# ---- block 1 ----
**Block 1: M2 wires**

The bar under the picture is 50 µm long. Cells faint in the background.
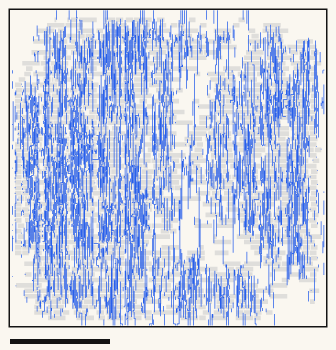

--- src/rtl/fetch_pkg.sv ---
`default_nettype none
// ============================================================================
//  Module   : fetch_pkg
//  Purpose  : Shared definitions for the instruction-fetch stage: PC step
//             derivation, default widths, default reset PC and the prefetch
//             queue entry layout.
//  Ports    : none (package)
//  Options  : FETCH_PERF_EN (consumed by fetch_unit, not by this package)
//  Revision : 1.0 - initial release
// ============================================================================
package fetch_pkg;

    localparam int unsigned c_DEF_PC_W     = 32;
    localparam int unsigned c_DEF_INSTR_W  = 32;
    localparam logic [31:0] c_DEF_RESET_PC = 32'h0000_0000;

    // The fetch PC advances by one instruction, expressed in bytes.
    function automatic int unsigned pc_step(input int unsigned instr_w);
        return instr_w / 8;
    endfunction

    // Queue entry at the default widths; fetch_unit declares the same
    // layout locally with its parameterised widths.
    typedef struct packed {
        logic [c_DEF_INSTR_W-1:0] instr;
        logic [c_DEF_PC_W-1:0]    pc;
    } fetch_entry_t;

endpackage
`default_nettype wire

--- src/rtl/fetch_queue.sv ---
`default_nettype none
// ============================================================================
//  Module   : fetch_queue
//  Purpose  : Parameterised synchronous FIFO used as the prefetch queue.
//             Flush has priority over push and pop; the head entry is
//             presented combinationally on o_rdata.
//  Ports    : clk, rst_n (async, active-low)
//             i_push/i_wdata  - write an entry
//             i_pop           - drop the head entry
//             i_flush         - empty the queue
//             o_rdata         - head entry
//             o_full/o_empty/o_count - occupancy status
//  Revision : 1.0 - initial release
// ============================================================================
module fetch_queue #(
    parameter int unsigned WIDTH = 64,
    parameter int unsigned DEPTH = 4
) (
    input  logic                     clk,
    input  logic                     rst_n,
    input  logic                     i_push,
    input  logic [WIDTH-1:0]         i_wdata,
    input  logic                     i_pop,
    input  logic                     i_flush,
    output logic [WIDTH-1:0]         o_rdata,
    output logic                     o_full,
    output logic                     o_empty,
    output logic [$clog2(DEPTH):0]   o_count
);

    localparam int unsigned c_AW = $clog2(DEPTH);

    logic [WIDTH-1:0] r_mem [DEPTH];
    logic [c_AW-1:0]  r_wr_ptr;
    logic [c_AW-1:0]  r_rd_ptr;
    logic [c_AW:0]    r_count;

    logic w_push;
    logic w_pop;

    assign o_full  = (r_count == (c_AW+1)'(DEPTH));
    assign o_empty = (r_count == '0);
    assign o_count = r_count;
    assign o_rdata = r_mem[r_rd_ptr];

    assign w_push = i_push & ~i_flush & ~o_full;
    assign w_pop  = i_pop  & ~i_flush & ~o_empty;

    // Storage is reset so the head reads as zero straight out of reset.
    always_ff @(posedge clk or negedge rst_n) begin
        if (!rst_n) begin
            for (int i = 0; i < int'(DEPTH); i++) begin
                r_mem[i] <= '0;
            end
            r_wr_ptr <= '0;
            r_rd_ptr <= '0;
            r_count  <= '0;
        end else if (i_flush) begin
            r_wr_ptr <= '0;
            r_rd_ptr <= '0;
            r_count  <= '0;
        end else begin
            if (w_push) begin
                r_mem[r_wr_ptr] <= i_wdata;
                r_wr_ptr        <= r_wr_ptr + 1'b1;
            end
            if (w_pop) begin
                r_rd_ptr <= r_rd_ptr + 1'b1;
            end
            case ({w_push, w_pop})
                2'b10:   r_count <= r_count + 1'b1;
                2'b01:   r_count <= r_count - 1'b1;
                default: r_count <= r_count;
            endcase
        end
    end

endmodule
`default_nettype wire

--- src/rtl/fetch_unit.sv ---
`default_nettype none
// ============================================================================
//  Module   : fetch_unit
//  Purpose  : Instruction-fetch stage. Holds the fetch PC, issues reads to a
//             synchronous instruction memory (1-cycle latency), buffers the
//             returned words in a prefetch queue and hands them to decode
//             over a valid/ready handshake. A redirect (pcSrc) reloads the
//             PC, flushes the queue and discards any read in flight.
//  Ports    : clk, rst_n (async, active-low)
//             pcSrc, pc_branched          - redirect request / target
//             imem_req, imem_addr         - memory read request
//             imem_rdata                  - memory read data (next cycle)
//             instruction, pc_out         - head-of-queue instruction / PC
//             instr_valid, instr_ready    - decode handshake
//             perf_fetched, perf_flushes  - only with FETCH_PERF_EN
//  Options  : FETCH_PERF_EN - adds wrapping counters of accepted
//             instructions and redirect edges.
//  Revision : 1.0 - initial release
// ============================================================================
module fetch_unit
    import fetch_pkg::*;
#(
    parameter int unsigned      PC_W        = c_DEF_PC_W,
    parameter int unsigned      INSTR_W     = c_DEF_INSTR_W,
    parameter int unsigned      QUEUE_DEPTH = 4,
    parameter logic [PC_W-1:0]  RESET_PC    = PC_W'(c_DEF_RESET_PC)
) (
    input  logic                clk,
    input  logic                rst_n,
    input  logic                pcSrc,
    input  logic [PC_W-1:0]     pc_branched,
    output logic                imem_req,
    output logic [PC_W-1:0]     imem_addr,
    input  logic [INSTR_W-1:0]  imem_rdata,
    output logic [INSTR_W-1:0]  instruction,
    output logic [PC_W-1:0]     pc_out,
    output logic                instr_valid,
    input  logic                instr_ready
`ifdef FETCH_PERF_EN
    ,
    output logic [31:0]         perf_fetched,
    output logic [31:0]         perf_flushes
`endif
);

    localparam logic [PC_W-1:0] c_PC_STEP = PC_W'(pc_step(INSTR_W));
    localparam logic [PC_W-1:0] c_PC_MASK = ~(c_PC_STEP - 1'b1);
    localparam int unsigned     c_CNT_W   = $clog2(QUEUE_DEPTH) + 1;

    typedef struct packed {
        logic [INSTR_W-1:0] instr;
        logic [PC_W-1:0]    pc;
    } entry_t;

    logic [PC_W-1:0]    r_fetch_pc;
    logic               r_in_flight;
    logic [PC_W-1:0]    r_inflight_pc;

    entry_t             w_wdata;
    entry_t             w_head;
    logic               w_q_full;
    logic               w_q_empty;
    logic [c_CNT_W-1:0] w_q_count;
    logic [c_CNT_W-1:0] w_occupancy;
    logic               w_issue;
    logic               w_push;
    logic               w_pop;

    // A slot is reserved for every outstanding read so a response can
    // always be written without checking for space.
    assign w_occupancy = w_q_count + c_CNT_W'(r_in_flight);
    assign w_issue     = ~pcSrc & ~w_q_full
                       & (w_occupancy < c_CNT_W'(QUEUE_DEPTH));

    // Gating with rst_n keeps the request low for the whole reset window
    // while letting the first read go out as soon as reset is released.
    assign imem_req  = rst_n & w_issue;
    assign imem_addr = r_fetch_pc;

    // A redirect on the response edge kills that response.
    assign w_push = r_in_flight & ~pcSrc;
    assign w_pop  = instr_valid & instr_ready & ~pcSrc;

    assign w_wdata.instr = imem_rdata;
    assign w_wdata.pc    = r_inflight_pc;

    assign instr_valid = ~w_q_empty;
    assign instruction = w_head.instr;
    assign pc_out      = w_head.pc;

    always_ff @(posedge clk or negedge rst_n) begin
        if (!rst_n) begin
            r_fetch_pc    <= RESET_PC;
            r_in_flight   <= 1'b0;
            r_inflight_pc <= '0;
        end else if (pcSrc) begin
            r_fetch_pc  <= pc_branched & c_PC_MASK;
            r_in_flight <= 1'b0;
        end else begin
            r_in_flight <= w_issue;
            if (w_issue) begin
                r_inflight_pc <= r_fetch_pc;
                r_fetch_pc    <= r_fetch_pc + c_PC_STEP;
            end
        end
    end

    fetch_queue #(
        .WIDTH (INSTR_W + PC_W),
        .DEPTH (QUEUE_DEPTH)
    ) u_queue (
        .clk     (clk),
        .rst_n   (rst_n),
        .i_push  (w_push),
        .i_wdata (w_wdata),
        .i_pop   (w_pop),
        .i_flush (pcSrc),
        .o_rdata (w_head),
        .o_full  (w_q_full),
        .o_empty (w_q_empty),
        .o_count (w_q_count)
    );

`ifdef FETCH_PERF_EN
    always_ff @(posedge clk or negedge rst_n) begin
        if (!rst_n) begin
            perf_fetched <= '0;
            perf_flushes <= '0;
        end else begin
            if (w_pop) begin
                perf_fetched <= perf_fetched + 1'b1;
            end
            if (pcSrc) begin
                perf_flushes <= perf_flushes + 1'b1;
            end
        end
    end
`endif

endmodule
`default_nettype wire

--- config.mk ---
export PLATFORM = sky130hd
export DESIGN_NAME = fetch_unit
export DESIGN_NICKNAME = d
export VERILOG_FILES = /design/src/rtl/fetch_pkg.sv /design/src/rtl/fetch_queue.sv /design/src/rtl/fetch_unit.sv
export SDC_FILE = /design/constraint.sdc
export NUM_CORES = 1
export LEC_CHECK = 0
export CORE_MARGIN = 2
export CORE_UTILIZATION = 60
export DETAILED_ROUTE_END_ITERATION = 12
export PLACE_DENSITY = 0.95
export SYNTH_ARGS = -nofsm -noshare
export SYNTH_HDL_FRONTEND = slang
export SYNTH_SLANG_ARGS = --single-unit
--- constraint.sdc ---
create_clock -name clk -period 3.46 [get_ports clk]
set_input_delay 0.692 -clock clk [delete_from_list [all_inputs] [get_ports clk]]
set_output_delay 0.692 -clock clk [all_outputs]
set_load 0.005 [all_outputs]
# ---- block 2 ----
<file path="config.mk">
export PLATFORM = sky130hd
export DESIGN_NAME = split_assign_loader
export DESIGN_NICKNAME = d
export VERILOG_FILES = /design/src/rtl/split_assign_loader.sv
export SDC_FILE = /design/constraint.sdc
export NUM_CORES = 1
export LEC_CHECK = 0
export ABC_AREA = 1
export CAP_MARGIN = 40
export CORE_MARGIN = 1.5
export CORE_UTILIZATION = 42
export CTS_CLUSTER_SIZE = 20
export DETAILED_ROUTE_END_ITERATION = 7
export PLACE_DENSITY = 0.77
export SLEW_MARGIN = 30
export SYNTH_ARGS = -nofsm -noshare
export SYNTH_HDL_FRONTEND = slang
export SYNTH_SLANG_ARGS = --single-unit
export TNS_END_PERCENT = 1
</file>
<file path="constraint.sdc">
create_clock -name clk -period 11.6 [get_ports clk]
set_clock_uncertainty 0.1 [all_clocks]
set_input_delay 1.16 -clock clk [delete_from_list [all_inputs] [get_ports clk]]
set_output_delay 1.16 -clock clk [all_outputs]
set_load 0.02 [all_outputs]
</file>
<file path="src/rtl/split_assign_loader.sv">
// Word-stream loader for a split_* constraint checker: assembles a packed assignment,
// strobes one evaluation, returns the verdict on a valid/ready channel.
// Optional pass/fail statistics are enabled by defining SPLIT_LOADER_STATS_EN.
module split_assign_loader #(
  parameter int TOTAL_W = 368,
  parameter int WORD_W  = 32,
  parameter int CNT_W   = 16
) (
  input  logic               clk,
  input  logic               rst,
  input  logic               in_valid,
  output logic               in_ready,
  input  logic [WORD_W-1:0]  in_data,
  output logic [TOTAL_W-1:0] assign_bus,
  output logic               assign_vld,
  input  logic               chk_x,
  output logic               res_valid,
  input  logic               res_ready,
  output logic               res_pass,
  output logic [CNT_W-1:0]   pass_cnt,
  output logic [CNT_W-1:0]   fail_cnt
);

  localparam int NWORDS = (TOTAL_W + WORD_W - 1) / WORD_W;
  localparam int IDX_W  = (NWORDS > 1) ? $clog2(NWORDS) : 1;
  localparam logic [IDX_W-1:0] LAST_IDX = IDX_W'(NWORDS - 1);

  typedef enum logic [1:0] {LOAD, EVAL, REPORT} state_t;

  state_t           state;
  logic [IDX_W-1:0] idx;
  logic             accept;

  assign accept = in_valid && in_ready;

  // in_ready is a flop so it reads 0 while rst is held and rises one edge after release.
  always_ff @(posedge clk or posedge rst) begin
    if (rst) begin
      state      <= LOAD;
      idx        <= '0;
      assign_bus <= '0;
      assign_vld <= 1'b0;
      in_ready   <= 1'b0;
      res_valid  <= 1'b0;
      res_pass   <= 1'b0;
    end else begin
      assign_vld <= 1'b0;
      case (state)
        LOAD: begin
          in_ready <= 1'b1;
          if (accept) begin
            // Bits of the last word beyond TOTAL_W have no destination and are dropped.
            for (int b = 0; b < TOTAL_W; b++) begin
              if (b / WORD_W == int'(idx)) assign_bus[b] <= in_data[b % WORD_W];
            end
            if (idx == LAST_IDX) begin
              state      <= EVAL;
              in_ready   <= 1'b0;
              assign_vld <= 1'b1;
            end else begin
              idx <= idx + 1'b1;
            end
          end
        end
        EVAL: begin
          res_pass  <= chk_x;
          res_valid <= 1'b1;
          state     <= REPORT;
        end
        REPORT: begin
          if (res_valid && res_ready) begin
            res_valid <= 1'b0;
            idx       <= '0;
            in_ready  <= 1'b1;
            state     <= LOAD;
          end
        end
        default: state <= LOAD;
      endcase
    end
  end

`ifdef SPLIT_LOADER_STATS_EN
  // Saturating counters, updated once per result handshake.
  always_ff @(posedge clk or posedge rst) begin
    if (rst) begin
      pass_cnt <= '0;
      fail_cnt <= '0;
    end else if (res_valid && res_ready) begin
      if (res_pass) begin
        if (pass_cnt != {CNT_W{1'b1}}) pass_cnt <= pass_cnt + 1'b1;
      end else begin
        if (fail_cnt != {CNT_W{1'b1}}) fail_cnt <= fail_cnt + 1'b1;
      end
    end
  end
`else
  assign pass_cnt = '0;
  assign fail_cnt = '0;
`endif

endmodule

</file>
# ---- block 3 ----
$ cat config.mk
export PLATFORM = sky130hd
export DESIGN_NAME = signed_seq_mult_ctrl
export DESIGN_NICKNAME = d
export VERILOG_FILES = /design/src/rtl/signed_seq_mult_ctrl.sv
export SDC_FILE = /design/constraint.sdc
export NUM_CORES = 1
export LEC_CHECK = 0
export ABC_AREA = 0
export CORE_ASPECT_RATIO = 0.9
export CORE_MARGIN = 3
export CORE_UTILIZATION = 52
export CTS_BUF_LIST = sky130_fd_sc_hd__clkbuf_4 sky130_fd_sc_hd__clkbuf_8 sky130_fd_sc_hd__clkbuf_16
export DETAILED_ROUTE_END_ITERATION = 10
export PLACE_DENSITY_LB_ADDON = 0.15
export SETUP_SLACK_MARGIN = 0.1
export SLEW_MARGIN = 20
export SYNTH_ARGS = -nofsm -noshare
export SYNTH_HDL_FRONTEND = slang
export SYNTH_SLANG_ARGS = --single-unit
$ cat constraint.sdc
create_clock -name clk -period 3.4 [get_ports clk]
set_input_delay 0.68 -clock clk [delete_from_list [all_inputs] [get_ports clk]]
set_output_delay 0.68 -clock clk [all_outputs]
set_load 0.1 [all_outputs]
$ cat src/rtl/signed_seq_mult_ctrl.sv
// signed_seq_mult_ctrl
// Sequential 8x8 signed multiplier. Operands are converted to magnitudes,
// multiplied by an 8-step unsigned shift-add loop (LSB first), and the
// 16-bit result is negated afterwards when the operand signs differ.
module signed_seq_mult_ctrl (
    input  logic        clk,
    input  logic        rst_n,
    input  logic        start,
    input  logic [7:0]  a,
    input  logic [7:0]  b,
    output logic        busy,
    output logic        done,
    output logic [15:0] product
);

    typedef enum logic [2:0] {
        IDLE = 3'd0,
        ABS  = 3'd1,
        MUL  = 3'd2,
        SIGN = 3'd3,
        DONE = 3'd4
    } state_t;

    state_t      state_q;
    logic [7:0]  a_q;
    logic [7:0]  b_q;
    logic        sign_q;
    logic [15:0] acc_q;
    logic [2:0]  cnt_q;
    logic [15:0] product_q;
    logic        busy_q;
    logic        done_q;

    logic [7:0]  a_mag_d;
    logic [7:0]  b_mag_d;
    logic [15:0] addend_d;
    logic [15:0] acc_d;
    logic [15:0] product_d;

    // Magnitudes, shift-add step and sign-corrected result.
    // 0x80 negates to itself and is then read as unsigned 128.
    always_comb begin
        a_mag_d   = a_q[7] ? (~a_q + 8'd1) : a_q;
        b_mag_d   = b_q[7] ? (~b_q + 8'd1) : b_q;
        addend_d  = b_q[cnt_q] ? ({8'h00, a_q} << cnt_q) : '0;
        acc_d     = acc_q + addend_d;
        product_d = sign_q ? (~acc_q + 16'd1) : acc_q;
    end

    // Control FSM with registered status and result outputs.
    always_ff @(posedge clk) begin
        if (!rst_n) begin
            state_q   <= IDLE;
            a_q       <= '0;
            b_q       <= '0;
            sign_q    <= 1'b0;
            acc_q     <= '0;
            cnt_q     <= '0;
            product_q <= '0;
            busy_q    <= 1'b0;
            done_q    <= 1'b0;
        end else begin
            case (state_q)
                IDLE: begin
                    done_q <= 1'b0;
                    if (start) begin
                        a_q     <= a;
                        b_q     <= b;
                        sign_q  <= a[7] ^ b[7];
                        busy_q  <= 1'b1;
                        state_q <= ABS;
                    end
                end
                ABS: begin
                    a_q     <= a_mag_d;
                    b_q     <= b_mag_d;
                    acc_q   <= '0;
                    cnt_q   <= '0;
                    state_q <= MUL;
                end
                MUL: begin
                    acc_q <= acc_d;
                    // Counter holds at 7 on the last step so no 9th pass exists.
                    if (cnt_q == 3'd7) begin
                        state_q <= SIGN;
                    end else begin
                        cnt_q <= cnt_q + 3'd1;
                    end
                end
                SIGN: begin
                    product_q <= product_d;
                    done_q    <= 1'b1;
                    state_q   <= DONE;
                end
                DONE: begin
                    done_q  <= 1'b0;
                    busy_q  <= 1'b0;
                    state_q <= IDLE;
                end
                default: begin
                    done_q  <= 1'b0;
                    busy_q  <= 1'b0;
                    state_q <= IDLE;
                end
            endcase
        end
    end

    assign busy    = busy_q;
    assign done    = done_q;
    assign product = product_q;

endmodule
# ---- block 4 ----
<file path="src/rtl/piso_stream_if.sv">
// Handshake bundle for piso_stream: parallel word input and serial bit output.
interface piso_stream_if #(
    parameter int WIDTH = 4
);
    logic             in_valid;
    logic             in_ready;
    logic [WIDTH-1:0] in_data;
    logic             ser_valid;
    logic             ser_ready;
    logic             ser_out;
    logic             ser_first;
    logic             ser_last;

    modport master (
        output in_valid, in_data, ser_ready,
        input  in_ready, ser_valid, ser_out, ser_first, ser_last
    );

    modport slave (
        input  in_valid, in_data, ser_ready,
        output in_ready, ser_valid, ser_out, ser_first, ser_last
    );
endinterface

</file>
<file path="src/rtl/piso_stream.sv">
// Parallel-in/serial-out converter with a one-word holding buffer so that
// consecutive words stream with no bubble; selectable shift direction.
module piso_stream #(
    parameter int WIDTH     = 4,
    parameter bit MSB_FIRST = 1'b1
) (
    input  logic          clk,
    input  logic          rst_n,
    input  logic          clear,
    output logic          busy,
    piso_stream_if.slave  s
);
    localparam int             CW   = $clog2(WIDTH);
    localparam logic [CW-1:0]  LAST = CW'(WIDTH - 1);

    logic [WIDTH-1:0] sh;
    logic [WIDTH-1:0] hold;
    logic [CW-1:0]    cnt;
    logic             act;
    logic             hold_v;
    logic             acc;
    logic             fire;
    logic             pop;

    assign acc  = s.in_valid && !hold_v;
    assign fire = act && s.ser_ready;
    assign pop  = fire && (cnt == LAST);

    always_ff @(posedge clk) begin
        if (!rst_n || clear) begin
            sh     <= '0;
            hold   <= '0;
            cnt    <= '0;
            act    <= 1'b0;
            hold_v <= 1'b0;
        end else if (pop) begin
            // Word boundary: refill from hold first, then from the input port.
            cnt <= '0;
            if (hold_v) begin
                sh     <= hold;
                hold_v <= 1'b0;
            end else if (acc) begin
                sh <= s.in_data;
            end else begin
                act <= 1'b0;
            end
        end else begin
            if (fire) begin
                if (MSB_FIRST) sh <= {sh[WIDTH-2:0], 1'b0};
                else           sh <= {1'b0, sh[WIDTH-1:1]};
                cnt <= cnt + 1'b1;
            end
            if (acc) begin
                if (!act) begin
                    sh  <= s.in_data;
                    cnt <= '0;
                    act <= 1'b1;
                end else begin
                    hold   <= s.in_data;
                    hold_v <= 1'b1;
                end
            end
        end
    end

    assign s.in_ready  = !hold_v;
    assign s.ser_valid = act;
    assign s.ser_out   = act && (MSB_FIRST ? sh[WIDTH-1] : sh[0]);
    assign s.ser_first = act && (cnt == '0);
    assign s.ser_last  = act && (cnt == LAST);
    assign busy        = act || hold_v;
endmodule

</file>
<file path="src/flat_wrapper.sv">
// flat-port wrapper written by rule: the top's interface ports become plain ports
module piso_stream_flat 
#(
    parameter int WIDTH     = 4,
    parameter bit MSB_FIRST = 1'b1
)
  (clk, rst_n, clear, busy, s_in_valid, s_in_data, s_ser_ready, s_in_ready, s_ser_valid, s_ser_out, s_ser_first, s_ser_last);
  piso_stream_if #(.WIDTH(WIDTH)) s_i ();
  input  logic clk;
  input  logic rst_n;
  input  logic clear;
  output logic busy;
  input wire logic [$bits(s_i.in_valid)-1:0] s_in_valid;
  input wire logic [$bits(s_i.in_data)-1:0] s_in_data;
  input wire logic [$bits(s_i.ser_ready)-1:0] s_ser_ready;
  output wire logic [$bits(s_i.in_ready)-1:0] s_in_ready;
  output wire logic [$bits(s_i.ser_valid)-1:0] s_ser_valid;
  output wire logic [$bits(s_i.ser_out)-1:0] s_ser_out;
  output wire logic [$bits(s_i.ser_first)-1:0] s_ser_first;
  output wire logic [$bits(s_i.ser_last)-1:0] s_ser_last;
  assign s_i.in_valid = s_in_valid;
  assign s_i.in_data = s_in_data;
  assign s_i.ser_ready = s_ser_ready;
  assign s_in_ready = s_i.in_ready;
  assign s_ser_valid = s_i.ser_valid;
  assign s_ser_out = s_i.ser_out;
  assign s_ser_first = s_i.ser_first;
  assign s_ser_last = s_i.ser_last;
  piso_stream #(.WIDTH(WIDTH), .MSB_FIRST(MSB_FIRST)) u_core (.clk(clk), .rst_n(rst_n), .clear(clear), .busy(busy), .s(s_i));
endmodule
</file>
<file path="config.mk">
export PLATFORM = sky130hd
export DESIGN_NAME = piso_stream_flat
export DESIGN_NICKNAME = d
export VERILOG_FILES = /design/src/rtl/piso_stream_if.sv /design/src/rtl/piso_stream.sv /design/src/flat_wrapper.sv
export SDC_FILE = /design/constraint.sdc
export NUM_CORES = 1
export LEC_CHECK = 0
export CAP_MARGIN = 30
export CORE_MARGIN = 2
export CORE_UTILIZATION = 51
export CTS_BUF_LIST = sky130_fd_sc_hd__clkbuf_16
export CTS_CLUSTER_DIAMETER = 100
export CTS_CLUSTER_SIZE = 10
export DETAILED_ROUTE_END_ITERATION = 8
export GPL_ROUTABILITY_DRIVEN = 0
export PLACE_DENSITY = 0.9
export REMOVE_ABC_BUFFERS = 1
export SETUP_SLACK_MARGIN = 0.15
export SLEW_MARGIN = 20
export SYNTH_ARGS = -nofsm -noshare
export SYNTH_HDL_FRONTEND = slang
export SYNTH_SLANG_ARGS = --single-unit
</file>
<file path="constraint.sdc">
create_clock -name clk -period 2.6 [get_ports clk]
set_input_delay 0.26 -clock clk [delete_from_list [all_inputs] [get_ports clk]]
set_output_delay 0.26 -clock clk [all_outputs]
set_load 0.01 [all_outputs]
</file>
**Block 2: track usage over the die**

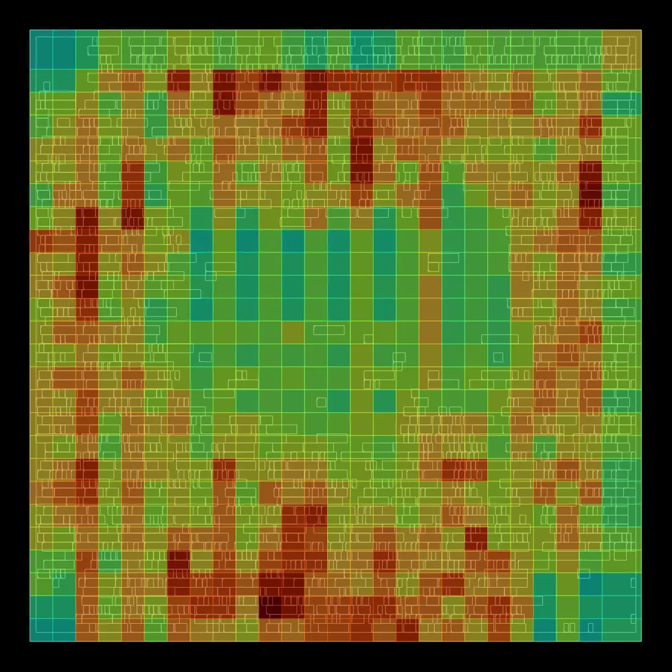
drt wl/cell: 18.8 µm
met2 Usage GRT: 38.9%
gr usage total: 24.1%
Final Core Density: 59.9%

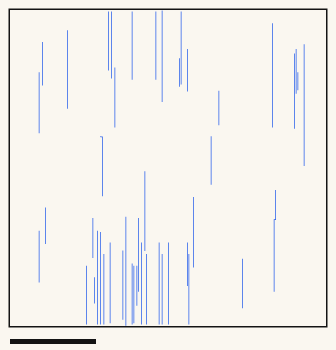
**Above:** block 2 (met4 routing).
The bar under the picture is 50 µm long.
main direction	vertical
longest straight run	70.7 µm

==> flow_metrics.env, block 2 <==
# yosys + openroad results
export IMPL_path_buffers=2
export IMPL_drc_errors=0
export IMPL_ant_nets=0
export IMPL_outcome="finished clean"
export IMPL_r2r_start="state[0]"
export IMPL_vias=10900
export IMPL_cts_tree="done"
export IMPL_flop_count=378
export IMPL_fmaxAchievable_ghz=0.330
export IMPL_setup_tns_ns=0
export IMPL_comb_share_pct=19.0
export IMPL_comb_area_um2=3700
export IMPL_use_met3_pct=6.26
export IMPL_lay_top_cells="408 x clkdlybuf4s50_1, 389 x nand2_1, 378 x dfrtp_1"
export IMPL_adder_share_pct=0.362
export IMPL_maxPowerGroup="combinational logic"
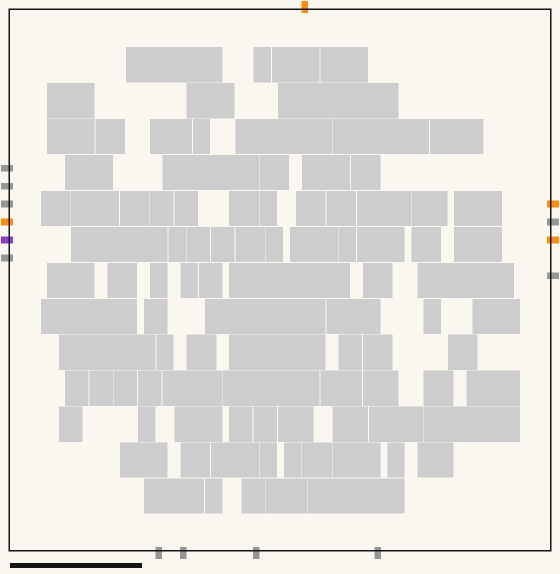
**Above:** block 4 (I/O pins on the die edge).
The bar under the picture is 10 µm long. Pins as bars across the die edge, other pins in grey.
colour	port	pins	direction	edge
orange	`s_in_data`	4	input	2 right, 1 left, 1 top
purple	`clk`	1	input	left
all pins by edge	6 left, 4 right, 4 bottom, 1 top

==> flow_metrics.env, block 4 <==
# yosys + openroad results
export IMPL_layout_top_cell="clkdlybuf4s50_1"
export IMPL_routed_top_layer="met3"
export IMPL_hold_path_endpoint="u_core.hold[2]"
export IMPL_clockRootBuffer="clkbuf_16"
export IMPL_wirelength_met1_um=714
export IMPL_numCtsBuffers=3
export IMPL_io_pins=15
export IMPL_clock_buffers=3
export IMPL_die_h_um=40.9
export IMPL_hpwlAfterDp_mm=1.11
export IMPL_yosysTopAreaCellShare_pct=34.7
export IMPL_cpPeakStageDelay_ns=0.69
export IMPL_synth_warnings=0
export IMPL_outcome="finished clean"
export IMPL_fmaxAchievable_ghz=0.520
export IMPL_grt_max_degree=23
export IMPL_r2r_start="u_core.cnt[0]"
export IMPL_ff_latch_area_um2=240
export IMPL_lay_top_cells="14 x clkdlybuf4s50_1, 12 x dfxtp_1, 6 x o22ai_1"
export IMPL_grt_pass1_vias=632
export IMPL_rsz0062_at_grt="false"
export IMPL_path_cells="and2_1, clkdlybuf4s50_1"
export IMPL_largest_cell_class="multi-input combinational cells"
export IMPL_totalWireLength_mm=1.63
export IMPL_ant_nets=0
export IMPL_fillers=99
export IMPL_finalClockSkew_ns=0.00162
export IMPL_place_area_um2=828
export IMPL_xor_area_share_pct=0
export IMPL_critPathMaxFanout=22
export IMPL_required_ns=2.34
export IMPL_seq_share_pct=26.6
export IMPL_design_area_um2=903
export IMPL_comb_area_um2=410
export IMPL_setup_tns_ns=0
export IMPL_synth_most_common_cell="dfxtp_1"
export IMPL_gr_usage_all_layers_pct=24.0
export IMPL_pg_clk_uw=273
export IMPL_place_ws_ns=0.707
export IMPL_ys_top_cells_by_count="12 x dfxtp_1, 6 x o22ai_1, 5 x inv_1, 5 x nand2_1, 5 x nor2_1"
export IMPL_use_met3_pct=4.89
export IMPL_clockBufferDepth=2
export IMPL_endpoint="s_ser_out"
export IMPL_worstSetupPathDepth=2
export IMPL_diodes=0
export IMPL_comb_share_pct=45.4
export IMPL_min_period_ns=1.92
export IMPL_yosys_stat_seqShare_pct=34.7
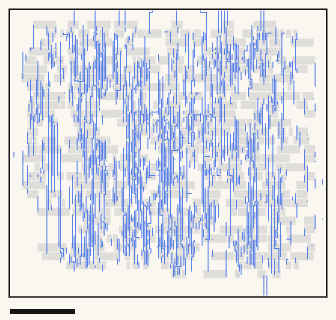
**Above:** block 3 (M2 wires).
The bar under the picture is 20 µm long. Cells faint in the background.
nets with wire on the layer	446
share of all routed wire	44%
wire length on this layer	4320 µm
longest straight run	37.1 µm
via count: 3662
Routed WL: 9.87 mm

==> flow_metrics.env, block 3 <==
# yosys + openroad results
export IMPL_seq_share_pct=25.3
export IMPL_hold_path_endpoint="busy"
export IMPL_grt_pass1_wl_mm=16.2
export IMPL_largest_area_cell="dfxtp_1"
export IMPL_clkSinkCount=57
export IMPL_worst_pin_slew_ns=1.00
export IMPL_crit_path_end_kind="flop"
export IMPL_min_period_ns=3.14
export IMPL_rsz0062_at_grt="true"
export IMPL_p_comb_uw=312
export IMPL_muxShareOfSynthArea_pct=6.56
export IMPL_use_met3_pct=4.84
export IMPL_xor_area_share_pct=5.71
export IMPL_hold_class="flop to flop"
export IMPL_synth_edff_count=0
export IMPL_synth_nets=523
export IMPL_grt_max_degree=39
export IMPL_irDropWorstVdd_mv=0.346
export IMPL_clockBufferDepth=2
export IMPL_synth_cell_types=54
export IMPL_crit_slowest_cell="mux4_2"
export IMPL_warning_count=27
export IMPL_wirelength_met1_mm=4.78
export IMPL_critPathMaxFanout=9
export IMPL_clock_buffers=10
export IMPL_antenna_found_initial=0
export IMPL_power_total_uw=1690
export IMPL_ff_latch_area_um2=1140
export IMPL_first_pass_iters=5
export IMPL_place_ws_ns=0.126
export IMPL_reg2regPathDepth=11
export IMPL_tap_cells=93
export IMPL_grt_use_met2_pct=36.8
export IMPL_num_multi_input_gates=380
export IMPL_routabilityCongestion=0.914
export IMPL_switching_share_pct=30.7
export IMPL_ys_top_cells_by_count="57 x dfxtp_1, 55 x nor2_1, 40 x a21oi_1"
export IMPL_die_area_um2=8440
export IMPL_setup_tns_ns=0
export IMPL_netlist_logic_family_top="AND-OR/OR-AND gates"
export IMPL_synthCells=483
export IMPL_path_buffers=1
export IMPL_routed_top_layer="met4"
export IMPL_synth_stat_cells=483
export IMPL_busiest_layer="met2"
export IMPL_wire_per_inst_um=16.0
export IMPL_yosysTopAreaCellShare_pct=29.8
export IMPL_gr_usage_all_layers_pct=24.8
export IMPL_die_w_um=96.5
export IMPL_fillers=647
export IMPL_clkCellAreaFrac_pct=4.29
export IMPL_worst_r2r_endpoint="acc_q[14]"
export IMPL_async_reset_ff_share_pct=0
export IMPL_wl_met3_um=669
export IMPL_critPathLaunchType="flop"
export IMPL_die_h_um=87.5
export IMPL_instances_no_fill=615
export IMPL_switchingPower_uw=520
export IMPL_power_share_sequential_pct=43.9
export IMPL_numCtsBuffers=9
export IMPL_finalClockSkew_ns=0.00596
export IMPL_holdWs_ns=0.480
export IMPL_yosys_area_share_simple_pct=21.4
export IMPL_relSlewSlack_pct=32.5
export IMPL_ys_sh_aoi_pct=24.9
export IMPL_cts_resized=1
export IMPL_met2WireLength_mm=4.32
export IMPL_report_final_slew_viol_count=0
export IMPL_synth_most_common_cell="dfxtp_1"
export IMPL_outcome="finished clean"
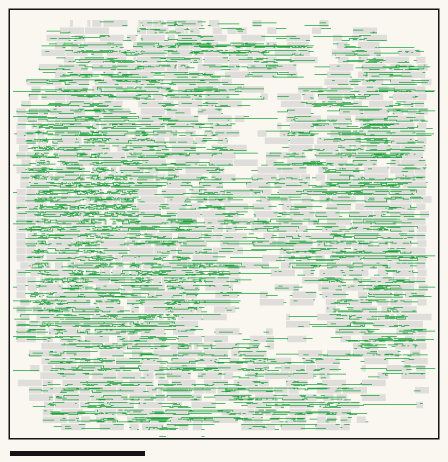
**Above:** block 1 (the metal 1 layer).
The bar under the picture is 50 µm long. Cells faint in the background.
longest straight run	52.4 µm
main direction	horizontal
wire length on this layer	13200 µm

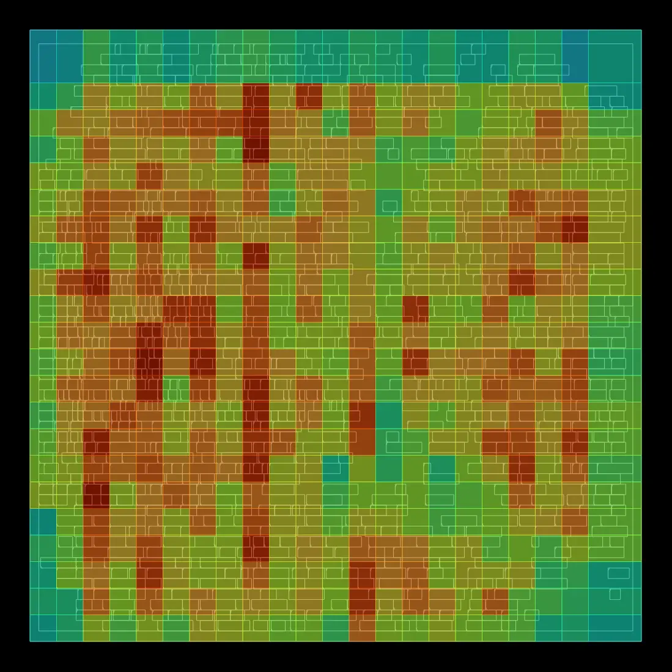
**Above:** block 1 (track usage over the die).
Final Core Density: 74.2%
GRT met1 Usage: 36.1%
gr usage total: 26.7%
met2 Usage GRT: 44.8%

## Picture notes: 'M2 wires' of block 1
nets with wire on the layer	1118
share of all routed wire	50%
wire length on this layer	16200 µm
longest straight run	48.3 µm

==> flow_metrics.env, block 1 <==
# yosys + openroad results
export IMPL_regToRegSetupSlack_ns=1.02
export IMPL_worst_r2r_endpoint="imem_addr[24]"
export IMPL_grt_pass1_wl_mm=51.9
export IMPL_io_pins=166
export IMPL_powerSeq_uw=6320
export IMPL_period_used_pct=91.8
export IMPL_internal_power_uw=10600
export IMPL_n_all_buffers=187
export IMPL_setup_tns_ns=0
export IMPL_clk_latency_ns=0.51
export IMPL_combPwrFrac_pct=33.6
export IMPL_wl_met3_mm=2.68
export IMPL_outcome="finished clean"
export IMPL_switching_share_pct=28.6
export IMPL_xor_area_share_pct=0.419
export IMPL_numCtsBuffers=34
export IMPL_place_area_um2=16300
export IMPL_wirelength_met1_mm=13.2
export IMPL_leakage_uw=0.00738
export IMPL_grt_max_degree=128
export IMPL_path_buffers=2
export IMPL_endpoint="pc_out[14]"
export IMPL_min_period_ns=3.18
export IMPL_yosys_area_share_simple_pct=5.69
export IMPL_synth_edff_count=0
export IMPL_ff_latch_area_um2=7910
export IMPL_final_hold_viol_count=0
export IMPL_ys_ff=316
export IMPL_holdWs_ns=0.0464
export IMPL_instances_no_fill=1461
export IMPL_overflow=0
export IMPL_relSlewSlack_pct=45.2
export IMPL_hpwlAfterDp_mm=20.9
export IMPL_ant_nets=0
export IMPL_drc_errors=0
export IMPL_totalWireLength_mm=32.5
export IMPL_clockBufferDepth=3
export IMPL_area_delta_synth_final_pct=21.4
export IMPL_path_cells="buf_4, mux4_2, clkdlybuf4s50_1"
export IMPL_comb_share_pct=34.8

==> screenshots <==
Signal wires on met3.
panel A
The bar under the picture is 50 µm long. Cells faint in the background.
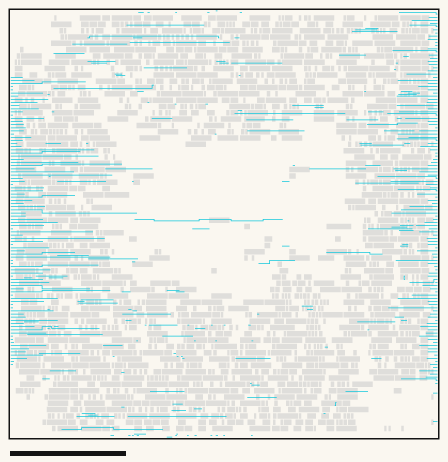
panel B
The bar under the picture is 50 µm long. Cells faint in the background.
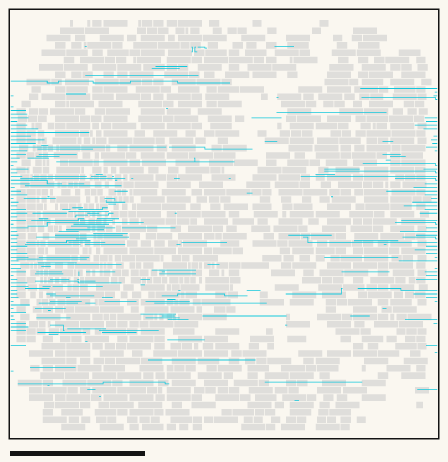
panel C
The bar under the picture is 20 µm long. Cells faint in the background.
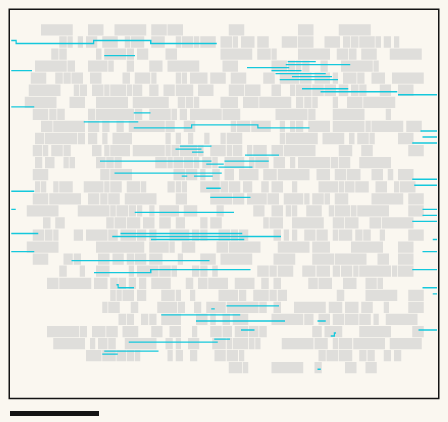
panel D
The bar under the picture is 10 µm long. Cells faint in the background.
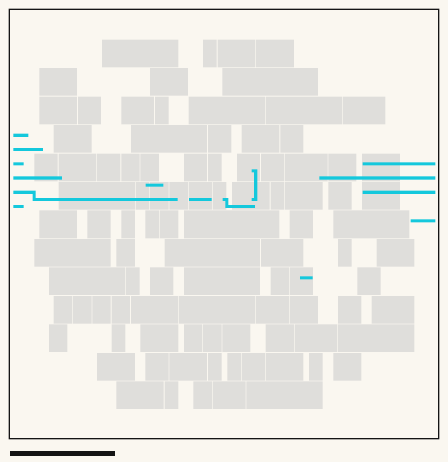
- largest die: panel A
block 4 -> panel D
block 2 -> panel A
block 3 -> panel C
block 1 -> panel B


# ---- block 5 ----
**Block 5: signal wires on met3**

The bar under the picture is 20 µm long. Cells faint in the background.
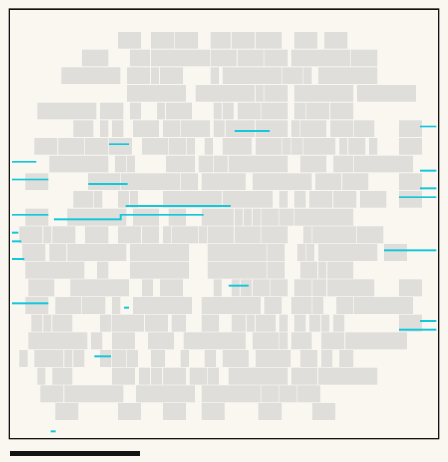

**config.mk**
```make
export PLATFORM = sky130hd
export DESIGN_NAME = minmax_seq_flat
export DESIGN_NICKNAME = d
export VERILOG_FILES = /design/src/rtl/alu_pkg.sv /design/src/rtl/minmax_seq_if.sv /design/src/rtl/signed_gt.sv /design/src/rtl/minmax_seq.sv /design/src/flat_wrapper.sv
export SDC_FILE = /design/constraint.sdc
export NUM_CORES = 1
export LEC_CHECK = 0
export CORE_UTILIZATION = 50
export CTS_BUF_LIST = sky130_fd_sc_hd__clkbuf_2 sky130_fd_sc_hd__clkbuf_4 sky130_fd_sc_hd__clkbuf_8
export DETAILED_ROUTE_END_ITERATION = 7
export HOLD_SLACK_MARGIN = 0.15
export PLACE_DENSITY = 0.79
export SYNTH_ARGS = -nofsm -noshare
export SYNTH_HDL_FRONTEND = slang
export SYNTH_HIERARCHICAL = 1
export SYNTH_SLANG_ARGS = --single-unit
```
**constraint.sdc**
```tcl
create_clock -name clk -period 2.64 [get_ports clk]
set_input_delay 0.528 -clock clk [delete_from_list [all_inputs] [get_ports clk]]
set_output_delay 0.528 -clock clk [all_outputs]
set_load 0.03 [all_outputs]
```
**src/rtl/alu_pkg.sv**
```systemverilog
// alu_pkg: shared types for the 6-bit signed Basic_ALU datapath.
//   DATA_W      operand width
//   data_t      signed two's-complement operand
//   mm_state_t  state encoding of the min/max scanner
package alu_pkg;

   localparam int DATA_W = 6;

   typedef logic signed [DATA_W-1:0] data_t;

   typedef enum logic [2:0] {
      IDLE,
      WAIT,
      CMP_MAX,
      CMP_MIN,
      DONE
   } mm_state_t;

endpackage

```
**src/rtl/minmax_seq_if.sv**
```systemverilog
// minmax_seq_if: operand stream and result handshake of the min/max scanner.
//   in_valid/in_ready/in_data/in_last   operand stream (source -> scanner)
//   res_valid/res_ready                 result handshake (scanner -> consumer)
//   res_max/res_min/res_count           frame result, valid while res_valid=1
//   busy                                scanner is not in IDLE
// master: the sequencer side (operand source and result consumer).
// slave : the scanner itself.
interface minmax_seq_if #(
   parameter int CNT_W = 8
);
   import alu_pkg::*;

   logic             in_valid;
   logic             in_ready;
   data_t            in_data;
   logic             in_last;
   logic             res_valid;
   logic             res_ready;
   data_t            res_max;
   data_t            res_min;
   logic [CNT_W-1:0] res_count;
   logic             busy;

   modport master (
      output in_valid, in_data, in_last, res_ready,
      input  in_ready, res_valid, res_max, res_min, res_count, busy
   );

   modport slave (
      input  in_valid, in_data, in_last, res_ready,
      output in_ready, res_valid, res_max, res_min, res_count, busy
   );

endinterface

```
**src/rtl/signed_gt.sv**
```systemverilog
// signed_gt: the single signed greater-than comparator of the scanner.
//   a, b  signed operands (data_t)
//   gt    1 when a > b in two's complement, so -32 < ... < -1 < 0 < ... < 31
module signed_gt
   import alu_pkg::*;
(
   input  data_t a,
   input  data_t b,
   output logic  gt
);

   // Both operands are of a signed type, so this is a signed compare.
   assign gt = (a > b);

endmodule

```
**src/rtl/minmax_seq.sv**
```systemverilog
// minmax_seq: sequential min/max scanner over a stream of signed operands.
// A frame is a run of operands ending with in_last; the running maximum,
// minimum and saturating operand count are presented on the result port
// once the frame is complete. One comparator is time-shared between the
// max-update (CMP_MAX) and min-update (CMP_MIN) steps.
//   clk    rising-edge clock
//   reset  asynchronous, active-high reset
//   bus    minmax_seq_if slave modport (operand stream, result, busy)
module minmax_seq
   import alu_pkg::*;
#(
   parameter int CNT_W = 8
) (
   input  logic        clk,
   input  logic        reset,
   minmax_seq_if.slave bus
);

   mm_state_t        state_q;
   data_t            sample_q;
   logic             last_q;
   data_t            max_q;
   data_t            min_q;
   logic [CNT_W-1:0] cnt_q;
   logic             in_ready_q;
   logic             res_valid_q;
   logic             busy_q;

   data_t            cmp_a;
   data_t            cmp_b;
   logic             cmp_gt;
   logic             accept;

   // Counter increment that sticks at the all-ones value instead of wrapping.
   function automatic logic [CNT_W-1:0] sat_inc(input logic [CNT_W-1:0] c);
      if (&c) return c;
      return c + 1'b1;
   endfunction

   assign accept = bus.in_valid && in_ready_q;

   // Operand muxes: gt(sample, max) in CMP_MAX, gt(min, sample) in CMP_MIN.
   // In other states the comparator output is not consumed.
   always_comb begin
      cmp_a = sample_q;
      cmp_b = max_q;
      if (state_q == CMP_MIN) begin
         cmp_a = min_q;
         cmp_b = sample_q;
      end
   end

   signed_gt u_gt (
      .a  (cmp_a),
      .b  (cmp_b),
      .gt (cmp_gt)
   );

   always_ff @(posedge clk or posedge reset) begin
      if (reset) begin
         state_q     <= IDLE;
         sample_q    <= '0;
         last_q      <= 1'b0;
         max_q       <= '0;
         min_q       <= '0;
         cnt_q       <= '0;
         in_ready_q  <= 1'b1;
         res_valid_q <= 1'b0;
         busy_q      <= 1'b0;
      end else begin
         case (state_q)
            IDLE: begin
               // First operand seeds both extremes; no compare needed.
               if (accept) begin
                  max_q  <= bus.in_data;
                  min_q  <= bus.in_data;
                  cnt_q  <= CNT_W'(1);
                  busy_q <= 1'b1;
                  if (bus.in_last) begin
                     state_q     <= DONE;
                     in_ready_q  <= 1'b0;
                     res_valid_q <= 1'b1;
                  end else begin
                     state_q <= WAIT;
                  end
               end
            end
            WAIT: begin
               if (accept) begin
                  sample_q   <= bus.in_data;
                  last_q     <= bus.in_last;
                  cnt_q      <= sat_inc(cnt_q);
                  state_q    <= CMP_MAX;
                  in_ready_q <= 1'b0;
               end
            end
            CMP_MAX: begin
               if (cmp_gt) max_q <= sample_q;
               state_q <= CMP_MIN;
            end
            CMP_MIN: begin
               if (cmp_gt) min_q <= sample_q;
               if (last_q) begin
                  state_q     <= DONE;
                  res_valid_q <= 1'b1;
               end else begin
                  state_q    <= WAIT;
                  in_ready_q <= 1'b1;
               end
            end
            DONE: begin
               // Result registers keep their values until the next first accept.
               if (bus.res_ready) begin
                  state_q     <= IDLE;
                  res_valid_q <= 1'b0;
                  in_ready_q  <= 1'b1;
                  busy_q      <= 1'b0;
               end
            end
            default: begin
               state_q     <= IDLE;
               in_ready_q  <= 1'b1;
               res_valid_q <= 1'b0;
               busy_q      <= 1'b0;
            end
         endcase
      end
   end

   assign bus.in_ready  = in_ready_q;
   assign bus.res_valid = res_valid_q;
   assign bus.res_max   = max_q;
   assign bus.res_min   = min_q;
   assign bus.res_count = cnt_q;
   assign bus.busy      = busy_q;

endmodule

```
**src/flat_wrapper.sv**
```systemverilog
// flat-port wrapper written by rule: the top's interface ports become plain ports
module minmax_seq_flat import alu_pkg::*;
#(
   parameter int CNT_W = 8
)
  (clk, reset, bus_in_valid, bus_in_data, bus_in_last, bus_res_ready, bus_in_ready, bus_res_valid, bus_res_max, bus_res_min, bus_res_count, bus_busy);
  minmax_seq_if #(.CNT_W(CNT_W)) bus_i ();
  input  logic clk;
  input  logic reset;
  input wire logic [$bits(bus_i.in_valid)-1:0] bus_in_valid;
  input wire logic [$bits(bus_i.in_data)-1:0] bus_in_data;
  input wire logic [$bits(bus_i.in_last)-1:0] bus_in_last;
  input wire logic [$bits(bus_i.res_ready)-1:0] bus_res_ready;
  output wire logic [$bits(bus_i.in_ready)-1:0] bus_in_ready;
  output wire logic [$bits(bus_i.res_valid)-1:0] bus_res_valid;
  output wire logic [$bits(bus_i.res_max)-1:0] bus_res_max;
  output wire logic [$bits(bus_i.res_min)-1:0] bus_res_min;
  output wire logic [$bits(bus_i.res_count)-1:0] bus_res_count;
  output wire logic [$bits(bus_i.busy)-1:0] bus_busy;
  assign bus_i.in_valid = bus_in_valid;
  assign bus_i.in_data = bus_in_data;
  assign bus_i.in_last = bus_in_last;
  assign bus_i.res_ready = bus_res_ready;
  assign bus_in_ready = bus_i.in_ready;
  assign bus_res_valid = bus_i.res_valid;
  assign bus_res_max = bus_i.res_max;
  assign bus_res_min = bus_i.res_min;
  assign bus_res_count = bus_i.res_count;
  assign bus_busy = bus_i.busy;
  minmax_seq #(.CNT_W(CNT_W)) u_core (.clk(clk), .reset(reset), .bus(bus_i));
endmodule
```
# ---- block 6 ----
$ cat src/rtl/temp_scan_sequencer.sv
// Four-channel temperature scan front end: settles the analog mux, clocks one
// 12-bit serial ADC frame per channel and publishes the clamped 10-bit result.
module temp_scan_sequencer #(
  parameter int CLK_DIV       = 4,
  parameter int SETTLE_CYCLES = 16,
  parameter int TEMP_MAX      = 999
) (
  input  logic       clk,
  input  logic       rst,
  input  logic       en,
  input  logic       adc_miso,
  output logic       adc_cs_n,
  output logic       adc_sclk,
  output logic [1:0] chan,
  output logic [9:0] temp,
  output logic [3:0] select,
  output logic       sample_valid,
  output logic       over_range
);

  localparam logic [1:0] S_IDLE    = 2'd0;
  localparam logic [1:0] S_SETTLE  = 2'd1;
  localparam logic [1:0] S_CONV    = 2'd2;
  localparam logic [1:0] S_PUBLISH = 2'd3;

  localparam int SW = (SETTLE_CYCLES > 1) ? $clog2(SETTLE_CYCLES) : 1;
  localparam int DW = $clog2(CLK_DIV);
  localparam logic [SW-1:0] SETTLE_LAST = SW'(SETTLE_CYCLES - 1);
  localparam logic [DW-1:0] DIV_LAST    = DW'(CLK_DIV - 1);
  localparam int            TMAX_C      = (TEMP_MAX > 1023) ? 1023 :
                                          ((TEMP_MAX < 0) ? 0 : TEMP_MAX);
  localparam logic [9:0]    TMAX        = 10'(TMAX_C);

  logic [1:0]    state;
  logic [SW-1:0] settle_cnt;
  logic [DW-1:0] div_cnt;
  logic [4:0]    edge_cnt;
  logic [9:0]    shift;
  logic          pub_done;

  function automatic logic [9:0] clamp_temp(input logic [9:0] raw);
    return (raw > TMAX) ? TMAX : raw;
  endfunction

  function automatic logic is_over(input logic [9:0] raw);
    return raw > TMAX;
  endfunction

  always_ff @(posedge clk) begin
    if (rst) begin
      state        <= S_IDLE;
      settle_cnt   <= '0;
      div_cnt      <= '0;
      edge_cnt     <= '0;
      shift        <= '0;
      pub_done     <= 1'b0;
      adc_cs_n     <= 1'b1;
      adc_sclk     <= 1'b0;
      chan         <= 2'd0;
      temp         <= '0;
      select       <= 4'hF;
      sample_valid <= 1'b0;
      over_range   <= 1'b0;
    end else begin
      case (state)
        S_IDLE: begin
          if (en) begin
            state      <= S_SETTLE;
            settle_cnt <= '0;
          end
        end
        S_SETTLE: begin
          if (!en) begin
            state <= S_IDLE;
          end else if (settle_cnt == SETTLE_LAST) begin
            state    <= S_CONV;
            adc_cs_n <= 1'b0;
            div_cnt  <= '0;
            edge_cnt <= '0;
          end else begin
            settle_cnt <= settle_cnt + 1'b1;
          end
        end
        // 24 sclk toggles per frame; data is captured on the toggle that raises sclk
        S_CONV: begin
          if (div_cnt == DIV_LAST) begin
            div_cnt  <= '0;
            adc_sclk <= ~adc_sclk;
            if (!adc_sclk) shift <= {shift[8:0], adc_miso};
            if (edge_cnt == 5'd23) begin
              adc_cs_n <= 1'b1;
              adc_sclk <= 1'b0;
              pub_done <= 1'b0;
              state    <= S_PUBLISH;
            end else begin
              edge_cnt <= edge_cnt + 5'd1;
            end
          end else begin
            div_cnt <= div_cnt + 1'b1;
          end
        end
        // First cycle drives the strobe, second clears it and advances the mux
        S_PUBLISH: begin
          if (!pub_done) begin
            pub_done     <= 1'b1;
            temp         <= clamp_temp(shift);
            over_range   <= is_over(shift);
            select       <= ~(4'b0001 << chan);
            sample_valid <= 1'b1;
          end else begin
            select       <= 4'hF;
            sample_valid <= 1'b0;
            over_range   <= 1'b0;
            chan         <= chan + 2'd1;
            settle_cnt   <= '0;
            state        <= en ? S_SETTLE : S_IDLE;
          end
        end
        default: state <= S_IDLE;
      endcase
    end
  end

endmodule

$ cat config.mk
export PLATFORM = sky130hd
export DESIGN_NAME = temp_scan_sequencer
export DESIGN_NICKNAME = d
export VERILOG_FILES = /design/src/rtl/temp_scan_sequencer.sv
export SDC_FILE = /design/constraint.sdc
export NUM_CORES = 1
export LEC_CHECK = 0
export CORE_MARGIN = 4
export CORE_UTILIZATION = 45
export DETAILED_ROUTE_END_ITERATION = 10
export GPL_TIMING_DRIVEN = 0
export PLACE_DENSITY = 0.64
export SETUP_SLACK_MARGIN = 0.05
export SLEW_MARGIN = 20
export SYNTH_ARGS = -nofsm -noshare
export SYNTH_HDL_FRONTEND = slang
export SYNTH_SLANG_ARGS = --single-unit
export TNS_END_PERCENT = 50
$ cat constraint.sdc
create_clock -name clk -period 2 [get_ports clk]
set_input_delay 0.3 -clock clk [delete_from_list [all_inputs] [get_ports clk]]
set_output_delay 0.3 -clock clk [all_outputs]
set_load 0.05 [all_outputs]
# ---- block 7 ----
<file path="src/rtl/register_file_if.sv">
// Core-side bus of the register file: two read ports, one write port and clear status.
// The core drives the master side; the register file implements the slave side.
interface register_file_if;
    logic [4:0]  read_reg1;
    logic [4:0]  read_reg2;
    logic [4:0]  write_reg;
    logic [31:0] write_data;
    logic        reg_write;
    logic [31:0] read_data1;
    logic [31:0] read_data2;
    logic        init_busy;
    logic [4:0]  clear_index;

    modport master (
        output read_reg1,
        output read_reg2,
        output write_reg,
        output write_data,
        output reg_write,
        input  read_data1,
        input  read_data2,
        input  init_busy,
        input  clear_index
    );

    modport slave (
        input  read_reg1,
        input  read_reg2,
        input  write_reg,
        input  write_data,
        input  reg_write,
        output read_data1,
        output read_data2,
        output init_busy,
        output clear_index
    );
endinterface

</file>
<file path="src/rtl/register_file.sv">
// 32 x 32-bit register file, zeroed by a 32-cycle clear walk after reset instead of a
// per-register reset. Reads are combinational with write-first bypass; x0 reads zero.
module register_file (
    input  logic            clk,
    input  logic            reset,
    register_file_if.slave  io_rf
);
    typedef enum logic {StClear, StReady} state_e;

    state_e      r_state;
    state_e      w_state_next;
    logic [4:0]  r_clear_index;
    logic [4:0]  w_clear_index_next;
    logic [31:0] r_mem [32];

    logic        w_mem_we;
    logic [4:0]  w_mem_addr;
    logic [31:0] w_mem_wdata;
    logic        w_user_we;
    logic [31:0] w_rd1;
    logic [31:0] w_rd2;

    always_ff @(posedge clk) begin
        if (reset) begin
            r_state       <= StClear;
            r_clear_index <= 5'd0;
        end else begin
            r_state       <= w_state_next;
            r_clear_index <= w_clear_index_next;
        end
    end

    assign w_user_we = io_rf.reg_write && (io_rf.write_reg != 5'd0);

    // Single write port shared by the clear walk and the user; reset blocks both.
    always_comb begin
        w_state_next       = r_state;
        w_clear_index_next = r_clear_index;
        w_mem_we           = 1'b0;
        w_mem_addr         = io_rf.write_reg;
        w_mem_wdata        = io_rf.write_data;
        unique case (r_state)
            StClear: begin
                w_mem_we           = !reset;
                w_mem_addr         = r_clear_index;
                w_mem_wdata        = 32'h0;
                w_clear_index_next = r_clear_index + 5'd1;
                if (r_clear_index == 5'd31) begin
                    w_state_next = StReady;
                end
            end
            StReady: begin
                w_mem_we = !reset && w_user_we;
            end
            default: begin
                w_state_next = StClear;
            end
        endcase
    end

    // No reset on the array so it can map onto RAM primitives.
    always_ff @(posedge clk) begin
        if (w_mem_we) begin
            r_mem[w_mem_addr] <= w_mem_wdata;
        end
    end

    always_comb begin
        w_rd1 = r_mem[io_rf.read_reg1];
        if (r_state == StClear || io_rf.read_reg1 == 5'd0) begin
            w_rd1 = 32'h0;
        end else if (w_user_we && io_rf.write_reg == io_rf.read_reg1) begin
            w_rd1 = io_rf.write_data;
        end
    end

    always_comb begin
        w_rd2 = r_mem[io_rf.read_reg2];
        if (r_state == StClear || io_rf.read_reg2 == 5'd0) begin
            w_rd2 = 32'h0;
        end else if (w_user_we && io_rf.write_reg == io_rf.read_reg2) begin
            w_rd2 = io_rf.write_data;
        end
    end

    assign io_rf.read_data1  = w_rd1;
    assign io_rf.read_data2  = w_rd2;
    assign io_rf.init_busy   = (r_state == StClear);
    assign io_rf.clear_index = r_clear_index;
endmodule

</file>
<file path="src/flat_wrapper.sv">
// flat-port wrapper written by rule: the top's interface ports become plain ports
module register_file_flat 
  (clk, reset, io_rf_read_reg1, io_rf_read_reg2, io_rf_write_reg, io_rf_write_data, io_rf_reg_write, io_rf_read_data1, io_rf_read_data2, io_rf_init_busy, io_rf_clear_index);
  register_file_if io_rf_i ();
  input  logic clk;
  input  logic reset;
  input wire logic [$bits(io_rf_i.read_reg1)-1:0] io_rf_read_reg1;
  input wire logic [$bits(io_rf_i.read_reg2)-1:0] io_rf_read_reg2;
  input wire logic [$bits(io_rf_i.write_reg)-1:0] io_rf_write_reg;
  input wire logic [$bits(io_rf_i.write_data)-1:0] io_rf_write_data;
  input wire logic [$bits(io_rf_i.reg_write)-1:0] io_rf_reg_write;
  output wire logic [$bits(io_rf_i.read_data1)-1:0] io_rf_read_data1;
  output wire logic [$bits(io_rf_i.read_data2)-1:0] io_rf_read_data2;
  output wire logic [$bits(io_rf_i.init_busy)-1:0] io_rf_init_busy;
  output wire logic [$bits(io_rf_i.clear_index)-1:0] io_rf_clear_index;
  assign io_rf_i.read_reg1 = io_rf_read_reg1;
  assign io_rf_i.read_reg2 = io_rf_read_reg2;
  assign io_rf_i.write_reg = io_rf_write_reg;
  assign io_rf_i.write_data = io_rf_write_data;
  assign io_rf_i.reg_write = io_rf_reg_write;
  assign io_rf_read_data1 = io_rf_i.read_data1;
  assign io_rf_read_data2 = io_rf_i.read_data2;
  assign io_rf_init_busy = io_rf_i.init_busy;
  assign io_rf_clear_index = io_rf_i.clear_index;
  register_file u_core (.clk(clk), .reset(reset), .io_rf(io_rf_i));
endmodule
</file>
<file path="config.mk">
export PLATFORM = sky130hd
export DESIGN_NAME = register_file_flat
export DESIGN_NICKNAME = d
export VERILOG_FILES = /design/src/rtl/register_file_if.sv /design/src/rtl/register_file.sv /design/src/flat_wrapper.sv
export SDC_FILE = /design/constraint.sdc
export NUM_CORES = 1
export LEC_CHECK = 0
export CORE_AREA = 10 10 352 354
export CTS_BUF_LIST = sky130_fd_sc_hd__clkbuf_4
export CTS_CLUSTER_SIZE = 16
export DETAILED_ROUTE_END_ITERATION = 7
export DIE_AREA = 0 0 362 364
export PLACE_DENSITY = 0.64
export SLEW_MARGIN = 20
export SYNTH_ARGS = -nofsm -noshare
export SYNTH_HDL_FRONTEND = slang
export SYNTH_SLANG_ARGS = --single-unit
export TNS_END_PERCENT = 50
</file>
<file path="constraint.sdc">
create_clock -name clk -period 4.21 [get_ports clk]
set_input_delay 0.842 -clock clk [delete_from_list [all_inputs] [get_ports clk]]
set_output_delay 0.842 -clock clk [all_outputs]
set_load 0.01 [all_outputs]
</file>
# ---- block 8 ----
`src/rtl/adder_sync.sv`:
```
// Registered unsigned adder with valid/ready handshakes on both sides.
// The result register holds its value under backpressure; the carry-out is the sum MSB.
module adder_sync #(
    parameter int WIDTH = 8
) (
    input  logic             clk,
    input  logic             rst_n,
    input  logic [WIDTH-1:0] a,
    input  logic [WIDTH-1:0] b,
    input  logic             in_valid,
    output logic             in_ready,
    output logic [WIDTH:0]   sum,
    output logic             out_valid,
    input  logic             out_ready
);

    logic           in_xfer;
    logic           out_xfer;
    logic [WIDTH:0] sum_next;

    // A new operand pair may land whenever the output slot is empty or draining this cycle.
    assign in_ready = !out_valid || out_ready;
    assign in_xfer  = in_valid && in_ready;
    assign out_xfer = out_valid && out_ready;
    assign sum_next = {1'b0, a} + {1'b0, b};

    always_ff @(posedge clk) begin
        if (!rst_n) begin
            out_valid <= 1'b0;
            sum       <= '0;
        end else if (in_xfer) begin
            out_valid <= 1'b1;
            sum       <= sum_next;
        end else if (out_xfer) begin
            out_valid <= 1'b0;
        end
    end

endmodule

```
`config.mk`:
```
export PLATFORM = sky130hd
export DESIGN_NAME = adder_sync
export DESIGN_NICKNAME = d
export VERILOG_FILES = /design/src/rtl/adder_sync.sv
export SDC_FILE = /design/constraint.sdc
export NUM_CORES = 1
export LEC_CHECK = 0
export CAP_MARGIN = 20
export CORE_MARGIN = 2
export CORE_UTILIZATION = 40
export DETAILED_ROUTE_END_ITERATION = 7
export HOLD_SLACK_MARGIN = 0.02
export PLACE_DENSITY = 0.77
export SLEW_MARGIN = 40
export SYNTH_ARGS = -nofsm -noshare
export SYNTH_HDL_FRONTEND = slang
export SYNTH_SLANG_ARGS = --single-unit
```
`constraint.sdc`:
```
create_clock -name clk -period 2.5 [get_ports clk]
set_clock_uncertainty 0.05 [all_clocks]
set_input_delay 0.625 -clock clk [delete_from_list [all_inputs] [get_ports clk]]
set_output_delay 0.625 -clock clk [all_outputs]
set_load 0.02 [all_outputs]
```
# ---- block 9 ----
--- config.mk ---
export PLATFORM = sky130hd
export DESIGN_NAME = tt_um_emern_triangle_loader_flat
export DESIGN_NICKNAME = d
export VERILOG_FILES = /design/src/rtl/tt_um_emern_triangle_loader_if.sv /design/src/rtl/tt_um_emern_triangle_loader.sv /design/src/flat_wrapper.sv
export SDC_FILE = /design/constraint.sdc
export NUM_CORES = 1
export LEC_CHECK = 0
export ABC_AREA = 1
export CORE_ASPECT_RATIO = 0.9
export CORE_MARGIN = 4
export CORE_UTILIZATION = 40
export CTS_BUF_LIST = sky130_fd_sc_hd__clkbuf_4
export CTS_CLUSTER_SIZE = 28
export DETAILED_ROUTE_END_ITERATION = 10
export PLACE_DENSITY = 0.61
export SYNTH_ARGS = -nofsm -noshare
export SYNTH_HDL_FRONTEND = slang
export SYNTH_SLANG_ARGS = --single-unit
--- constraint.sdc ---
create_clock -name clk -period 2.9 [get_ports clk]
set_clock_uncertainty 0.1 [all_clocks]
set_input_delay 0.58 -clock clk [delete_from_list [all_inputs] [get_ports clk]]
set_output_delay 0.58 -clock clk [all_outputs]
set_load 0.005 [all_outputs]
--- src/rtl/tt_um_emern_triangle_loader_if.sv ---
// Byte-stream handshake carrying packed vertex data into the triangle loader.
//   in_data  : vertex byte from the source
//   in_valid : in_data is valid this cycle
//   in_ready : loader accepts a byte this cycle (transfer on valid && ready)
// master = byte source, slave = loader.
interface tt_um_emern_triangle_loader_if;
    logic [7:0] in_data;
    logic       in_valid;
    logic       in_ready;

    modport master (output in_data, output in_valid, input  in_ready);
    modport slave  (input  in_data, input  in_valid, output in_ready);
endinterface

--- src/rtl/tt_um_emern_triangle_loader.sv ---
// Triangle loader: gathers 9 bytes (3 vertices x 3 bytes) into staging slots,
// rejects out-of-screen triangles, sorts the vertices by x descending (stable)
// and publishes them on the next frame_start so the outputs hold for a frame.
// Ports:
//   clk, rst           : rising-edge clock, synchronous active-high reset
//   in_s (slave)       : byte stream in_data / in_valid / in_ready
//   frame_start        : one-cycle pulse at start of vertical blank
//   v0..v2_x / v0..v2_y: active vertex set, v0 has the largest x
//   tri_valid          : active vertex set is meaningful
//   err                : one-cycle pulse when a triangle is rejected
module tt_um_emern_triangle_loader (
    input  logic       clk,
    input  logic       rst,
    tt_um_emern_triangle_loader_if.slave in_s,
    input  logic       frame_start,
    output logic [9:0] v0_x,
    output logic [8:0] v0_y,
    output logic [9:0] v1_x,
    output logic [8:0] v1_y,
    output logic [9:0] v2_x,
    output logic [8:0] v2_y,
    output logic       tri_valid,
    output logic       err
);
    typedef enum logic [2:0] {LOAD, SORT1, SORT2, SORT3, PENDING} state_t;

    state_t     state;
    logic [3:0] cnt;
    logic [9:0] sx [3];
    logic [8:0] sy [3];
    logic [1:0] vk;          // vertex index of the current byte
    logic [1:0] bj;          // byte position within the vertex
    logic       accept;
    logic [8:0] y2_full;
    logic       range_bad;

    assign in_s.in_ready = (state == LOAD) && !rst;
    assign accept        = in_s.in_valid && in_s.in_ready;

    always_comb begin
        vk = 2'd0;
        bj = 2'd0;
        case (cnt)
            4'd0: begin vk = 2'd0; bj = 2'd0; end
            4'd1: begin vk = 2'd0; bj = 2'd1; end
            4'd2: begin vk = 2'd0; bj = 2'd2; end
            4'd3: begin vk = 2'd1; bj = 2'd0; end
            4'd4: begin vk = 2'd1; bj = 2'd1; end
            4'd5: begin vk = 2'd1; bj = 2'd2; end
            4'd6: begin vk = 2'd2; bj = 2'd0; end
            4'd7: begin vk = 2'd2; bj = 2'd1; end
            default: begin vk = 2'd2; bj = 2'd2; end
        endcase
    end

    // Vertex 2's y upper bits arrive with the last byte, so the range check
    // must use the incoming byte rather than the staging slot.
    assign y2_full   = {in_s.in_data[2:0], sy[2][5:0]};
    assign range_bad = (sx[0] > 10'd639) || (sx[1] > 10'd639) || (sx[2] > 10'd639) ||
                       (sy[0] > 9'd479)  || (sy[1] > 9'd479)  || (y2_full > 9'd479);

    always_ff @(posedge clk) begin
        if (rst) begin
            state     <= LOAD;
            cnt       <= 4'd0;
            for (int i = 0; i < 3; i++) begin
                sx[i] <= '0;
                sy[i] <= '0;
            end
            v0_x      <= '0;
            v0_y      <= '0;
            v1_x      <= '0;
            v1_y      <= '0;
            v2_x      <= '0;
            v2_y      <= '0;
            tri_valid <= 1'b0;
            err       <= 1'b0;
        end else begin
            err <= 1'b0;
            case (state)
                LOAD: begin
                    if (accept) begin
                        case (bj)
                            2'd0: sx[vk][7:0] <= in_s.in_data;
                            2'd1: begin
                                sx[vk][9:8] <= in_s.in_data[1:0];
                                sy[vk][5:0] <= in_s.in_data[7:2];
                            end
                            default: sy[vk][8:6] <= in_s.in_data[2:0];
                        endcase
                        if (cnt == 4'd8) begin
                            cnt <= 4'd0;
                            if (range_bad) err   <= 1'b1;
                            else           state <= SORT1;
                        end else begin
                            cnt <= cnt + 4'd1;
                        end
                    end
                end
                // Three strict compare-swaps form a stable descending bubble sort.
                SORT1, SORT3: begin
                    if (sx[0] < sx[1]) begin
                        sx[0] <= sx[1];
                        sx[1] <= sx[0];
                        sy[0] <= sy[1];
                        sy[1] <= sy[0];
                    end
                    state <= (state == SORT1) ? SORT2 : PENDING;
                end
                SORT2: begin
                    if (sx[1] < sx[2]) begin
                        sx[1] <= sx[2];
                        sx[2] <= sx[1];
                        sy[1] <= sy[2];
                        sy[2] <= sy[1];
                    end
                    state <= SORT3;
                end
                PENDING: begin
                    if (frame_start) begin
                        v0_x      <= sx[0];
                        v0_y      <= sy[0];
                        v1_x      <= sx[1];
                        v1_y      <= sy[1];
                        v2_x      <= sx[2];
                        v2_y      <= sy[2];
                        tri_valid <= 1'b1;
                        state     <= LOAD;
                    end
                end
                default: state <= LOAD;
            endcase
        end
    end
endmodule

--- src/flat_wrapper.sv ---
// flat-port wrapper written by rule: the top's interface ports become plain ports
module tt_um_emern_triangle_loader_flat 
  (clk, rst, frame_start, v0_x, v0_y, v1_x, v1_y, v2_x, v2_y, tri_valid, err, in_s_in_data, in_s_in_valid, in_s_in_ready);
  tt_um_emern_triangle_loader_if in_s_i ();
  input  logic clk;
  input  logic rst;
  input  logic frame_start;
  output logic [9:0] v0_x;
  output logic [8:0] v0_y;
  output logic [9:0] v1_x;
  output logic [8:0] v1_y;
  output logic [9:0] v2_x;
  output logic [8:0] v2_y;
  output logic tri_valid;
  output logic err;
  input wire logic [$bits(in_s_i.in_data)-1:0] in_s_in_data;
  input wire logic [$bits(in_s_i.in_valid)-1:0] in_s_in_valid;
  output wire logic [$bits(in_s_i.in_ready)-1:0] in_s_in_ready;
  assign in_s_i.in_data = in_s_in_data;
  assign in_s_i.in_valid = in_s_in_valid;
  assign in_s_in_ready = in_s_i.in_ready;
  tt_um_emern_triangle_loader u_core (.clk(clk), .rst(rst), .in_s(in_s_i), .frame_start(frame_start), .v0_x(v0_x), .v0_y(v0_y), .v1_x(v1_x), .v1_y(v1_y), .v2_x(v2_x), .v2_y(v2_y), .tri_valid(tri_valid), .err(err));
endmodule
**Block 7: track usage over the die**

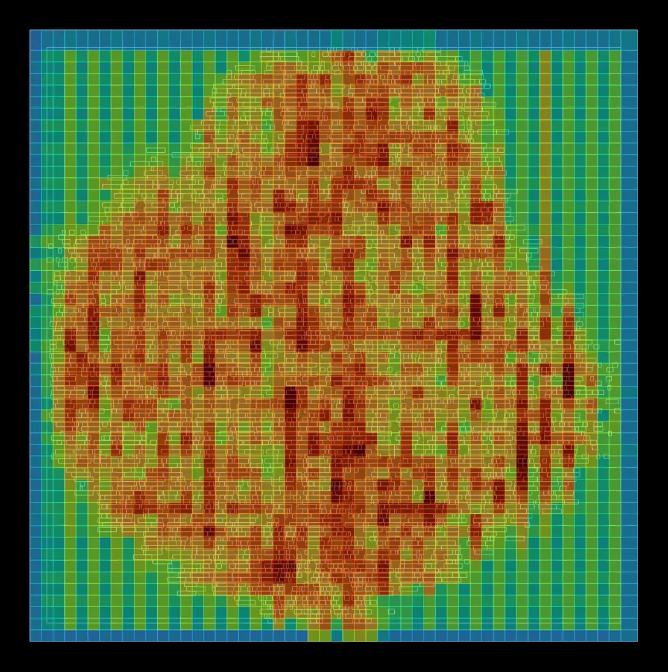
M3 GR Usage: 6.55%
met2 Usage GRT: 38.8%

==> flow_metrics.env, block 7 <==
# yosys + openroad results
export IMPL_wl_met3_mm=18.4
export IMPL_min_from="reset"
export IMPL_powerSeq_uw=11200
export IMPL_endpoint="io_rf_read_data1[5]"
export IMPL_outcome="finished with violations"
export IMPL_place_area_um2=55000
export IMPL_overflow=0
export IMPL_setup_ws_ns=-0.0555
export IMPL_fillers=9595
export IMPL_ant_nets=0
export IMPL_avgViaCountPerCell=6.55
export IMPL_core_rowCount=126
export IMPL_num_multi_input_gates=1394
export IMPL_nNetsFinal=3268
export IMPL_synth_edff_count=1024
export IMPL_finalClockSkew_ns=0.121
export IMPL_worstSetupPathDepth=10
export IMPL_cp_common_cell="buf_12"
export IMPL_clk_latency_ns=1.20
export IMPL_crit_path_end_kind="output pin"
export IMPL_drive_above_1_share_pct=38.7
export IMPL_worstSetupStartpoint="io_rf_write_reg[1]"
export IMPL_path_cells="clkdlybuf4s50_1, or4_4, o21ai_4, buf_4, o311ai_4, buf_12, buf_12, a21oi_1, a211o_1, dlygate4sd2_1"
export IMPL_ys_area_um2=48600
export IMPL_setup_viol_count_final=5
export IMPL_design_area_um2=58700
export IMPL_p_comb_uw=1960
export IMPL_totalWireLength_mm=166
export IMPL_grt_max_degree=59
export IMPL_cts_tree="done"
export IMPL_die_h_um=364
export IMPL_critPathTopFamily="buffers and inverters"
export IMPL_wire_per_inst_um=33.7
export IMPL_async_reset_ff_share_pct=0
export IMPL_path_buffers=5
export IMPL_routed_top_layer="met4"
export IMPL_worstPathArrival_ns=3.42
export IMPL_cpPeakStageDelay_ns=0.56
export IMPL_synth_cell_types=47
export IMPL_worst_r2r_endpoint="u_core.r_mem[14][8]"
export IMPL_post_cts_buffers=9
export IMPL_rsz0062_at_grt="true"
export IMPL_grt_pass1_vias=33300
export IMPL_pg_clk_uw=8390
export IMPL_internal_power_uw=16300
export IMPL_largest_cell_class="registers"
export IMPL_report_final_slew_viol_count=0
export IMPL_layout_top_cell="edfxtp_1"
export IMPL_die_area_um2=132000
export IMPL_power_share_sequential_pct=52.0
export IMPL_leakage_uw=0.0200
export IMPL_violations="setup timing"
export IMPL_xor_area_share_pct=0.235
export IMPL_tap_cells=1536
export IMPL_clockPowerShare_pct=38.9
export IMPL_setup_tns_ns=-0.145
export IMPL_hold_path_cell_count=2
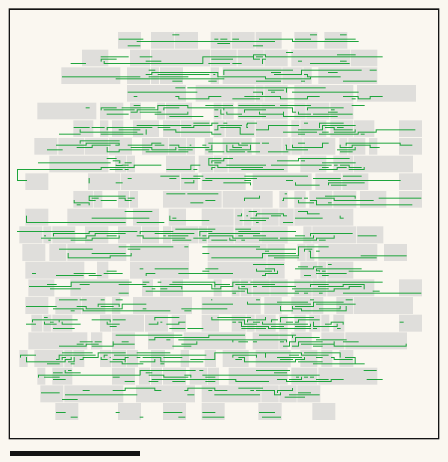
**Above:** block 5 (the metal 1 layer).
The bar under the picture is 20 µm long. Cells faint in the background.
wire length on this layer	2180 µm
longest straight run	21.2 µm
share of all routed wire	50%
main direction	horizontal
GRT met1 Usage: 28.4%
via count: 1605
Routed WL: 4.38 mm

## Picture notes: 'signal wires on met3' of block 5
longest straight run	15.9 µm
nets with wire on the layer	19
main direction	horizontal
share of all routed wire	2.5%
wire length on this layer	109 µm
M3 GR Usage: 4.83%

==> flow_metrics.env, block 5 <==
# yosys + openroad results
export IMPL_violations="setup timing"
export IMPL_wire_per_inst_um=15.3
export IMPL_worstPathArrival_ns=2.91
export IMPL_seq_share_pct=31.3
export IMPL_place_area_um2=2420
export IMPL_setup_ws_ns=-0.0551
export IMPL_area_delta_synth_final_pct=29.5
export IMPL_rsz0062_at_grt="true"
export IMPL_final_hold_viol_count=0
export IMPL_ff_latch_area_um2=827
export IMPL_muxShareOfSynthArea_pct=18.0
export IMPL_wl_met3_um=108
export IMPL_synthCells=194
export IMPL_power_share_sequential_pct=52.7
export IMPL_routabilityCongestion=0.787
export IMPL_nNetsFinal=256
export IMPL_yosys_stat_seqShare_pct=40.6
export IMPL_yosysTopAreaCellShare_pct=39.3
export IMPL_synth_edff_count=0
export IMPL_synth_cell_types=48
export IMPL_yosys_area_share_simple_pct=16.4
export IMPL_leakage_uw=0.00120
export IMPL_clockRootBuffer="clkbuf_8"
export IMPL_outcome="finished with violations"
export IMPL_endpoint="u_core/bus.res_max[2]"
export IMPL_met2WireLength_mm=2.04
export IMPL_hpwlAfterDp_mm=2.78
export IMPL_die_w_um=65.9
export IMPL_synth_nets=212
export IMPL_reg2regPathDepth=13
export IMPL_synth_warnings=6
export IMPL_clkCellAreaFrac_pct=3.27
export IMPL_largest_reg_flops=8
export IMPL_setup_viol_count_final=6
export IMPL_cts_tree="done"
export IMPL_holdWs_ns=0.488
export IMPL_clk_latency_ns=0.29
export IMPL_hold_path_cell_count=1
export IMPL_cp_common_cell="buf_6"
export IMPL_synth_stat_cells=194
export IMPL_gr_usage_all_layers_pct=21.1
export IMPL_ys_ff=33
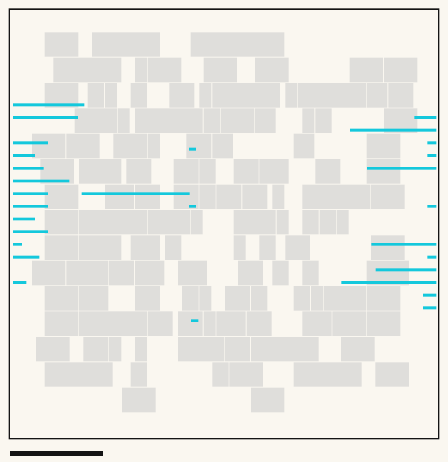
**Above:** block 8 (signal wires on met3).
The bar under the picture is 10 µm long. Cells faint in the background.
wire length on this layer	103 µm
main direction	horizontal

==> flow_metrics.env, block 8 <==
# yosys + openroad results
export IMPL_hold_class="flop to flop"
export IMPL_grtUsageMet1_pct=18.3
export IMPL_grt_use_met2_pct=34.4
export IMPL_r2r_start="out_valid"
export IMPL_avgViaCountPerCell=5.70
export IMPL_path_buffers=2
export IMPL_outcome="finished clean"
export IMPL_vias=781
export IMPL_internal_power_uw=364
export IMPL_xor_area_share_pct=1.25
export IMPL_rsz0062_at_grt="false"
export IMPL_clkCellAreaFrac_pct=3.28
export IMPL_synth_nets=110
export IMPL_num_nonclk_inverters=3
export IMPL_flop_count=10
export IMPL_routabilityCongestion=0.766
export IMPL_totalWireLength_mm=1.80
export IMPL_cts_tree="done"
export IMPL_clock_buffers=4
export IMPL_comb_share_pct=43.0
export IMPL_cts_resized=0
export IMPL_synthCells=81
export IMPL_ys_sh_aoi_pct=31.3
export IMPL_reg2regPathDepth=5
export IMPL_ant_nets=0
export IMPL_io_buffers=30
export IMPL_final_util_pct=65.4
export IMPL_clockRootBuffer="clkbuf_4"
export IMPL_die_h_um=45.9
export IMPL_fp_utilization_pct=41.5
export IMPL_path_cells="clkdlybuf4s50_1, nand2b_1, clkdlybuf4s50_1"
export IMPL_setup_ws_ns=0.0475
export IMPL_p_comb_uw=194
export IMPL_instances_no_fill=137
export IMPL_crit_path_end_kind="output pin"
export IMPL_ys_top_cells_by_count="11 x nand2_1, 10 x dfxtp_1, 8 x ha_1"
export IMPL_min_period_ns=2.45
export IMPL_yosys_area_share_simple_pct=18.2
export IMPL_wire_per_inst_um=13.2
export IMPL_netlist_area_um2=701
export IMPL_synth_warnings=0
export IMPL_adder_share_pct=17.1
export IMPL_critPathMaxFanout=2
export IMPL_worstSetupStartpoint="out_ready"
export IMPL_dp_cells=133
export IMPL_maxPowerGroup="combinational logic"
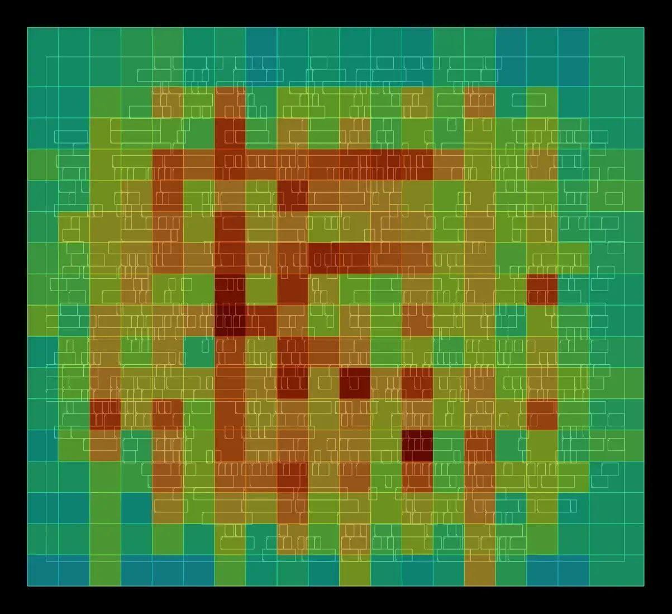
**Above:** block 9 (track usage over the die).
GRT met1 Usage: 29.4%
gr usage total: 20.3%
M3 GR Usage: 6.79%

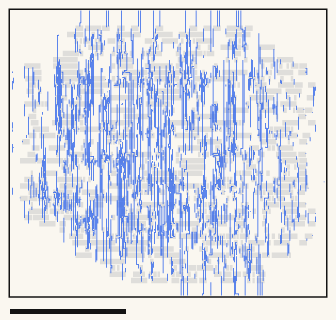
**Above:** block 9 (M2 wires).
The bar under the picture is 50 µm long. Cells faint in the background.
longest straight run	46.1 µm
nets with wire on the layer	668
wire length on this layer	7040 µm

==> flow_metrics.env, block 9 <==
# yosys + openroad results
export IMPL_async_reset_ff_share_pct=0
export IMPL_place_area_um2=6900
export IMPL_seq_share_pct=43.3
export IMPL_r2r_start="u_core.sx[1][9]"
export IMPL_routed_top_layer="met4"
export IMPL_numCtsBuffers=17
export IMPL_nonClkBufAreaFrac_pct=11.9
export IMPL_p_per_area_nw_per_um2=512
export IMPL_yosys_stat_seqShare_pct=52.5
export IMPL_ctsHtreeMaxLevel=4
export IMPL_drive_above_1_share_pct=8.20
export IMPL_clkCellAreaFrac_pct=3.95
export IMPL_antenna_found_initial=1
export IMPL_relSlewSlack_pct=66.5
export IMPL_first_pass_iters=5
export IMPL_xor_area_share_pct=0
export IMPL_routabilityCongestion=0.915
export IMPL_combPwrFrac_pct=11.2
export IMPL_reg2regPathDepth=8
export IMPL_die_h_um=123
export IMPL_outcome="finished clean"
export IMPL_wire_per_inst_um=16.4
export IMPL_crit_slowest_cell="edfxtp_1"
export IMPL_switchingPower_uw=996
export IMPL_worstSetupStartpoint="u_core.sx[1][9]"
export IMPL_clkSlewWorstSetupHoldPaths_ns=0.11
export IMPL_holdWs_ns=0.348
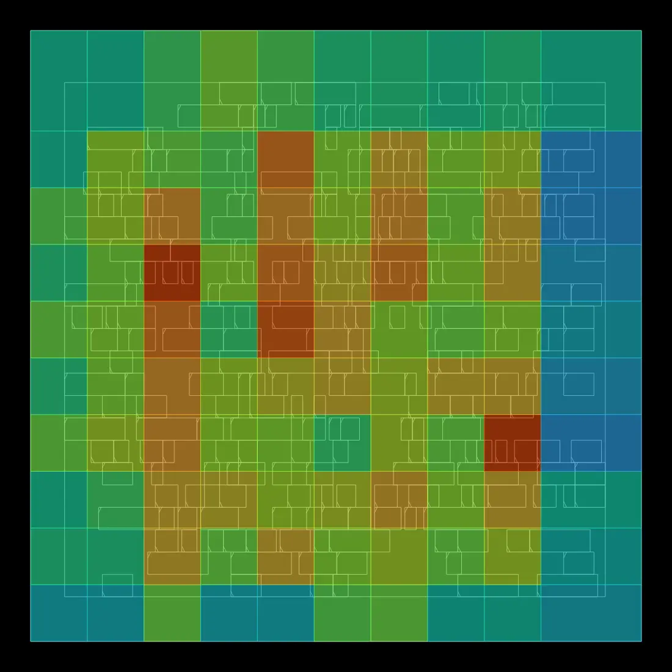
**Above:** block 6 (track usage over the die).
GRT met1 Usage: 22.7%
gr usage total: 16.6%
met2 Usage GRT: 25.8%
M3 GR Usage: 4.05%

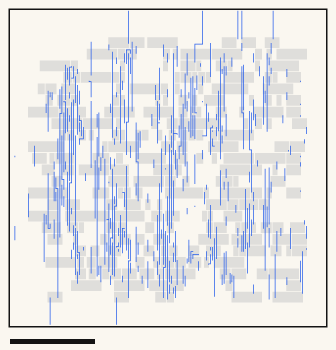
**Above:** block 6 (M2 wires).
The bar under the picture is 20 µm long. Cells faint in the background.
main direction	vertical
share of all routed wire	42%
nets with wire on the layer	206
wire length on this layer	1740 µm

==> flow_metrics.env, block 6 <==
# yosys + openroad results
export IMPL_cts_resized=0
export IMPL_coreArea_um2=4120
export IMPL_async_reset_ff_share_pct=0
export IMPL_internal_power_uw=1140
export IMPL_hold_class="flop to flop"
export IMPL_synth_warnings=0
export IMPL_final_util_pct=57.2
export IMPL_seq_share_pct=37.4
export IMPL_ys_ff=44
export IMPL_netlist_area_um2=1980
export IMPL_ys_sh_aoi_pct=18.3
export IMPL_place_ws_ns=-0.0133
export IMPL_synth_stat_cells=227
export IMPL_clockRootBuffer="clkbuf_8"
export IMPL_regToRegSetupSlack_ns=0.46
export IMPL_largest_area_cell="dfxtp_1"
export IMPL_routabilityCongestion=0.748
export IMPL_critPathTopFamily="buffers and inverters"
export IMPL_ctsHtreeMaxLevel=2
export IMPL_cts_tree="done"
export IMPL_clkSinkCount=44
export IMPL_relSlewSlack_pct=61.4
export IMPL_yosysTopAreaCellShare_pct=44.5
export IMPL_warning_count=29
export IMPL_avgViaCountPerCell=5.28
export IMPL_outcome="finished clean"
export IMPL_post_cts_buffers=0
export IMPL_area_delta_synth_final_pct=18.9
export IMPL_leakage_uw=0.000843
export IMPL_synthCells=227
export IMPL_synth_most_common_cell="dfxtp_1"
export IMPL_hpwlAfterDp_mm=3.01
export IMPL_grt_max_degree=14
export IMPL_adder_share_pct=4.42
export IMPL_path_cells="clkdlybuf4s50_1"
export IMPL_core_rowCount=23
export IMPL_io_buffers=23
export IMPL_ff_latch_area_um2=881
export IMPL_die_h_um=74.3
export IMPL_n_all_buffers=36
export IMPL_critPathLaunchType="flop"
export IMPL_first_pass_iters=4
export IMPL_design_area_um2=2350
export IMPL_muxShareOfSynthArea_pct=1.52
export IMPL_drc_errors=0
export IMPL_place_area_um2=2270
export IMPL_maxCapViolations=0
export IMPL_clk_latency_ns=0.30
export IMPL_path_class="flop to output pin"
export IMPL_combPwrFrac_pct=3.9

# ---- block 10 ----
**Block 10: met4 routing**

The bar under the picture is 50 µm long.
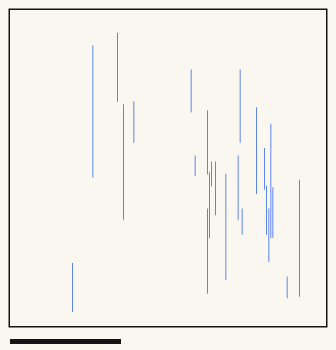

<file path="config.mk">
export PLATFORM = sky130hd
export DESIGN_NAME = sid_wr_sched_flat
export DESIGN_NICKNAME = d
export VERILOG_FILES = /design/src/rtl/sid_wr_sched_pkg.sv /design/src/rtl/sid_wr_sched_if.sv /design/src/rtl/sid_wr_sched_fifo.sv /design/src/rtl/sid_wr_sched.sv /design/src/flat_wrapper.sv
export SDC_FILE = /design/constraint.sdc
export NUM_CORES = 1
export LEC_CHECK = 0
export CAP_MARGIN = 10
export CORE_MARGIN = 4
export CORE_UTILIZATION = 55
export CTS_CLUSTER_DIAMETER = 30
export DETAILED_ROUTE_END_ITERATION = 7
export PLACE_DENSITY = 0.76
export SETUP_SLACK_MARGIN = 0.05
export SLEW_MARGIN = 5
export SYNTH_ARGS = -nofsm -noshare
export SYNTH_HDL_FRONTEND = slang
export SYNTH_SLANG_ARGS = --single-unit
export TNS_END_PERCENT = 100
</file>
<file path="constraint.sdc">
create_clock -name clk -period 4.9 [get_ports clk]
set_input_delay 0.49 -clock clk [delete_from_list [all_inputs] [get_ports clk]]
set_output_delay 0.49 -clock clk [all_outputs]
set_load 0.05 [all_outputs]
</file>
<file path="src/rtl/sid_wr_sched_pkg.sv">
// rtl/sid_wr_sched_pkg.sv - shared types and constants for the SID write scheduler
package sid_wr_sched_pkg;

  typedef struct packed {
    logic [4:0] addr;
    logic [7:0] data;
  } sid_wr_t;

  localparam logic [4:0] SID_REG_LAST_WR = 5'h18;

  typedef enum logic [1:0] {IDLE, SETUP, STROBE, GAP} sid_wr_state_e;

  // Registers above 0x18 are read-only or unused on the 6581.
  function automatic logic sid_writable(input logic [4:0] addr);
    return addr <= SID_REG_LAST_WR;
  endfunction

endpackage

</file>
<file path="src/rtl/sid_wr_sched_if.sv">
// rtl/sid_wr_sched_if.sv - two-requester write request bundle
interface sid_wr_sched_if;
  logic [1:0]      req_valid;
  logic [1:0]      req_ready;
  logic [1:0][4:0] req_addr;
  logic [1:0][7:0] req_data;

  modport master (output req_valid, output req_addr, output req_data, input req_ready);
  modport slave  (input req_valid, input req_addr, input req_data, output req_ready);
endinterface

</file>
<file path="src/rtl/sid_wr_sched_fifo.sv">
// rtl/sid_wr_sched_fifo.sv - synchronous write buffer with flush and level counter
module sid_wr_fifo
  import sid_wr_sched_pkg::*;
#(
  parameter int DEPTH = 16
) (
  input  logic                     clk,
  input  logic                     n_reset,
  input  logic                     i_push,
  input  logic                     i_pop,
  input  logic                     i_flush,
  input  sid_wr_t                  i_wr,
  output sid_wr_t                  o_head,
  output logic [$clog2(DEPTH):0]   o_level,
  output logic                     o_empty,
  output logic                     o_full
);

  localparam int AW = $clog2(DEPTH);
  localparam logic [AW:0] LVL_FULL = (AW + 1)'(DEPTH);

  sid_wr_t       r_mem [DEPTH];
  logic [AW-1:0] r_wr_ptr;
  logic [AW-1:0] r_rd_ptr;
  logic [AW:0]   r_level;

  always_ff @(posedge clk) begin
    if (i_push && !i_flush) begin
      r_mem[r_wr_ptr] <= i_wr;
    end
  end

  // Pointers wrap naturally; full/empty come only from the level counter.
  always_ff @(posedge clk or negedge n_reset) begin
    if (!n_reset) begin
      r_wr_ptr <= '0;
      r_rd_ptr <= '0;
      r_level  <= '0;
    end else if (i_flush) begin
      r_wr_ptr <= '0;
      r_rd_ptr <= '0;
      r_level  <= '0;
    end else begin
      if (i_push) r_wr_ptr <= r_wr_ptr + 1'b1;
      if (i_pop)  r_rd_ptr <= r_rd_ptr + 1'b1;
      case ({i_push, i_pop})
        2'b10:   r_level <= r_level + 1'b1;
        2'b01:   r_level <= r_level - 1'b1;
        default: r_level <= r_level;
      endcase
    end
  end

  assign o_head  = r_mem[r_rd_ptr];
  assign o_level = r_level;
  assign o_empty = (r_level == '0);
  assign o_full  = (r_level == LVL_FULL);

endmodule

</file>
<file path="src/rtl/sid_wr_sched.sv">
// rtl/sid_wr_sched.sv - arbitrates two write sources and replays them to the SID paced by clk_en
module sid_wr_sched
  import sid_wr_sched_pkg::*;
#(
  parameter int FIFO_DEPTH = 16,
  parameter int GAP_TICKS  = 1
) (
  input  logic                          clk,
  input  logic                          n_reset,
  input  logic                          i_clk_en,
  input  logic                          i_flush,
  sid_wr_sched_if.slave                 i_req,
  output logic [4:0]                    o_sid_addr,
  output logic [7:0]                    o_sid_data,
  output logic                          o_sid_n_cs,
  output logic                          o_drop_pulse,
  output logic [$clog2(FIFO_DEPTH):0]   o_fifo_level,
  output logic                          o_busy
);

  localparam logic [3:0] GAP_LAST = (GAP_TICKS > 0) ? 4'(GAP_TICKS - 1) : 4'd0;

  sid_wr_state_e r_state;
  logic          r_rr;
  logic [3:0]    r_gap_cnt;
  logic [4:0]    r_sid_addr;
  logic [7:0]    r_sid_data;
  logic          r_sid_n_cs;
  logic          r_drop_pulse;

  logic          w_full;
  logic          w_empty;
  logic          w_pop;
  logic          w_push;
  logic          w_can_grant;
  logic          w_transfer;
  logic          w_grant_idx;
  sid_wr_t       w_wr;
  sid_wr_t       w_head;

  // A pop in the same clk frees a slot, so a full FIFO can still accept.
  assign w_pop       = (r_state == IDLE) && !w_empty && !i_flush;
  assign w_can_grant = (!w_full || w_pop) && !i_flush;
  assign w_transfer  = w_can_grant && (|i_req.req_valid);
  assign w_push      = w_transfer && sid_writable(w_wr.addr);

  always_comb begin
    w_grant_idx = 1'b0;
    case (i_req.req_valid)
      2'b01:   w_grant_idx = 1'b0;
      2'b10:   w_grant_idx = 1'b1;
      2'b11:   w_grant_idx = ~r_rr;
      default: w_grant_idx = 1'b0;
    endcase
  end

  always_comb begin
    i_req.req_ready = 2'b00;
    if (w_transfer) begin
      i_req.req_ready[w_grant_idx] = 1'b1;
    end
  end

  assign w_wr.addr = i_req.req_addr[w_grant_idx];
  assign w_wr.data = i_req.req_data[w_grant_idx];

  sid_wr_fifo #(
    .DEPTH (FIFO_DEPTH)
  ) u_fifo (
    .clk     (clk),
    .n_reset (n_reset),
    .i_push  (w_push),
    .i_pop   (w_pop),
    .i_flush (i_flush),
    .i_wr    (w_wr),
    .o_head  (w_head),
    .o_level (o_fifo_level),
    .o_empty (w_empty),
    .o_full  (w_full)
  );

  always_ff @(posedge clk or negedge n_reset) begin
    if (!n_reset) begin
      r_state      <= IDLE;
      r_rr         <= 1'b0;
      r_gap_cnt    <= '0;
      r_sid_addr   <= '0;
      r_sid_data   <= '0;
      r_sid_n_cs   <= 1'b1;
      r_drop_pulse <= 1'b0;
    end else begin
      r_drop_pulse <= w_transfer && !sid_writable(w_wr.addr);
      if (w_transfer) r_rr <= w_grant_idx;

      case (r_state)
        IDLE: begin
          if (w_pop) begin
            r_sid_addr <= w_head.addr;
            r_sid_data <= w_head.data;
            r_state    <= SETUP;
          end
        end
        SETUP: begin
          if (i_flush) begin
            r_state <= IDLE;
          end else if (i_clk_en) begin
            r_sid_n_cs <= 1'b0;
            r_state    <= STROBE;
          end
        end
        // A strobe in flight always runs its full tick, flush or not.
        STROBE: begin
          if (i_clk_en) begin
            r_sid_n_cs <= 1'b1;
            r_gap_cnt  <= '0;
            r_state    <= (GAP_TICKS == 0) ? IDLE : GAP;
          end
        end
        GAP: begin
          if (i_clk_en) begin
            if (r_gap_cnt == GAP_LAST) r_state <= IDLE;
            else                        r_gap_cnt <= r_gap_cnt + 1'b1;
          end
        end
        default: r_state <= IDLE;
      endcase
    end
  end

  assign o_sid_addr   = r_sid_addr;
  assign o_sid_data   = r_sid_data;
  assign o_sid_n_cs   = r_sid_n_cs;
  assign o_drop_pulse = r_drop_pulse;
  assign o_busy       = !w_empty || (r_state != IDLE);

endmodule

</file>
<file path="src/flat_wrapper.sv">
// flat-port wrapper written by rule: the top's interface ports become plain ports
module sid_wr_sched_flat import sid_wr_sched_pkg::*;
#(
  parameter int FIFO_DEPTH = 16,
  parameter int GAP_TICKS  = 1
)
  (clk, n_reset, i_clk_en, i_flush, o_sid_addr, o_sid_data, o_sid_n_cs, o_drop_pulse, o_fifo_level, o_busy, i_req_req_valid, i_req_req_addr, i_req_req_data, i_req_req_ready);
  sid_wr_sched_if i_req_i ();
  input  logic clk;
  input  logic n_reset;
  input  logic i_clk_en;
  input  logic i_flush;
  output logic [4:0] o_sid_addr;
  output logic [7:0] o_sid_data;
  output logic o_sid_n_cs;
  output logic o_drop_pulse;
  output logic [$clog2(FIFO_DEPTH):0] o_fifo_level;
  output logic o_busy;
  input wire logic [$bits(i_req_i.req_valid)-1:0] i_req_req_valid;
  input wire logic [$bits(i_req_i.req_addr)-1:0] i_req_req_addr;
  input wire logic [$bits(i_req_i.req_data)-1:0] i_req_req_data;
  output wire logic [$bits(i_req_i.req_ready)-1:0] i_req_req_ready;
  assign i_req_i.req_valid = i_req_req_valid;
  assign i_req_i.req_addr = i_req_req_addr;
  assign i_req_i.req_data = i_req_req_data;
  assign i_req_req_ready = i_req_i.req_ready;
  sid_wr_sched #(.FIFO_DEPTH(FIFO_DEPTH), .GAP_TICKS(GAP_TICKS)) u_core (.clk(clk), .n_reset(n_reset), .i_clk_en(i_clk_en), .i_flush(i_flush), .i_req(i_req_i), .o_sid_addr(o_sid_addr), .o_sid_data(o_sid_data), .o_sid_n_cs(o_sid_n_cs), .o_drop_pulse(o_drop_pulse), .o_fifo_level(o_fifo_level), .o_busy(o_busy));
endmodule
</file>
# ---- block 11 ----
<file path="config.mk">
export PLATFORM = sky130hd
export DESIGN_NAME = acc_seq
export DESIGN_NICKNAME = d
export VERILOG_FILES = /design/src/rtl/acc_seq_pkg.sv /design/src/rtl/acc_addr_gen.sv /design/src/rtl/acc_seq.sv
export SDC_FILE = /design/constraint.sdc
export NUM_CORES = 1
export LEC_CHECK = 0
export CAP_MARGIN = 0
export CORE_MARGIN = 4
export CORE_UTILIZATION = 46
export CTS_BUF_LIST = sky130_fd_sc_hd__clkbuf_4 sky130_fd_sc_hd__clkbuf_8 sky130_fd_sc_hd__clkbuf_16
export CTS_CLUSTER_SIZE = 30
export DETAILED_ROUTE_END_ITERATION = 8
export PLACE_DENSITY_LB_ADDON = 0.25
export RECOVER_POWER = 25
export SYNTH_ARGS = -nofsm -noshare
export SYNTH_HDL_FRONTEND = slang
export SYNTH_SLANG_ARGS = --single-unit
</file>
<file path="constraint.sdc">
create_clock -name clk -period 5.3 [get_ports clk]
set_input_delay 0.795 -clock clk [delete_from_list [all_inputs] [get_ports clk]]
set_output_delay 0.795 -clock clk [all_outputs]
set_load 0.05 [all_outputs]
</file>
<file path="src/rtl/acc_seq_pkg.sv">
// Shared types and encodings for the ACC word-serial sequencer.
package acc_seq_pkg;

    typedef enum logic [1:0] {
        OP_ADD  = 2'd0,
        OP_SUB  = 2'd1,
        OP_MULC = 2'd2,
        OP_NOP  = 2'd3
    } op_e;

    typedef enum logic [3:0] {
        IDLE,
        RDA,
        RDB,
        LDB,
        EXE,
        WR,
        SHF,
        WRH,
        DONE
    } state_e;

    localparam logic [1:0] SEL2_FIRST     = 2'b00;
    localparam logic [1:0] SEL2_CARRY     = 2'b01;
    localparam logic [1:0] CARRY_EN_OFF   = 2'b00;
    localparam logic [1:0] CARRY_EN_CHAIN = 2'b01;

    function automatic logic is_mulc(input op_e op);
        return op == OP_MULC;
    endfunction

endpackage

</file>
<file path="src/rtl/acc_addr_gen.sv">
// Word counter and base+index address adders for the ACC sequencer.
module acc_addr_gen #(
    parameter int ADDR_W = 10,
    parameter int NW_W   = 4
) (
    input  logic              clk,
    input  logic              rst_n,
    input  logic              load_i,
    input  logic              inc_i,
    input  logic [NW_W-1:0]   nwords_i,
    input  logic [ADDR_W-1:0] base_a_i,
    input  logic [ADDR_W-1:0] base_b_i,
    input  logic [ADDR_W-1:0] base_r_i,
    input  logic              rd_b_i,
    input  logic              wr_hi_i,
    output logic [ADDR_W-1:0] addrb_o,
    output logic [ADDR_W-1:0] addra_o,
    output logic              first_o,
    output logic              last_o
);

    logic [NW_W-1:0]   i_q, i_d;
    logic [ADDR_W-1:0] rd_base;

    // NOTE: every variable written in always_comb gets a default first, so no latch is inferred.
    always_comb begin
        i_d = i_q;
        if (load_i) begin
            i_d = '0;
        end else if (inc_i) begin
            i_d = i_q + NW_W'(1);
        end
    end

    // NOTE: sequential state uses non-blocking assignments only.
    always_ff @(posedge clk or negedge rst_n) begin
        if (!rst_n) begin
            i_q <= '0;
        end else begin
            i_q <= i_d;
        end
    end

    // The high word written after a multiply lands at base_r + n; addresses wrap silently.
    assign rd_base = rd_b_i ? base_b_i : base_a_i;
    assign addrb_o = rd_base + ADDR_W'(i_q);
    assign addra_o = base_r_i + ADDR_W'(wr_hi_i ? nwords_i : i_q);
    assign first_o = (i_q == '0);
    assign last_o  = (i_q == nwords_i - NW_W'(1));

endmodule

</file>
<file path="src/rtl/acc_seq.sv">
// Word-serial sequencer driving ACC controls and the data RAM port for
// multi-word ADD/SUB with carry chaining and multiply-by-ROM-constant.
module acc_seq
    import acc_seq_pkg::*;
#(
    parameter int ADDR_W = 10,
    parameter int NW_W   = 4
) (
    input  logic              clk,
    input  logic              rst_n,
    input  logic              start,
    input  logic [1:0]        op,
    input  logic [NW_W-1:0]   nwords,
    input  logic [ADDR_W-1:0] base_a,
    input  logic [ADDR_W-1:0] base_b,
    input  logic [ADDR_W-1:0] base_r,
    input  logic [2:0]        rom_sel_in,
    output logic              busy,
    output logic              done,
    output logic [ADDR_W-1:0] addrb,
    output logic [ADDR_W-1:0] addra,
    output logic              wea,
    output logic              en1,
    output logic              en2,
    output logic              Cen,
    output logic              Cshift,
    output logic              add,
    output logic              sel3,
    output logic              sel4,
    output logic              sel5,
    output logic              sel6,
    output logic              mask,
    output logic [1:0]        sel2,
    output logic [1:0]        carry_en,
    output logic [2:0]        ROM_sel
);

    state_e            state_q, state_d;
    op_e               op_q;
    logic [NW_W-1:0]   n_q;
    logic [ADDR_W-1:0] base_a_q, base_b_q, base_r_q;
    logic [2:0]        rom_q;

    logic              load, inc, mulc, first, last;
    logic [ADDR_W-1:0] rd_addr, wr_addr;

    assign load = (state_q == IDLE) && start;
    assign mulc = is_mulc(op_q);
    assign inc  = ((state_q == WR) && !mulc) || (state_q == SHF);

    acc_addr_gen #(
        .ADDR_W (ADDR_W),
        .NW_W   (NW_W)
    ) u_addr_gen (
        .clk      (clk),
        .rst_n    (rst_n),
        .load_i   (load),
        .inc_i    (inc),
        .nwords_i (n_q),
        .base_a_i (base_a_q),
        .base_b_i (base_b_q),
        .base_r_i (base_r_q),
        .rd_b_i   (state_q == RDB),
        .wr_hi_i  (state_q == WRH),
        .addrb_o  (rd_addr),
        .addra_o  (wr_addr),
        .first_o  (first),
        .last_o   (last)
    );

    always_comb begin
        state_d = state_q;
        case (state_q)
            IDLE: begin
                if (start) begin
                    if (op_e'(op) == OP_NOP || nwords == '0) begin
                        state_d = DONE;
                    end else if (op_e'(op) == OP_MULC) begin
                        state_d = RDB;
                    end else begin
                        state_d = RDA;
                    end
                end
            end
            RDA:  state_d = RDB;
            RDB:  state_d = LDB;
            LDB:  state_d = EXE;
            EXE:  state_d = WR;
            WR: begin
                if (mulc) begin
                    state_d = SHF;
                end else begin
                    state_d = last ? DONE : RDA;
                end
            end
            SHF:  state_d = last ? WRH : RDB;
            WRH:  state_d = DONE;
            DONE: state_d = IDLE;
            default: state_d = IDLE;
        endcase
    end

    always_ff @(posedge clk or negedge rst_n) begin
        if (!rst_n) begin
            state_q  <= IDLE;
            op_q     <= OP_ADD;
            n_q      <= '0;
            base_a_q <= '0;
            base_b_q <= '0;
            base_r_q <= '0;
            rom_q    <= '0;
        end else begin
            state_q <= state_d;
            if (load) begin
                op_q     <= op_e'(op);
                n_q      <= nwords;
                base_a_q <= base_a;
                base_b_q <= base_b;
                base_r_q <= base_r;
                rom_q    <= rom_sel_in;
            end
        end
    end

    // Outputs decode only registered state, so reset clears them asynchronously.
    always_comb begin
        busy     = (state_q != IDLE);
        done     = (state_q == DONE);
        addrb    = '0;
        addra    = '0;
        wea      = 1'b0;
        en1      = 1'b0;
        en2      = 1'b0;
        Cen      = 1'b0;
        Cshift   = 1'b0;
        add      = 1'b0;
        sel3     = 1'b0;
        sel4     = 1'b0;
        sel5     = 1'b0;
        sel2     = SEL2_FIRST;
        carry_en = CARRY_EN_OFF;
        ROM_sel  = '0;
        case (state_q)
            RDA: addrb = rd_addr;
            RDB: begin
                addrb = rd_addr;
                en1   = !mulc;
            end
            LDB: en2 = 1'b1;
            EXE: begin
                Cen = 1'b1;
                if (mulc) begin
                    sel3    = 1'b1;
                    sel4    = 1'b1;
                    ROM_sel = rom_q;
                    sel5    = !first;
                end else begin
                    carry_en = CARRY_EN_CHAIN;
                    add      = (op_q == OP_ADD);
                    sel2     = first ? SEL2_FIRST : SEL2_CARRY;
                end
            end
            WR, WRH: begin
                wea   = 1'b1;
                addra = wr_addr;
            end
            SHF: Cshift = 1'b1;
            default: ;
        endcase
    end

    // Write path always takes the accumulator low word, unmasked.
    assign sel6 = 1'b0;
    assign mask = 1'b0;

endmodule

</file>
# ---- block 12 ----
$ cat config.mk
export PLATFORM = sky130hd
export DESIGN_NAME = square_seq
export DESIGN_NICKNAME = d
export VERILOG_FILES = /design/src/rtl/square_seq.sv
export SDC_FILE = /design/constraint.sdc
export NUM_CORES = 1
export LEC_CHECK = 0
export CELL_PAD_IN_SITES_DETAIL_PLACEMENT = 1
export CELL_PAD_IN_SITES_GLOBAL_PLACEMENT = 2
export CORE_ASPECT_RATIO = 1.5
export CORE_MARGIN = 4
export CORE_UTILIZATION = 35
export DETAILED_ROUTE_END_ITERATION = 10
export GPL_ROUTABILITY_DRIVEN = 0
export HOLD_SLACK_MARGIN = 0.12
export PLACE_DENSITY_LB_ADDON = 0.1
export SYNTH_ARGS = -nofsm -noshare
export SYNTH_HDL_FRONTEND = slang
export SYNTH_SLANG_ARGS = --single-unit
$ cat constraint.sdc
create_clock -name clk -period 3.6 [get_ports clk]
set_clock_uncertainty 0.05 [all_clocks]
set_input_delay 0.54 -clock clk [delete_from_list [all_inputs] [get_ports clk]]
set_output_delay 0.54 -clock clk [all_outputs]
set_load 0.005 [all_outputs]
$ cat src/rtl/square_seq.sv
// ----------------------------------------------------------------------------
// square_seq
//
// Sequential shift-add squarer for the calculator datapath. It computes
// result = operand * operand and uses the same init/done level handshake
// as the square-root unit, so the calculator top can square a root and
// compare it with the original value.
//
// The datapath has three registers:
//   A : 2*WIDTH multiplicand. It starts as the zero-extended operand and
//       shifts left once per multiplier bit.
//   B : WIDTH multiplier shift register. It starts as the operand and
//       shifts right once per bit.
//   P : 2*WIDTH partial-product accumulator.
// The loop stops as soon as B becomes zero. Short operands therefore
// finish early: latency = 2 + 3*bitlen(operand) + popcount(operand).
//
// Ports:
//   clk     : system clock, rising edge
//   rst     : synchronous, active-high reset
//   init    : start request (level), sampled only while idle
//   operand : unsigned value to square, captured on the init edge
//   result  : registered square, updated only on entry to FINAL
//   done    : high while in FINAL
//   busy    : high while computing (every state except INICIO and FINAL)
// ----------------------------------------------------------------------------
module square_seq #(
    parameter int WIDTH = 16
) (
    input  logic                 clk,
    input  logic                 rst,
    input  logic                 init,
    input  logic [WIDTH-1:0]     operand,
    output logic [2*WIDTH-1:0]   result,
    output logic                 done,
    output logic                 busy
);

    typedef enum logic [2:0] {
        INICIO      = 3'd0,
        VERIFICAR_Z = 3'd1,
        VERIFICAR   = 3'd2,
        SUMAR       = 3'd3,
        DESPLAZAR   = 3'd4,
        FINAL       = 3'd5
    } state_t;

    state_t               state_q, state_d;
    logic [2*WIDTH-1:0]   a_q, a_d;
    logic [WIDTH-1:0]     b_q, b_d;
    logic [2*WIDTH-1:0]   p_q, p_d;
    logic [2*WIDTH-1:0]   result_q, result_d;
    logic                 done_q, done_d;
    logic                 busy_q, busy_d;
    logic                 z;

    // The loop ends when no multiplier bits remain.
    assign z = (b_q == '0);

    always_comb begin
        // NOTE: every signal assigned here gets a default first. A path that
        // leaves a signal unassigned would otherwise infer a latch.
        state_d  = state_q;
        a_d      = a_q;
        b_d      = b_q;
        p_d      = p_q;
        result_d = result_q;

        case (state_q)
            INICIO: begin
                if (init) begin
                    a_d     = {{WIDTH{1'b0}}, operand};
                    b_d     = operand;
                    p_d     = '0;
                    state_d = VERIFICAR_Z;
                end
            end
            VERIFICAR_Z: begin
                if (z) begin
                    // result is written only here, so a reset or an abort
                    // never exposes a partial product.
                    result_d = p_q;
                    state_d  = FINAL;
                end else begin
                    state_d  = VERIFICAR;
                end
            end
            VERIFICAR: begin
                state_d = b_q[0] ? SUMAR : DESPLAZAR;
            end
            SUMAR: begin
                // A never exceeds operand << (WIDTH-1), so the sum fits in
                // 2*WIDTH bits.
                p_d     = p_q + a_q;
                state_d = DESPLAZAR;
            end
            DESPLAZAR: begin
                a_d     = a_q << 1;
                b_d     = b_q >> 1;
                state_d = VERIFICAR_Z;
            end
            FINAL: begin
                // Holding init high must not retrigger a computation.
                if (!init) begin
                    state_d = INICIO;
                end
            end
            default: begin
                state_d = INICIO;
            end
        endcase

        // done and busy are decoded from the next state and then registered.
        // This keeps them aligned with state_q and avoids any combinational
        // path from the inputs to the outputs.
        done_d = (state_d == FINAL);
        busy_d = (state_d != INICIO) && (state_d != FINAL);
    end

    always_ff @(posedge clk) begin
        // NOTE: sequential state uses non-blocking assignments. All flops then
        // update together on the edge, and no flop sees another flop's new
        // value within the same cycle.
        if (rst) begin
            state_q  <= INICIO;
            a_q      <= '0;
            b_q      <= '0;
            p_q      <= '0;
            result_q <= '0;
            done_q   <= 1'b0;
            busy_q   <= 1'b0;
        end else begin
            state_q  <= state_d;
            a_q      <= a_d;
            b_q      <= b_d;
            p_q      <= p_d;
            result_q <= result_d;
            done_q   <= done_d;
            busy_q   <= busy_d;
        end
    end

    assign result = result_q;
    assign done   = done_q;
    assign busy   = busy_q;

endmodule

# ---- block 13 ----
`config.mk`:
```
export PLATFORM = sky130hd
export DESIGN_NAME = edge_event_scheduler
export DESIGN_NICKNAME = d
export VERILOG_FILES = /design/src/rtl/edge_event_scheduler.sv
export SDC_FILE = /design/constraint.sdc
export NUM_CORES = 1
export LEC_CHECK = 0
export CORE_ASPECT_RATIO = 0.75
export CORE_MARGIN = 4
export CORE_UTILIZATION = 35
export DETAILED_ROUTE_END_ITERATION = 6
export HOLD_SLACK_MARGIN = 0.08
export PLACE_DENSITY = 0.7
export REMOVE_ABC_BUFFERS = 1
export SLEW_MARGIN = 25
export SYNTH_ARGS = -nofsm -noshare
export SYNTH_HDL_FRONTEND = slang
export SYNTH_SLANG_ARGS = --single-unit
```
`constraint.sdc`:
```
create_clock -name clk -period 1.1 [get_ports clk]
set_clock_uncertainty 0.05 [all_clocks]
set_input_delay 0.22 -clock clk [delete_from_list [all_inputs] [get_ports clk]]
set_output_delay 0.22 -clock clk [all_outputs]
set_load 0.01 [all_outputs]
```
`src/rtl/edge_event_scheduler.sv`:
```
// edge_event_scheduler: N-channel level-to-event controller.
// Each channel synchronizes an asynchronous level, detects rising edges and
// latches them as pending events. A two-state round-robin arbiter hands the
// pending events one at a time to a single valid/ready port.

// Per-channel datapath: synchronizer, edge detector, pending and overflow.
module edge_event_lane #(
   parameter int SYNC_STAGES = 2
) (
   input  logic clk,
   input  logic reset,
   input  logic level,
   input  logic enable,
   input  logic clr,             // accepted transfer for this channel
   input  logic clear_overflow,
   output logic pending,
   output logic overflow
);

   logic [SYNC_STAGES-1:0] sync_q;
   logic                   prev_q;
   logic                   sync;
   logic                   rise;

   assign sync = sync_q[SYNC_STAGES-1];
   // enable only masks new edges; an event already pending is kept
   assign rise = sync & ~prev_q & enable;

   // Synchronizer chain and previous-value flop. prev resets to 0 so a level
   // held high through reset release counts as a rising edge.
   always_ff @(posedge clk) begin
      if (reset) begin
         sync_q <= '0;
         prev_q <= 1'b0;
      end else begin
         sync_q <= {sync_q[SYNC_STAGES-2:0], level};
         prev_q <= sync;
      end
   end

   // Pending flag: a new edge wins over a same-cycle clear.
   always_ff @(posedge clk) begin
      if (reset)
         pending <= 1'b0;
      else if (rise)
         pending <= 1'b1;
      else if (clr)
         pending <= 1'b0;
   end

   // Sticky lost-event flag: an edge landing on a pending event that is not
   // being retired this cycle. A set beats a same-cycle clear_overflow.
   always_ff @(posedge clk) begin
      if (reset)
         overflow <= 1'b0;
      else if (rise & pending & ~clr)
         overflow <= 1'b1;
      else if (clear_overflow)
         overflow <= 1'b0;
   end

endmodule

// Top level: lane array plus round-robin event arbiter.
module edge_event_scheduler #(
   parameter int N           = 4,
   parameter int SYNC_STAGES = 2,
   parameter int IDW         = $clog2(N)
) (
   input  logic           clk,
   input  logic           reset,
   input  logic [N-1:0]   level,
   input  logic [N-1:0]   enable,
   output logic           evt_valid,
   input  logic           evt_ready,
   output logic [IDW-1:0] evt_id,
   output logic [N-1:0]   pending,
   output logic [N-1:0]   overflow,
   input  logic           clear_overflow
);

   typedef enum logic {IDLE = 1'b0, OFFER = 1'b1} state_t;

   state_t           state, state_nxt;
   logic [IDW-1:0]   id_nxt;
   logic [IDW-1:0]   last_grant, last_grant_nxt;
   logic             accept;
   logic [N-1:0]     clr;
   logic [IDW-1:0]   rr_pick;
   logic             rr_found;

   genvar g;
   generate
      for (g = 0; g < N; g++) begin : g_lane
         assign clr[g] = accept && (evt_id == IDW'(g));

         edge_event_lane #(
            .SYNC_STAGES (SYNC_STAGES)
         ) u_lane (
            .clk            (clk),
            .reset          (reset),
            .level          (level[g]),
            .enable         (enable[g]),
            .clr            (clr[g]),
            .clear_overflow (clear_overflow),
            .pending        (pending[g]),
            .overflow       (overflow[g])
         );
      end
   endgenerate

   // Round-robin search: first pending channel after last_grant, with wrap.
   always_comb begin
      int             idx;
      logic [IDW-1:0] cand;
      rr_pick  = '0;
      rr_found = 1'b0;
      for (int k = 1; k <= N; k++) begin
         idx  = (int'(last_grant) + k) % N;
         cand = idx[IDW-1:0];
         if (!rr_found && pending[cand]) begin
            rr_pick  = cand;
            rr_found = 1'b1;
         end
      end
   end

   // Arbiter state, offered ID and last-grant pointer. Reset drops any
   // offered event without a handshake and gives channel 0 first priority.
   always_ff @(posedge clk) begin
      if (reset) begin
         state      <= IDLE;
         evt_id     <= '0;
         last_grant <= IDW'(N - 1);
      end else begin
         state      <= state_nxt;
         evt_id     <= id_nxt;
         last_grant <= last_grant_nxt;
      end
   end

   // Next-state and handshake decode. evt_id only changes when leaving IDLE,
   // so it is stable for the whole OFFER phase.
   always_comb begin
      state_nxt      = state;
      id_nxt         = evt_id;
      last_grant_nxt = last_grant;
      evt_valid      = 1'b0;
      accept         = 1'b0;
      case (state)
         IDLE: begin
            if (rr_found) begin
               id_nxt    = rr_pick;
               state_nxt = OFFER;
            end
         end
         OFFER: begin
            evt_valid = 1'b1;
            if (evt_ready) begin
               accept         = 1'b1;
               last_grant_nxt = evt_id;
               state_nxt      = IDLE;
            end
         end
         default: state_nxt = IDLE;
      endcase
   end

endmodule
```
**Block 10: track usage over the die**

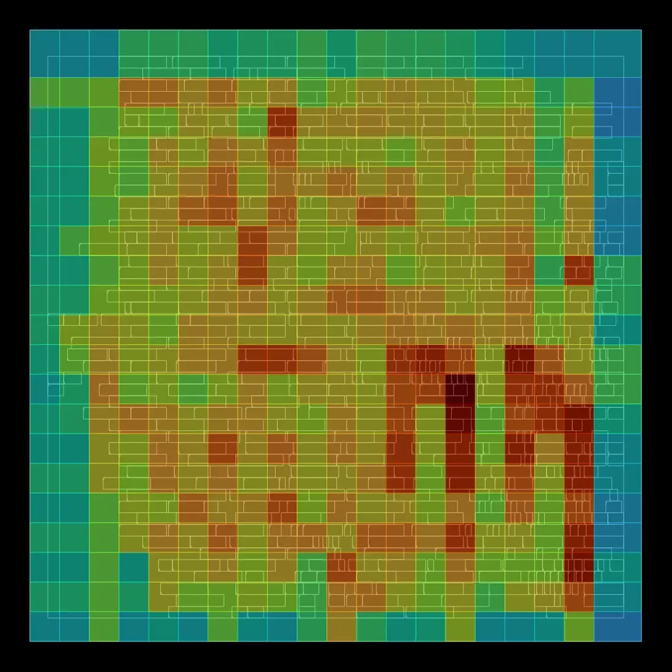
drt wl/cell: 25.0 µm
GRT met1 Usage: 29.1%

About 'met4 routing' of block 10:
share of all routed wire	3.3%
nets with wire on the layer	18
longest straight run	59.2 µm

==> flow_metrics.env, block 10 <==
# yosys + openroad results
export IMPL_switchingPower_uw=2000
export IMPL_n_all_buffers=58
export IMPL_io_buffers=54
export IMPL_leakage_uw=0.00410
export IMPL_setup_ws_ns=1.57
export IMPL_critPathTopFamily="simple AND/OR/NAND/NOR gates"
export IMPL_hold_class="input pin to async pin"
export IMPL_ant_nets=0
export IMPL_clockBufferDepth=3
export IMPL_pg_clk_uw=2820
export IMPL_nonClkBufAreaFrac_pct=4.70
export IMPL_clockRootBuffer="clkbuf_16"
export IMPL_io_pins=55
export IMPL_largest_area_cell="edfxtp_1"
export IMPL_netlist_area_um2=9890
export IMPL_grt_pass1_wl_mm=32.4
export IMPL_outcome="finished clean"
export IMPL_seq_share_pct=59.3
export IMPL_xor_area_share_pct=0.797
export IMPL_combPwrFrac_pct=20.8
export IMPL_use_met3_pct=4.23
export IMPL_maxCapViolations=0
export IMPL_final_util_pct=68.8
export IMPL_rsz0062_at_grt="false"
export IMPL_ctsHoldBuffers=0
export IMPL_diodes=0
export IMPL_synth_warnings=0
export IMPL_min_period_ns=3.33
export IMPL_path_buffers=0
export IMPL_critPathMaxFanout=19
export IMPL_lay_top_cells="208 x edfxtp_1, 65 x mux4_2, 56 x nand2_1"
export IMPL_dp_cells=782
export IMPL_endpoint="u_core.u_fifo.o_level[4]"
export IMPL_overflow=0
export IMPL_required_ns=5.34
export IMPL_fillers=1034
export IMPL_relSlewSlack_pct=26.0
export IMPL_gr_usage_all_layers_pct=21.8
export IMPL_post_cts_buffers=0
export IMPL_async_reset_ff_share_pct=14.4
export IMPL_p_per_area_nw_per_um2=571
export IMPL_adder_share_pct=1.14
export IMPL_design_area_um2=12000
export IMPL_area_delta_synth_final_pct=21.5
export IMPL_numCtsBuffers=40
export IMPL_path_cells="or2_4, a21oi_2, nand2_1, nor2_1, xor2_1, ha_1, o31a_1, nor3_1, a2111oi_0, o21bai_1"
export IMPL_cts_resized=0
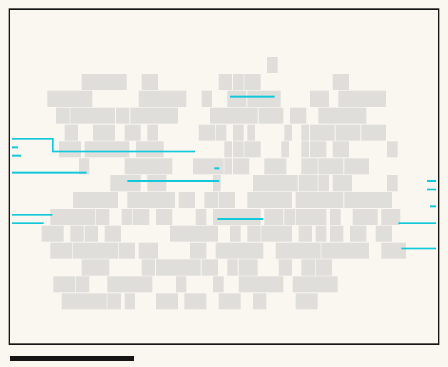
**Above:** block 13 (signal wires on met3).
The bar under the picture is 20 µm long. Cells faint in the background.
share of all routed wire	4.8%
nets with wire on the layer	13

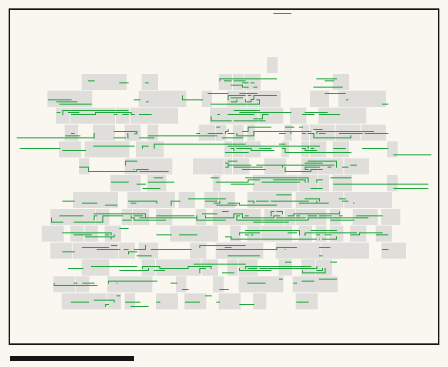
**Above:** block 13 (the metal 1 layer).
The bar under the picture is 20 µm long. Cells faint in the background.
share of all routed wire	44%
wire length on this layer	911 µm
main direction	horizontal

==> flow_metrics.env, block 13 <==
# yosys + openroad results
export IMPL_clkSlewWorstSetupHoldPaths_ns=0.08
export IMPL_io_pins=23
export IMPL_endpoint="g_lane[0].u_lane.overflow"
export IMPL_violations="setup timing"
export IMPL_p_comb_uw=274
export IMPL_nonClkBufAreaFrac_pct=24.6
export IMPL_p_per_area_nw_per_um2=1280
export IMPL_critPathTopFamily="flip-flops"
export IMPL_place_area_um2=1280
export IMPL_tap_cells=36
export IMPL_clockPowerShare_pct=30.0
export IMPL_num_nonclk_inverters=2
export IMPL_final_hold_viol_count=0
export IMPL_setup_ws_ns=-0.0640
export IMPL_regToRegSetupSlack_ns=-0.06
export IMPL_hpwlAfterDp_mm=1.45
export IMPL_wl_met3_um=98
export IMPL_worstPathArrival_ns=1.31
export IMPL_hold_path_cell_count=3
export IMPL_outcome="finished with violations"
export IMPL_warning_count=27
export IMPL_r2r_start="g_lane[0].u_lane.pending"
export IMPL_relSlewSlack_pct=80.8
export IMPL_clock_buffers=3
export IMPL_setup_viol_count_final=7
export IMPL_synth_cell_types=29
export IMPL_drc_errors=0
export IMPL_power_total_uw=1780
export IMPL_leakage_uw=0.000572
export IMPL_largest_area_cell="dfxtp_1"
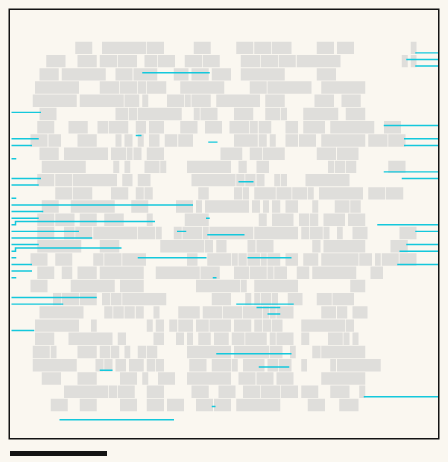
**Above:** block 11 (signal wires on met3).
The bar under the picture is 20 µm long. Cells faint in the background.
share of all routed wire	6.4%
main direction	horizontal
wire length on this layer	432 µm
nets with wire on the layer	49
Routed WL: 6.80 mm
via count: 2368
M3 GR Usage: 4.52%

==> flow_metrics.env, block 11 <==
# yosys + openroad results
export IMPL_die_h_um=88.0
export IMPL_combPwrFrac_pct=59.5
export IMPL_endpoint="addrb[9]"
export IMPL_rsz0062_at_grt="false"
export IMPL_fmaxAchievable_ghz=0.202
export IMPL_violations="capacitance limit, slew limit"
export IMPL_warning_count=27
export IMPL_routed_top_layer="met4"
export IMPL_hold_class="flop to flop"
export IMPL_wl_met3_um=431
export IMPL_setup_ws_ns=0.357
export IMPL_avgViaCountPerCell=5.46
export IMPL_worstSetupStartpoint="state_q[1]"
export IMPL_switching_share_pct=46.3
export IMPL_outcome="finished with violations"
export IMPL_largest_cell_class="multi-input combinational cells"
export IMPL_maxCapViolations=1
export IMPL_diodes=0
export IMPL_gr_usage_all_layers_pct=18.8
export IMPL_synthTopCellsByArea="dfrtp_1 40%, mux2_2 16%, ha_1 4.7%"
export IMPL_ff_type="dfrtp_1"
export IMPL_synth_most_common_cell="dfrtp_1"
export IMPL_nonClkBufAreaFrac_pct=20.7
export IMPL_power_share_sequential_pct=31.0
export IMPL_cpPeakStageDelay_ns=0.85
export IMPL_ant_nets=0
export IMPL_min_from="base_b_q[3]"
export IMPL_synth_edff_count=0
export IMPL_adder_share_pct=6.03
export IMPL_report_final_slew_viol_count=48
export IMPL_ys_area_um2=2950
export IMPL_grt_pass1_wl_mm=11.5
export IMPL_routabilityCongestion=0.814
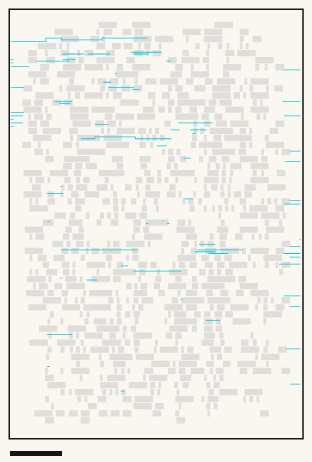
**Above:** block 12 (signal wires on met3).
The bar under the picture is 20 µm long. Cells faint in the background.
nets with wire on the layer	47
share of all routed wire	2.5%
main direction	horizontal
wire length on this layer	430 µm
via count: 5117
Routed WL: 17.0 mm

==> flow_metrics.env, block 12 <==
# yosys + openroad results
export IMPL_critPathTopFamily="AND-OR/OR-AND gates"
export IMPL_crit_slowest_cell="a2111oi_4"
export IMPL_place_area_um2=6420
export IMPL_leakage_uw=0.00284
export IMPL_regToRegSetupSlack_ns=0.66
export IMPL_powerSeq_uw=1390
export IMPL_grt_use_met2_pct=36.4
export IMPL_post_cts_buffers=0
export IMPL_routed_top_layer="met4"
export IMPL_first_pass_iters=9
export IMPL_flop_count=117
export IMPL_clkCellAreaFrac_pct=9.66
export IMPL_layout_top_cell="dfxtp_1"
export IMPL_path_buffers=1
export IMPL_r2r_start="a_q[0]"
export IMPL_ctsHoldBuffers=0
export IMPL_wirelength_met1_mm=6.68
export IMPL_nNetsFinal=745
export IMPL_worst_r2r_endpoint="p_q[30]"
export IMPL_relSlewSlack_pct=32.4
export IMPL_worst_pin_slew_ns=1.01
export IMPL_comb_area_um2=3190
export IMPL_grt_pass1_wl_mm=27.7
export IMPL_adder_share_pct=7.11
export IMPL_rsz0062_at_grt="false"
export IMPL_hold_path_cell_count=2
export IMPL_critPathLaunchType="flop"
export IMPL_ys_area_um2=5740
export IMPL_synth_warnings=0
export IMPL_die_w_um=113
export IMPL_instances_no_fill=913
export IMPL_overflow=0
export IMPL_netlist_area_um2=5740
export IMPL_synth_cell_types=64
export IMPL_ctsHtreeMaxLevel=4
export IMPL_avgViaCountPerCell=5.60
export IMPL_required_ns=3.85
export IMPL_nonClkBufAreaFrac_pct=8.31
export IMPL_min_period_ns=2.94
export IMPL_endpoint="p_q[30]"
export IMPL_outcome="finished clean"
export IMPL_ff_latch_area_um2=2340
export IMPL_worstSetupPathDepth=12
export IMPL_path_cells="ha_1, inv_1, fa_1, nor2b_2, o31ai_2, a2111oi_4, o221ai_4, o21ai_4, nand2_1, a31oi_1, xor2_1, a22o_1"
export IMPL_dp_cells=881
export IMPL_period_used_pct=81.6
export IMPL_seq_share_pct=33.0
export IMPL_die_h_um=165
export IMPL_design_area_um2=7110
export IMPL_io_buffers=52
export IMPL_synthCells=657
export IMPL_largest_cell_class="multi-input combinational cells"
export IMPL_largest_area_cell="dfxtp_1"
export IMPL_avgSynthCellArea_um2=8.74
export IMPL_die_area_um2=18600
export IMPL_num_multi_input_gates=485
export IMPL_yosysTopAreaCellShare_pct=40.8
export IMPL_report_final_slew_viol_count=0
export IMPL_power_share_sequential_pct=37.7
export IMPL_grt_max_degree=50
export IMPL_cts_resized=0
export IMPL_coreArea_um2=16200


==> gallery <==
The metal 1 layer.
(a)
The bar under the picture is 100 µm long. Cells faint in the background.
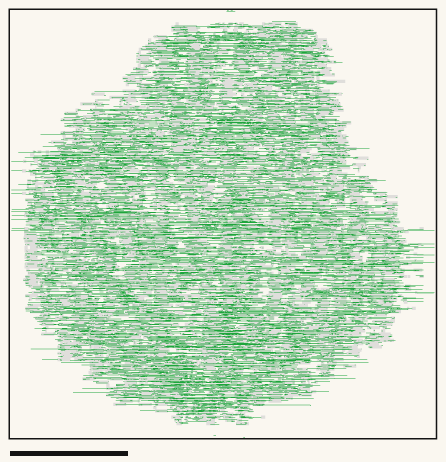
(b)
The bar under the picture is 10 µm long. Cells faint in the background.
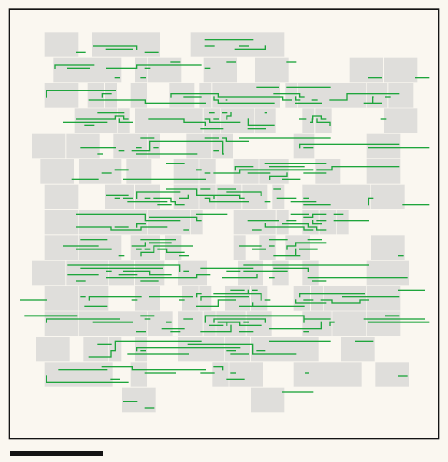
(c)
The bar under the picture is 50 µm long. Cells faint in the background.
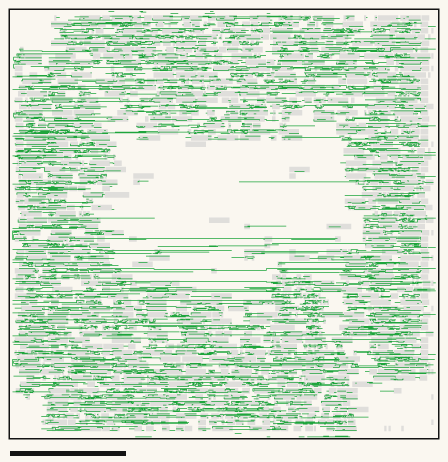
(d)
The bar under the picture is 20 µm long. Cells faint in the background.
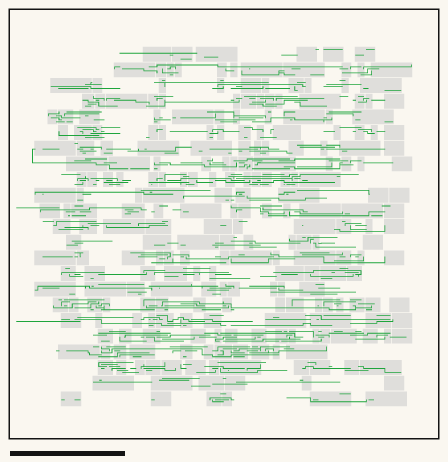
(e)
The bar under the picture is 20 µm long. Cells faint in the background.
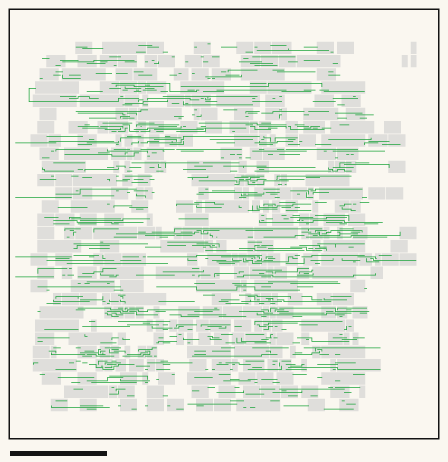
(f)
The bar under the picture is 20 µm long. Cells faint in the background.
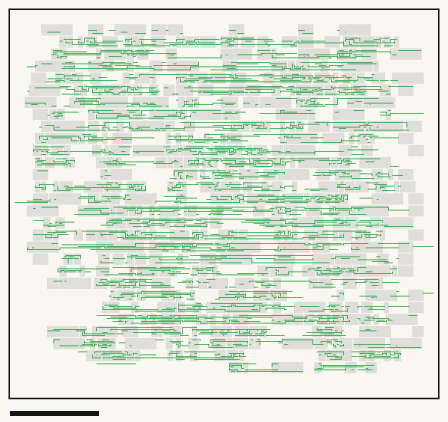
(c) -> block 2
(f) -> block 3
(a) -> block 7
(e) -> block 11
(b) -> block 8
(d) -> block 6
The one with the smallest die is (b).
The one with the largest die is (a).


==> gallery <==
Met4 routing.
Plate I
The bar under the picture is 20 µm long.
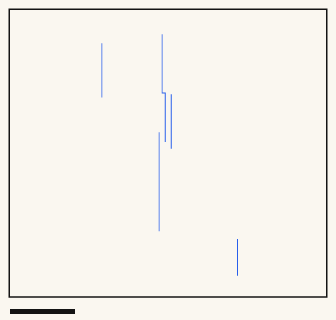
Plate II
The bar under the picture is 20 µm long.
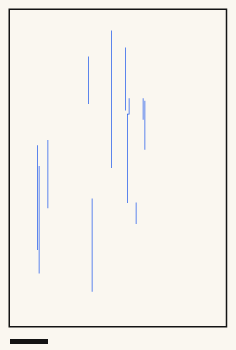
Plate III
The bar under the picture is 100 µm long.
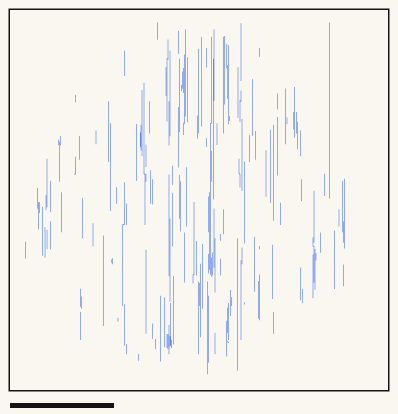
Plate IV
The bar under the picture is 50 µm long.
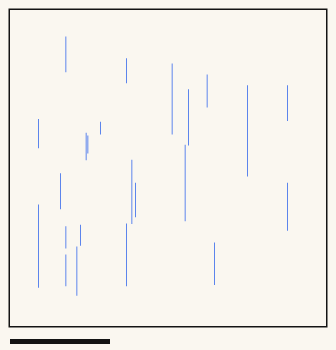
Of these, largest die: Plate III
Of these, smallest die: Plate I
block 1 -> Plate IV
block 12 -> Plate II
block 3 -> Plate I
block 7 -> Plate III

Key to Plate I:
share of all routed wire	1.1%
longest straight run	29.9 µm

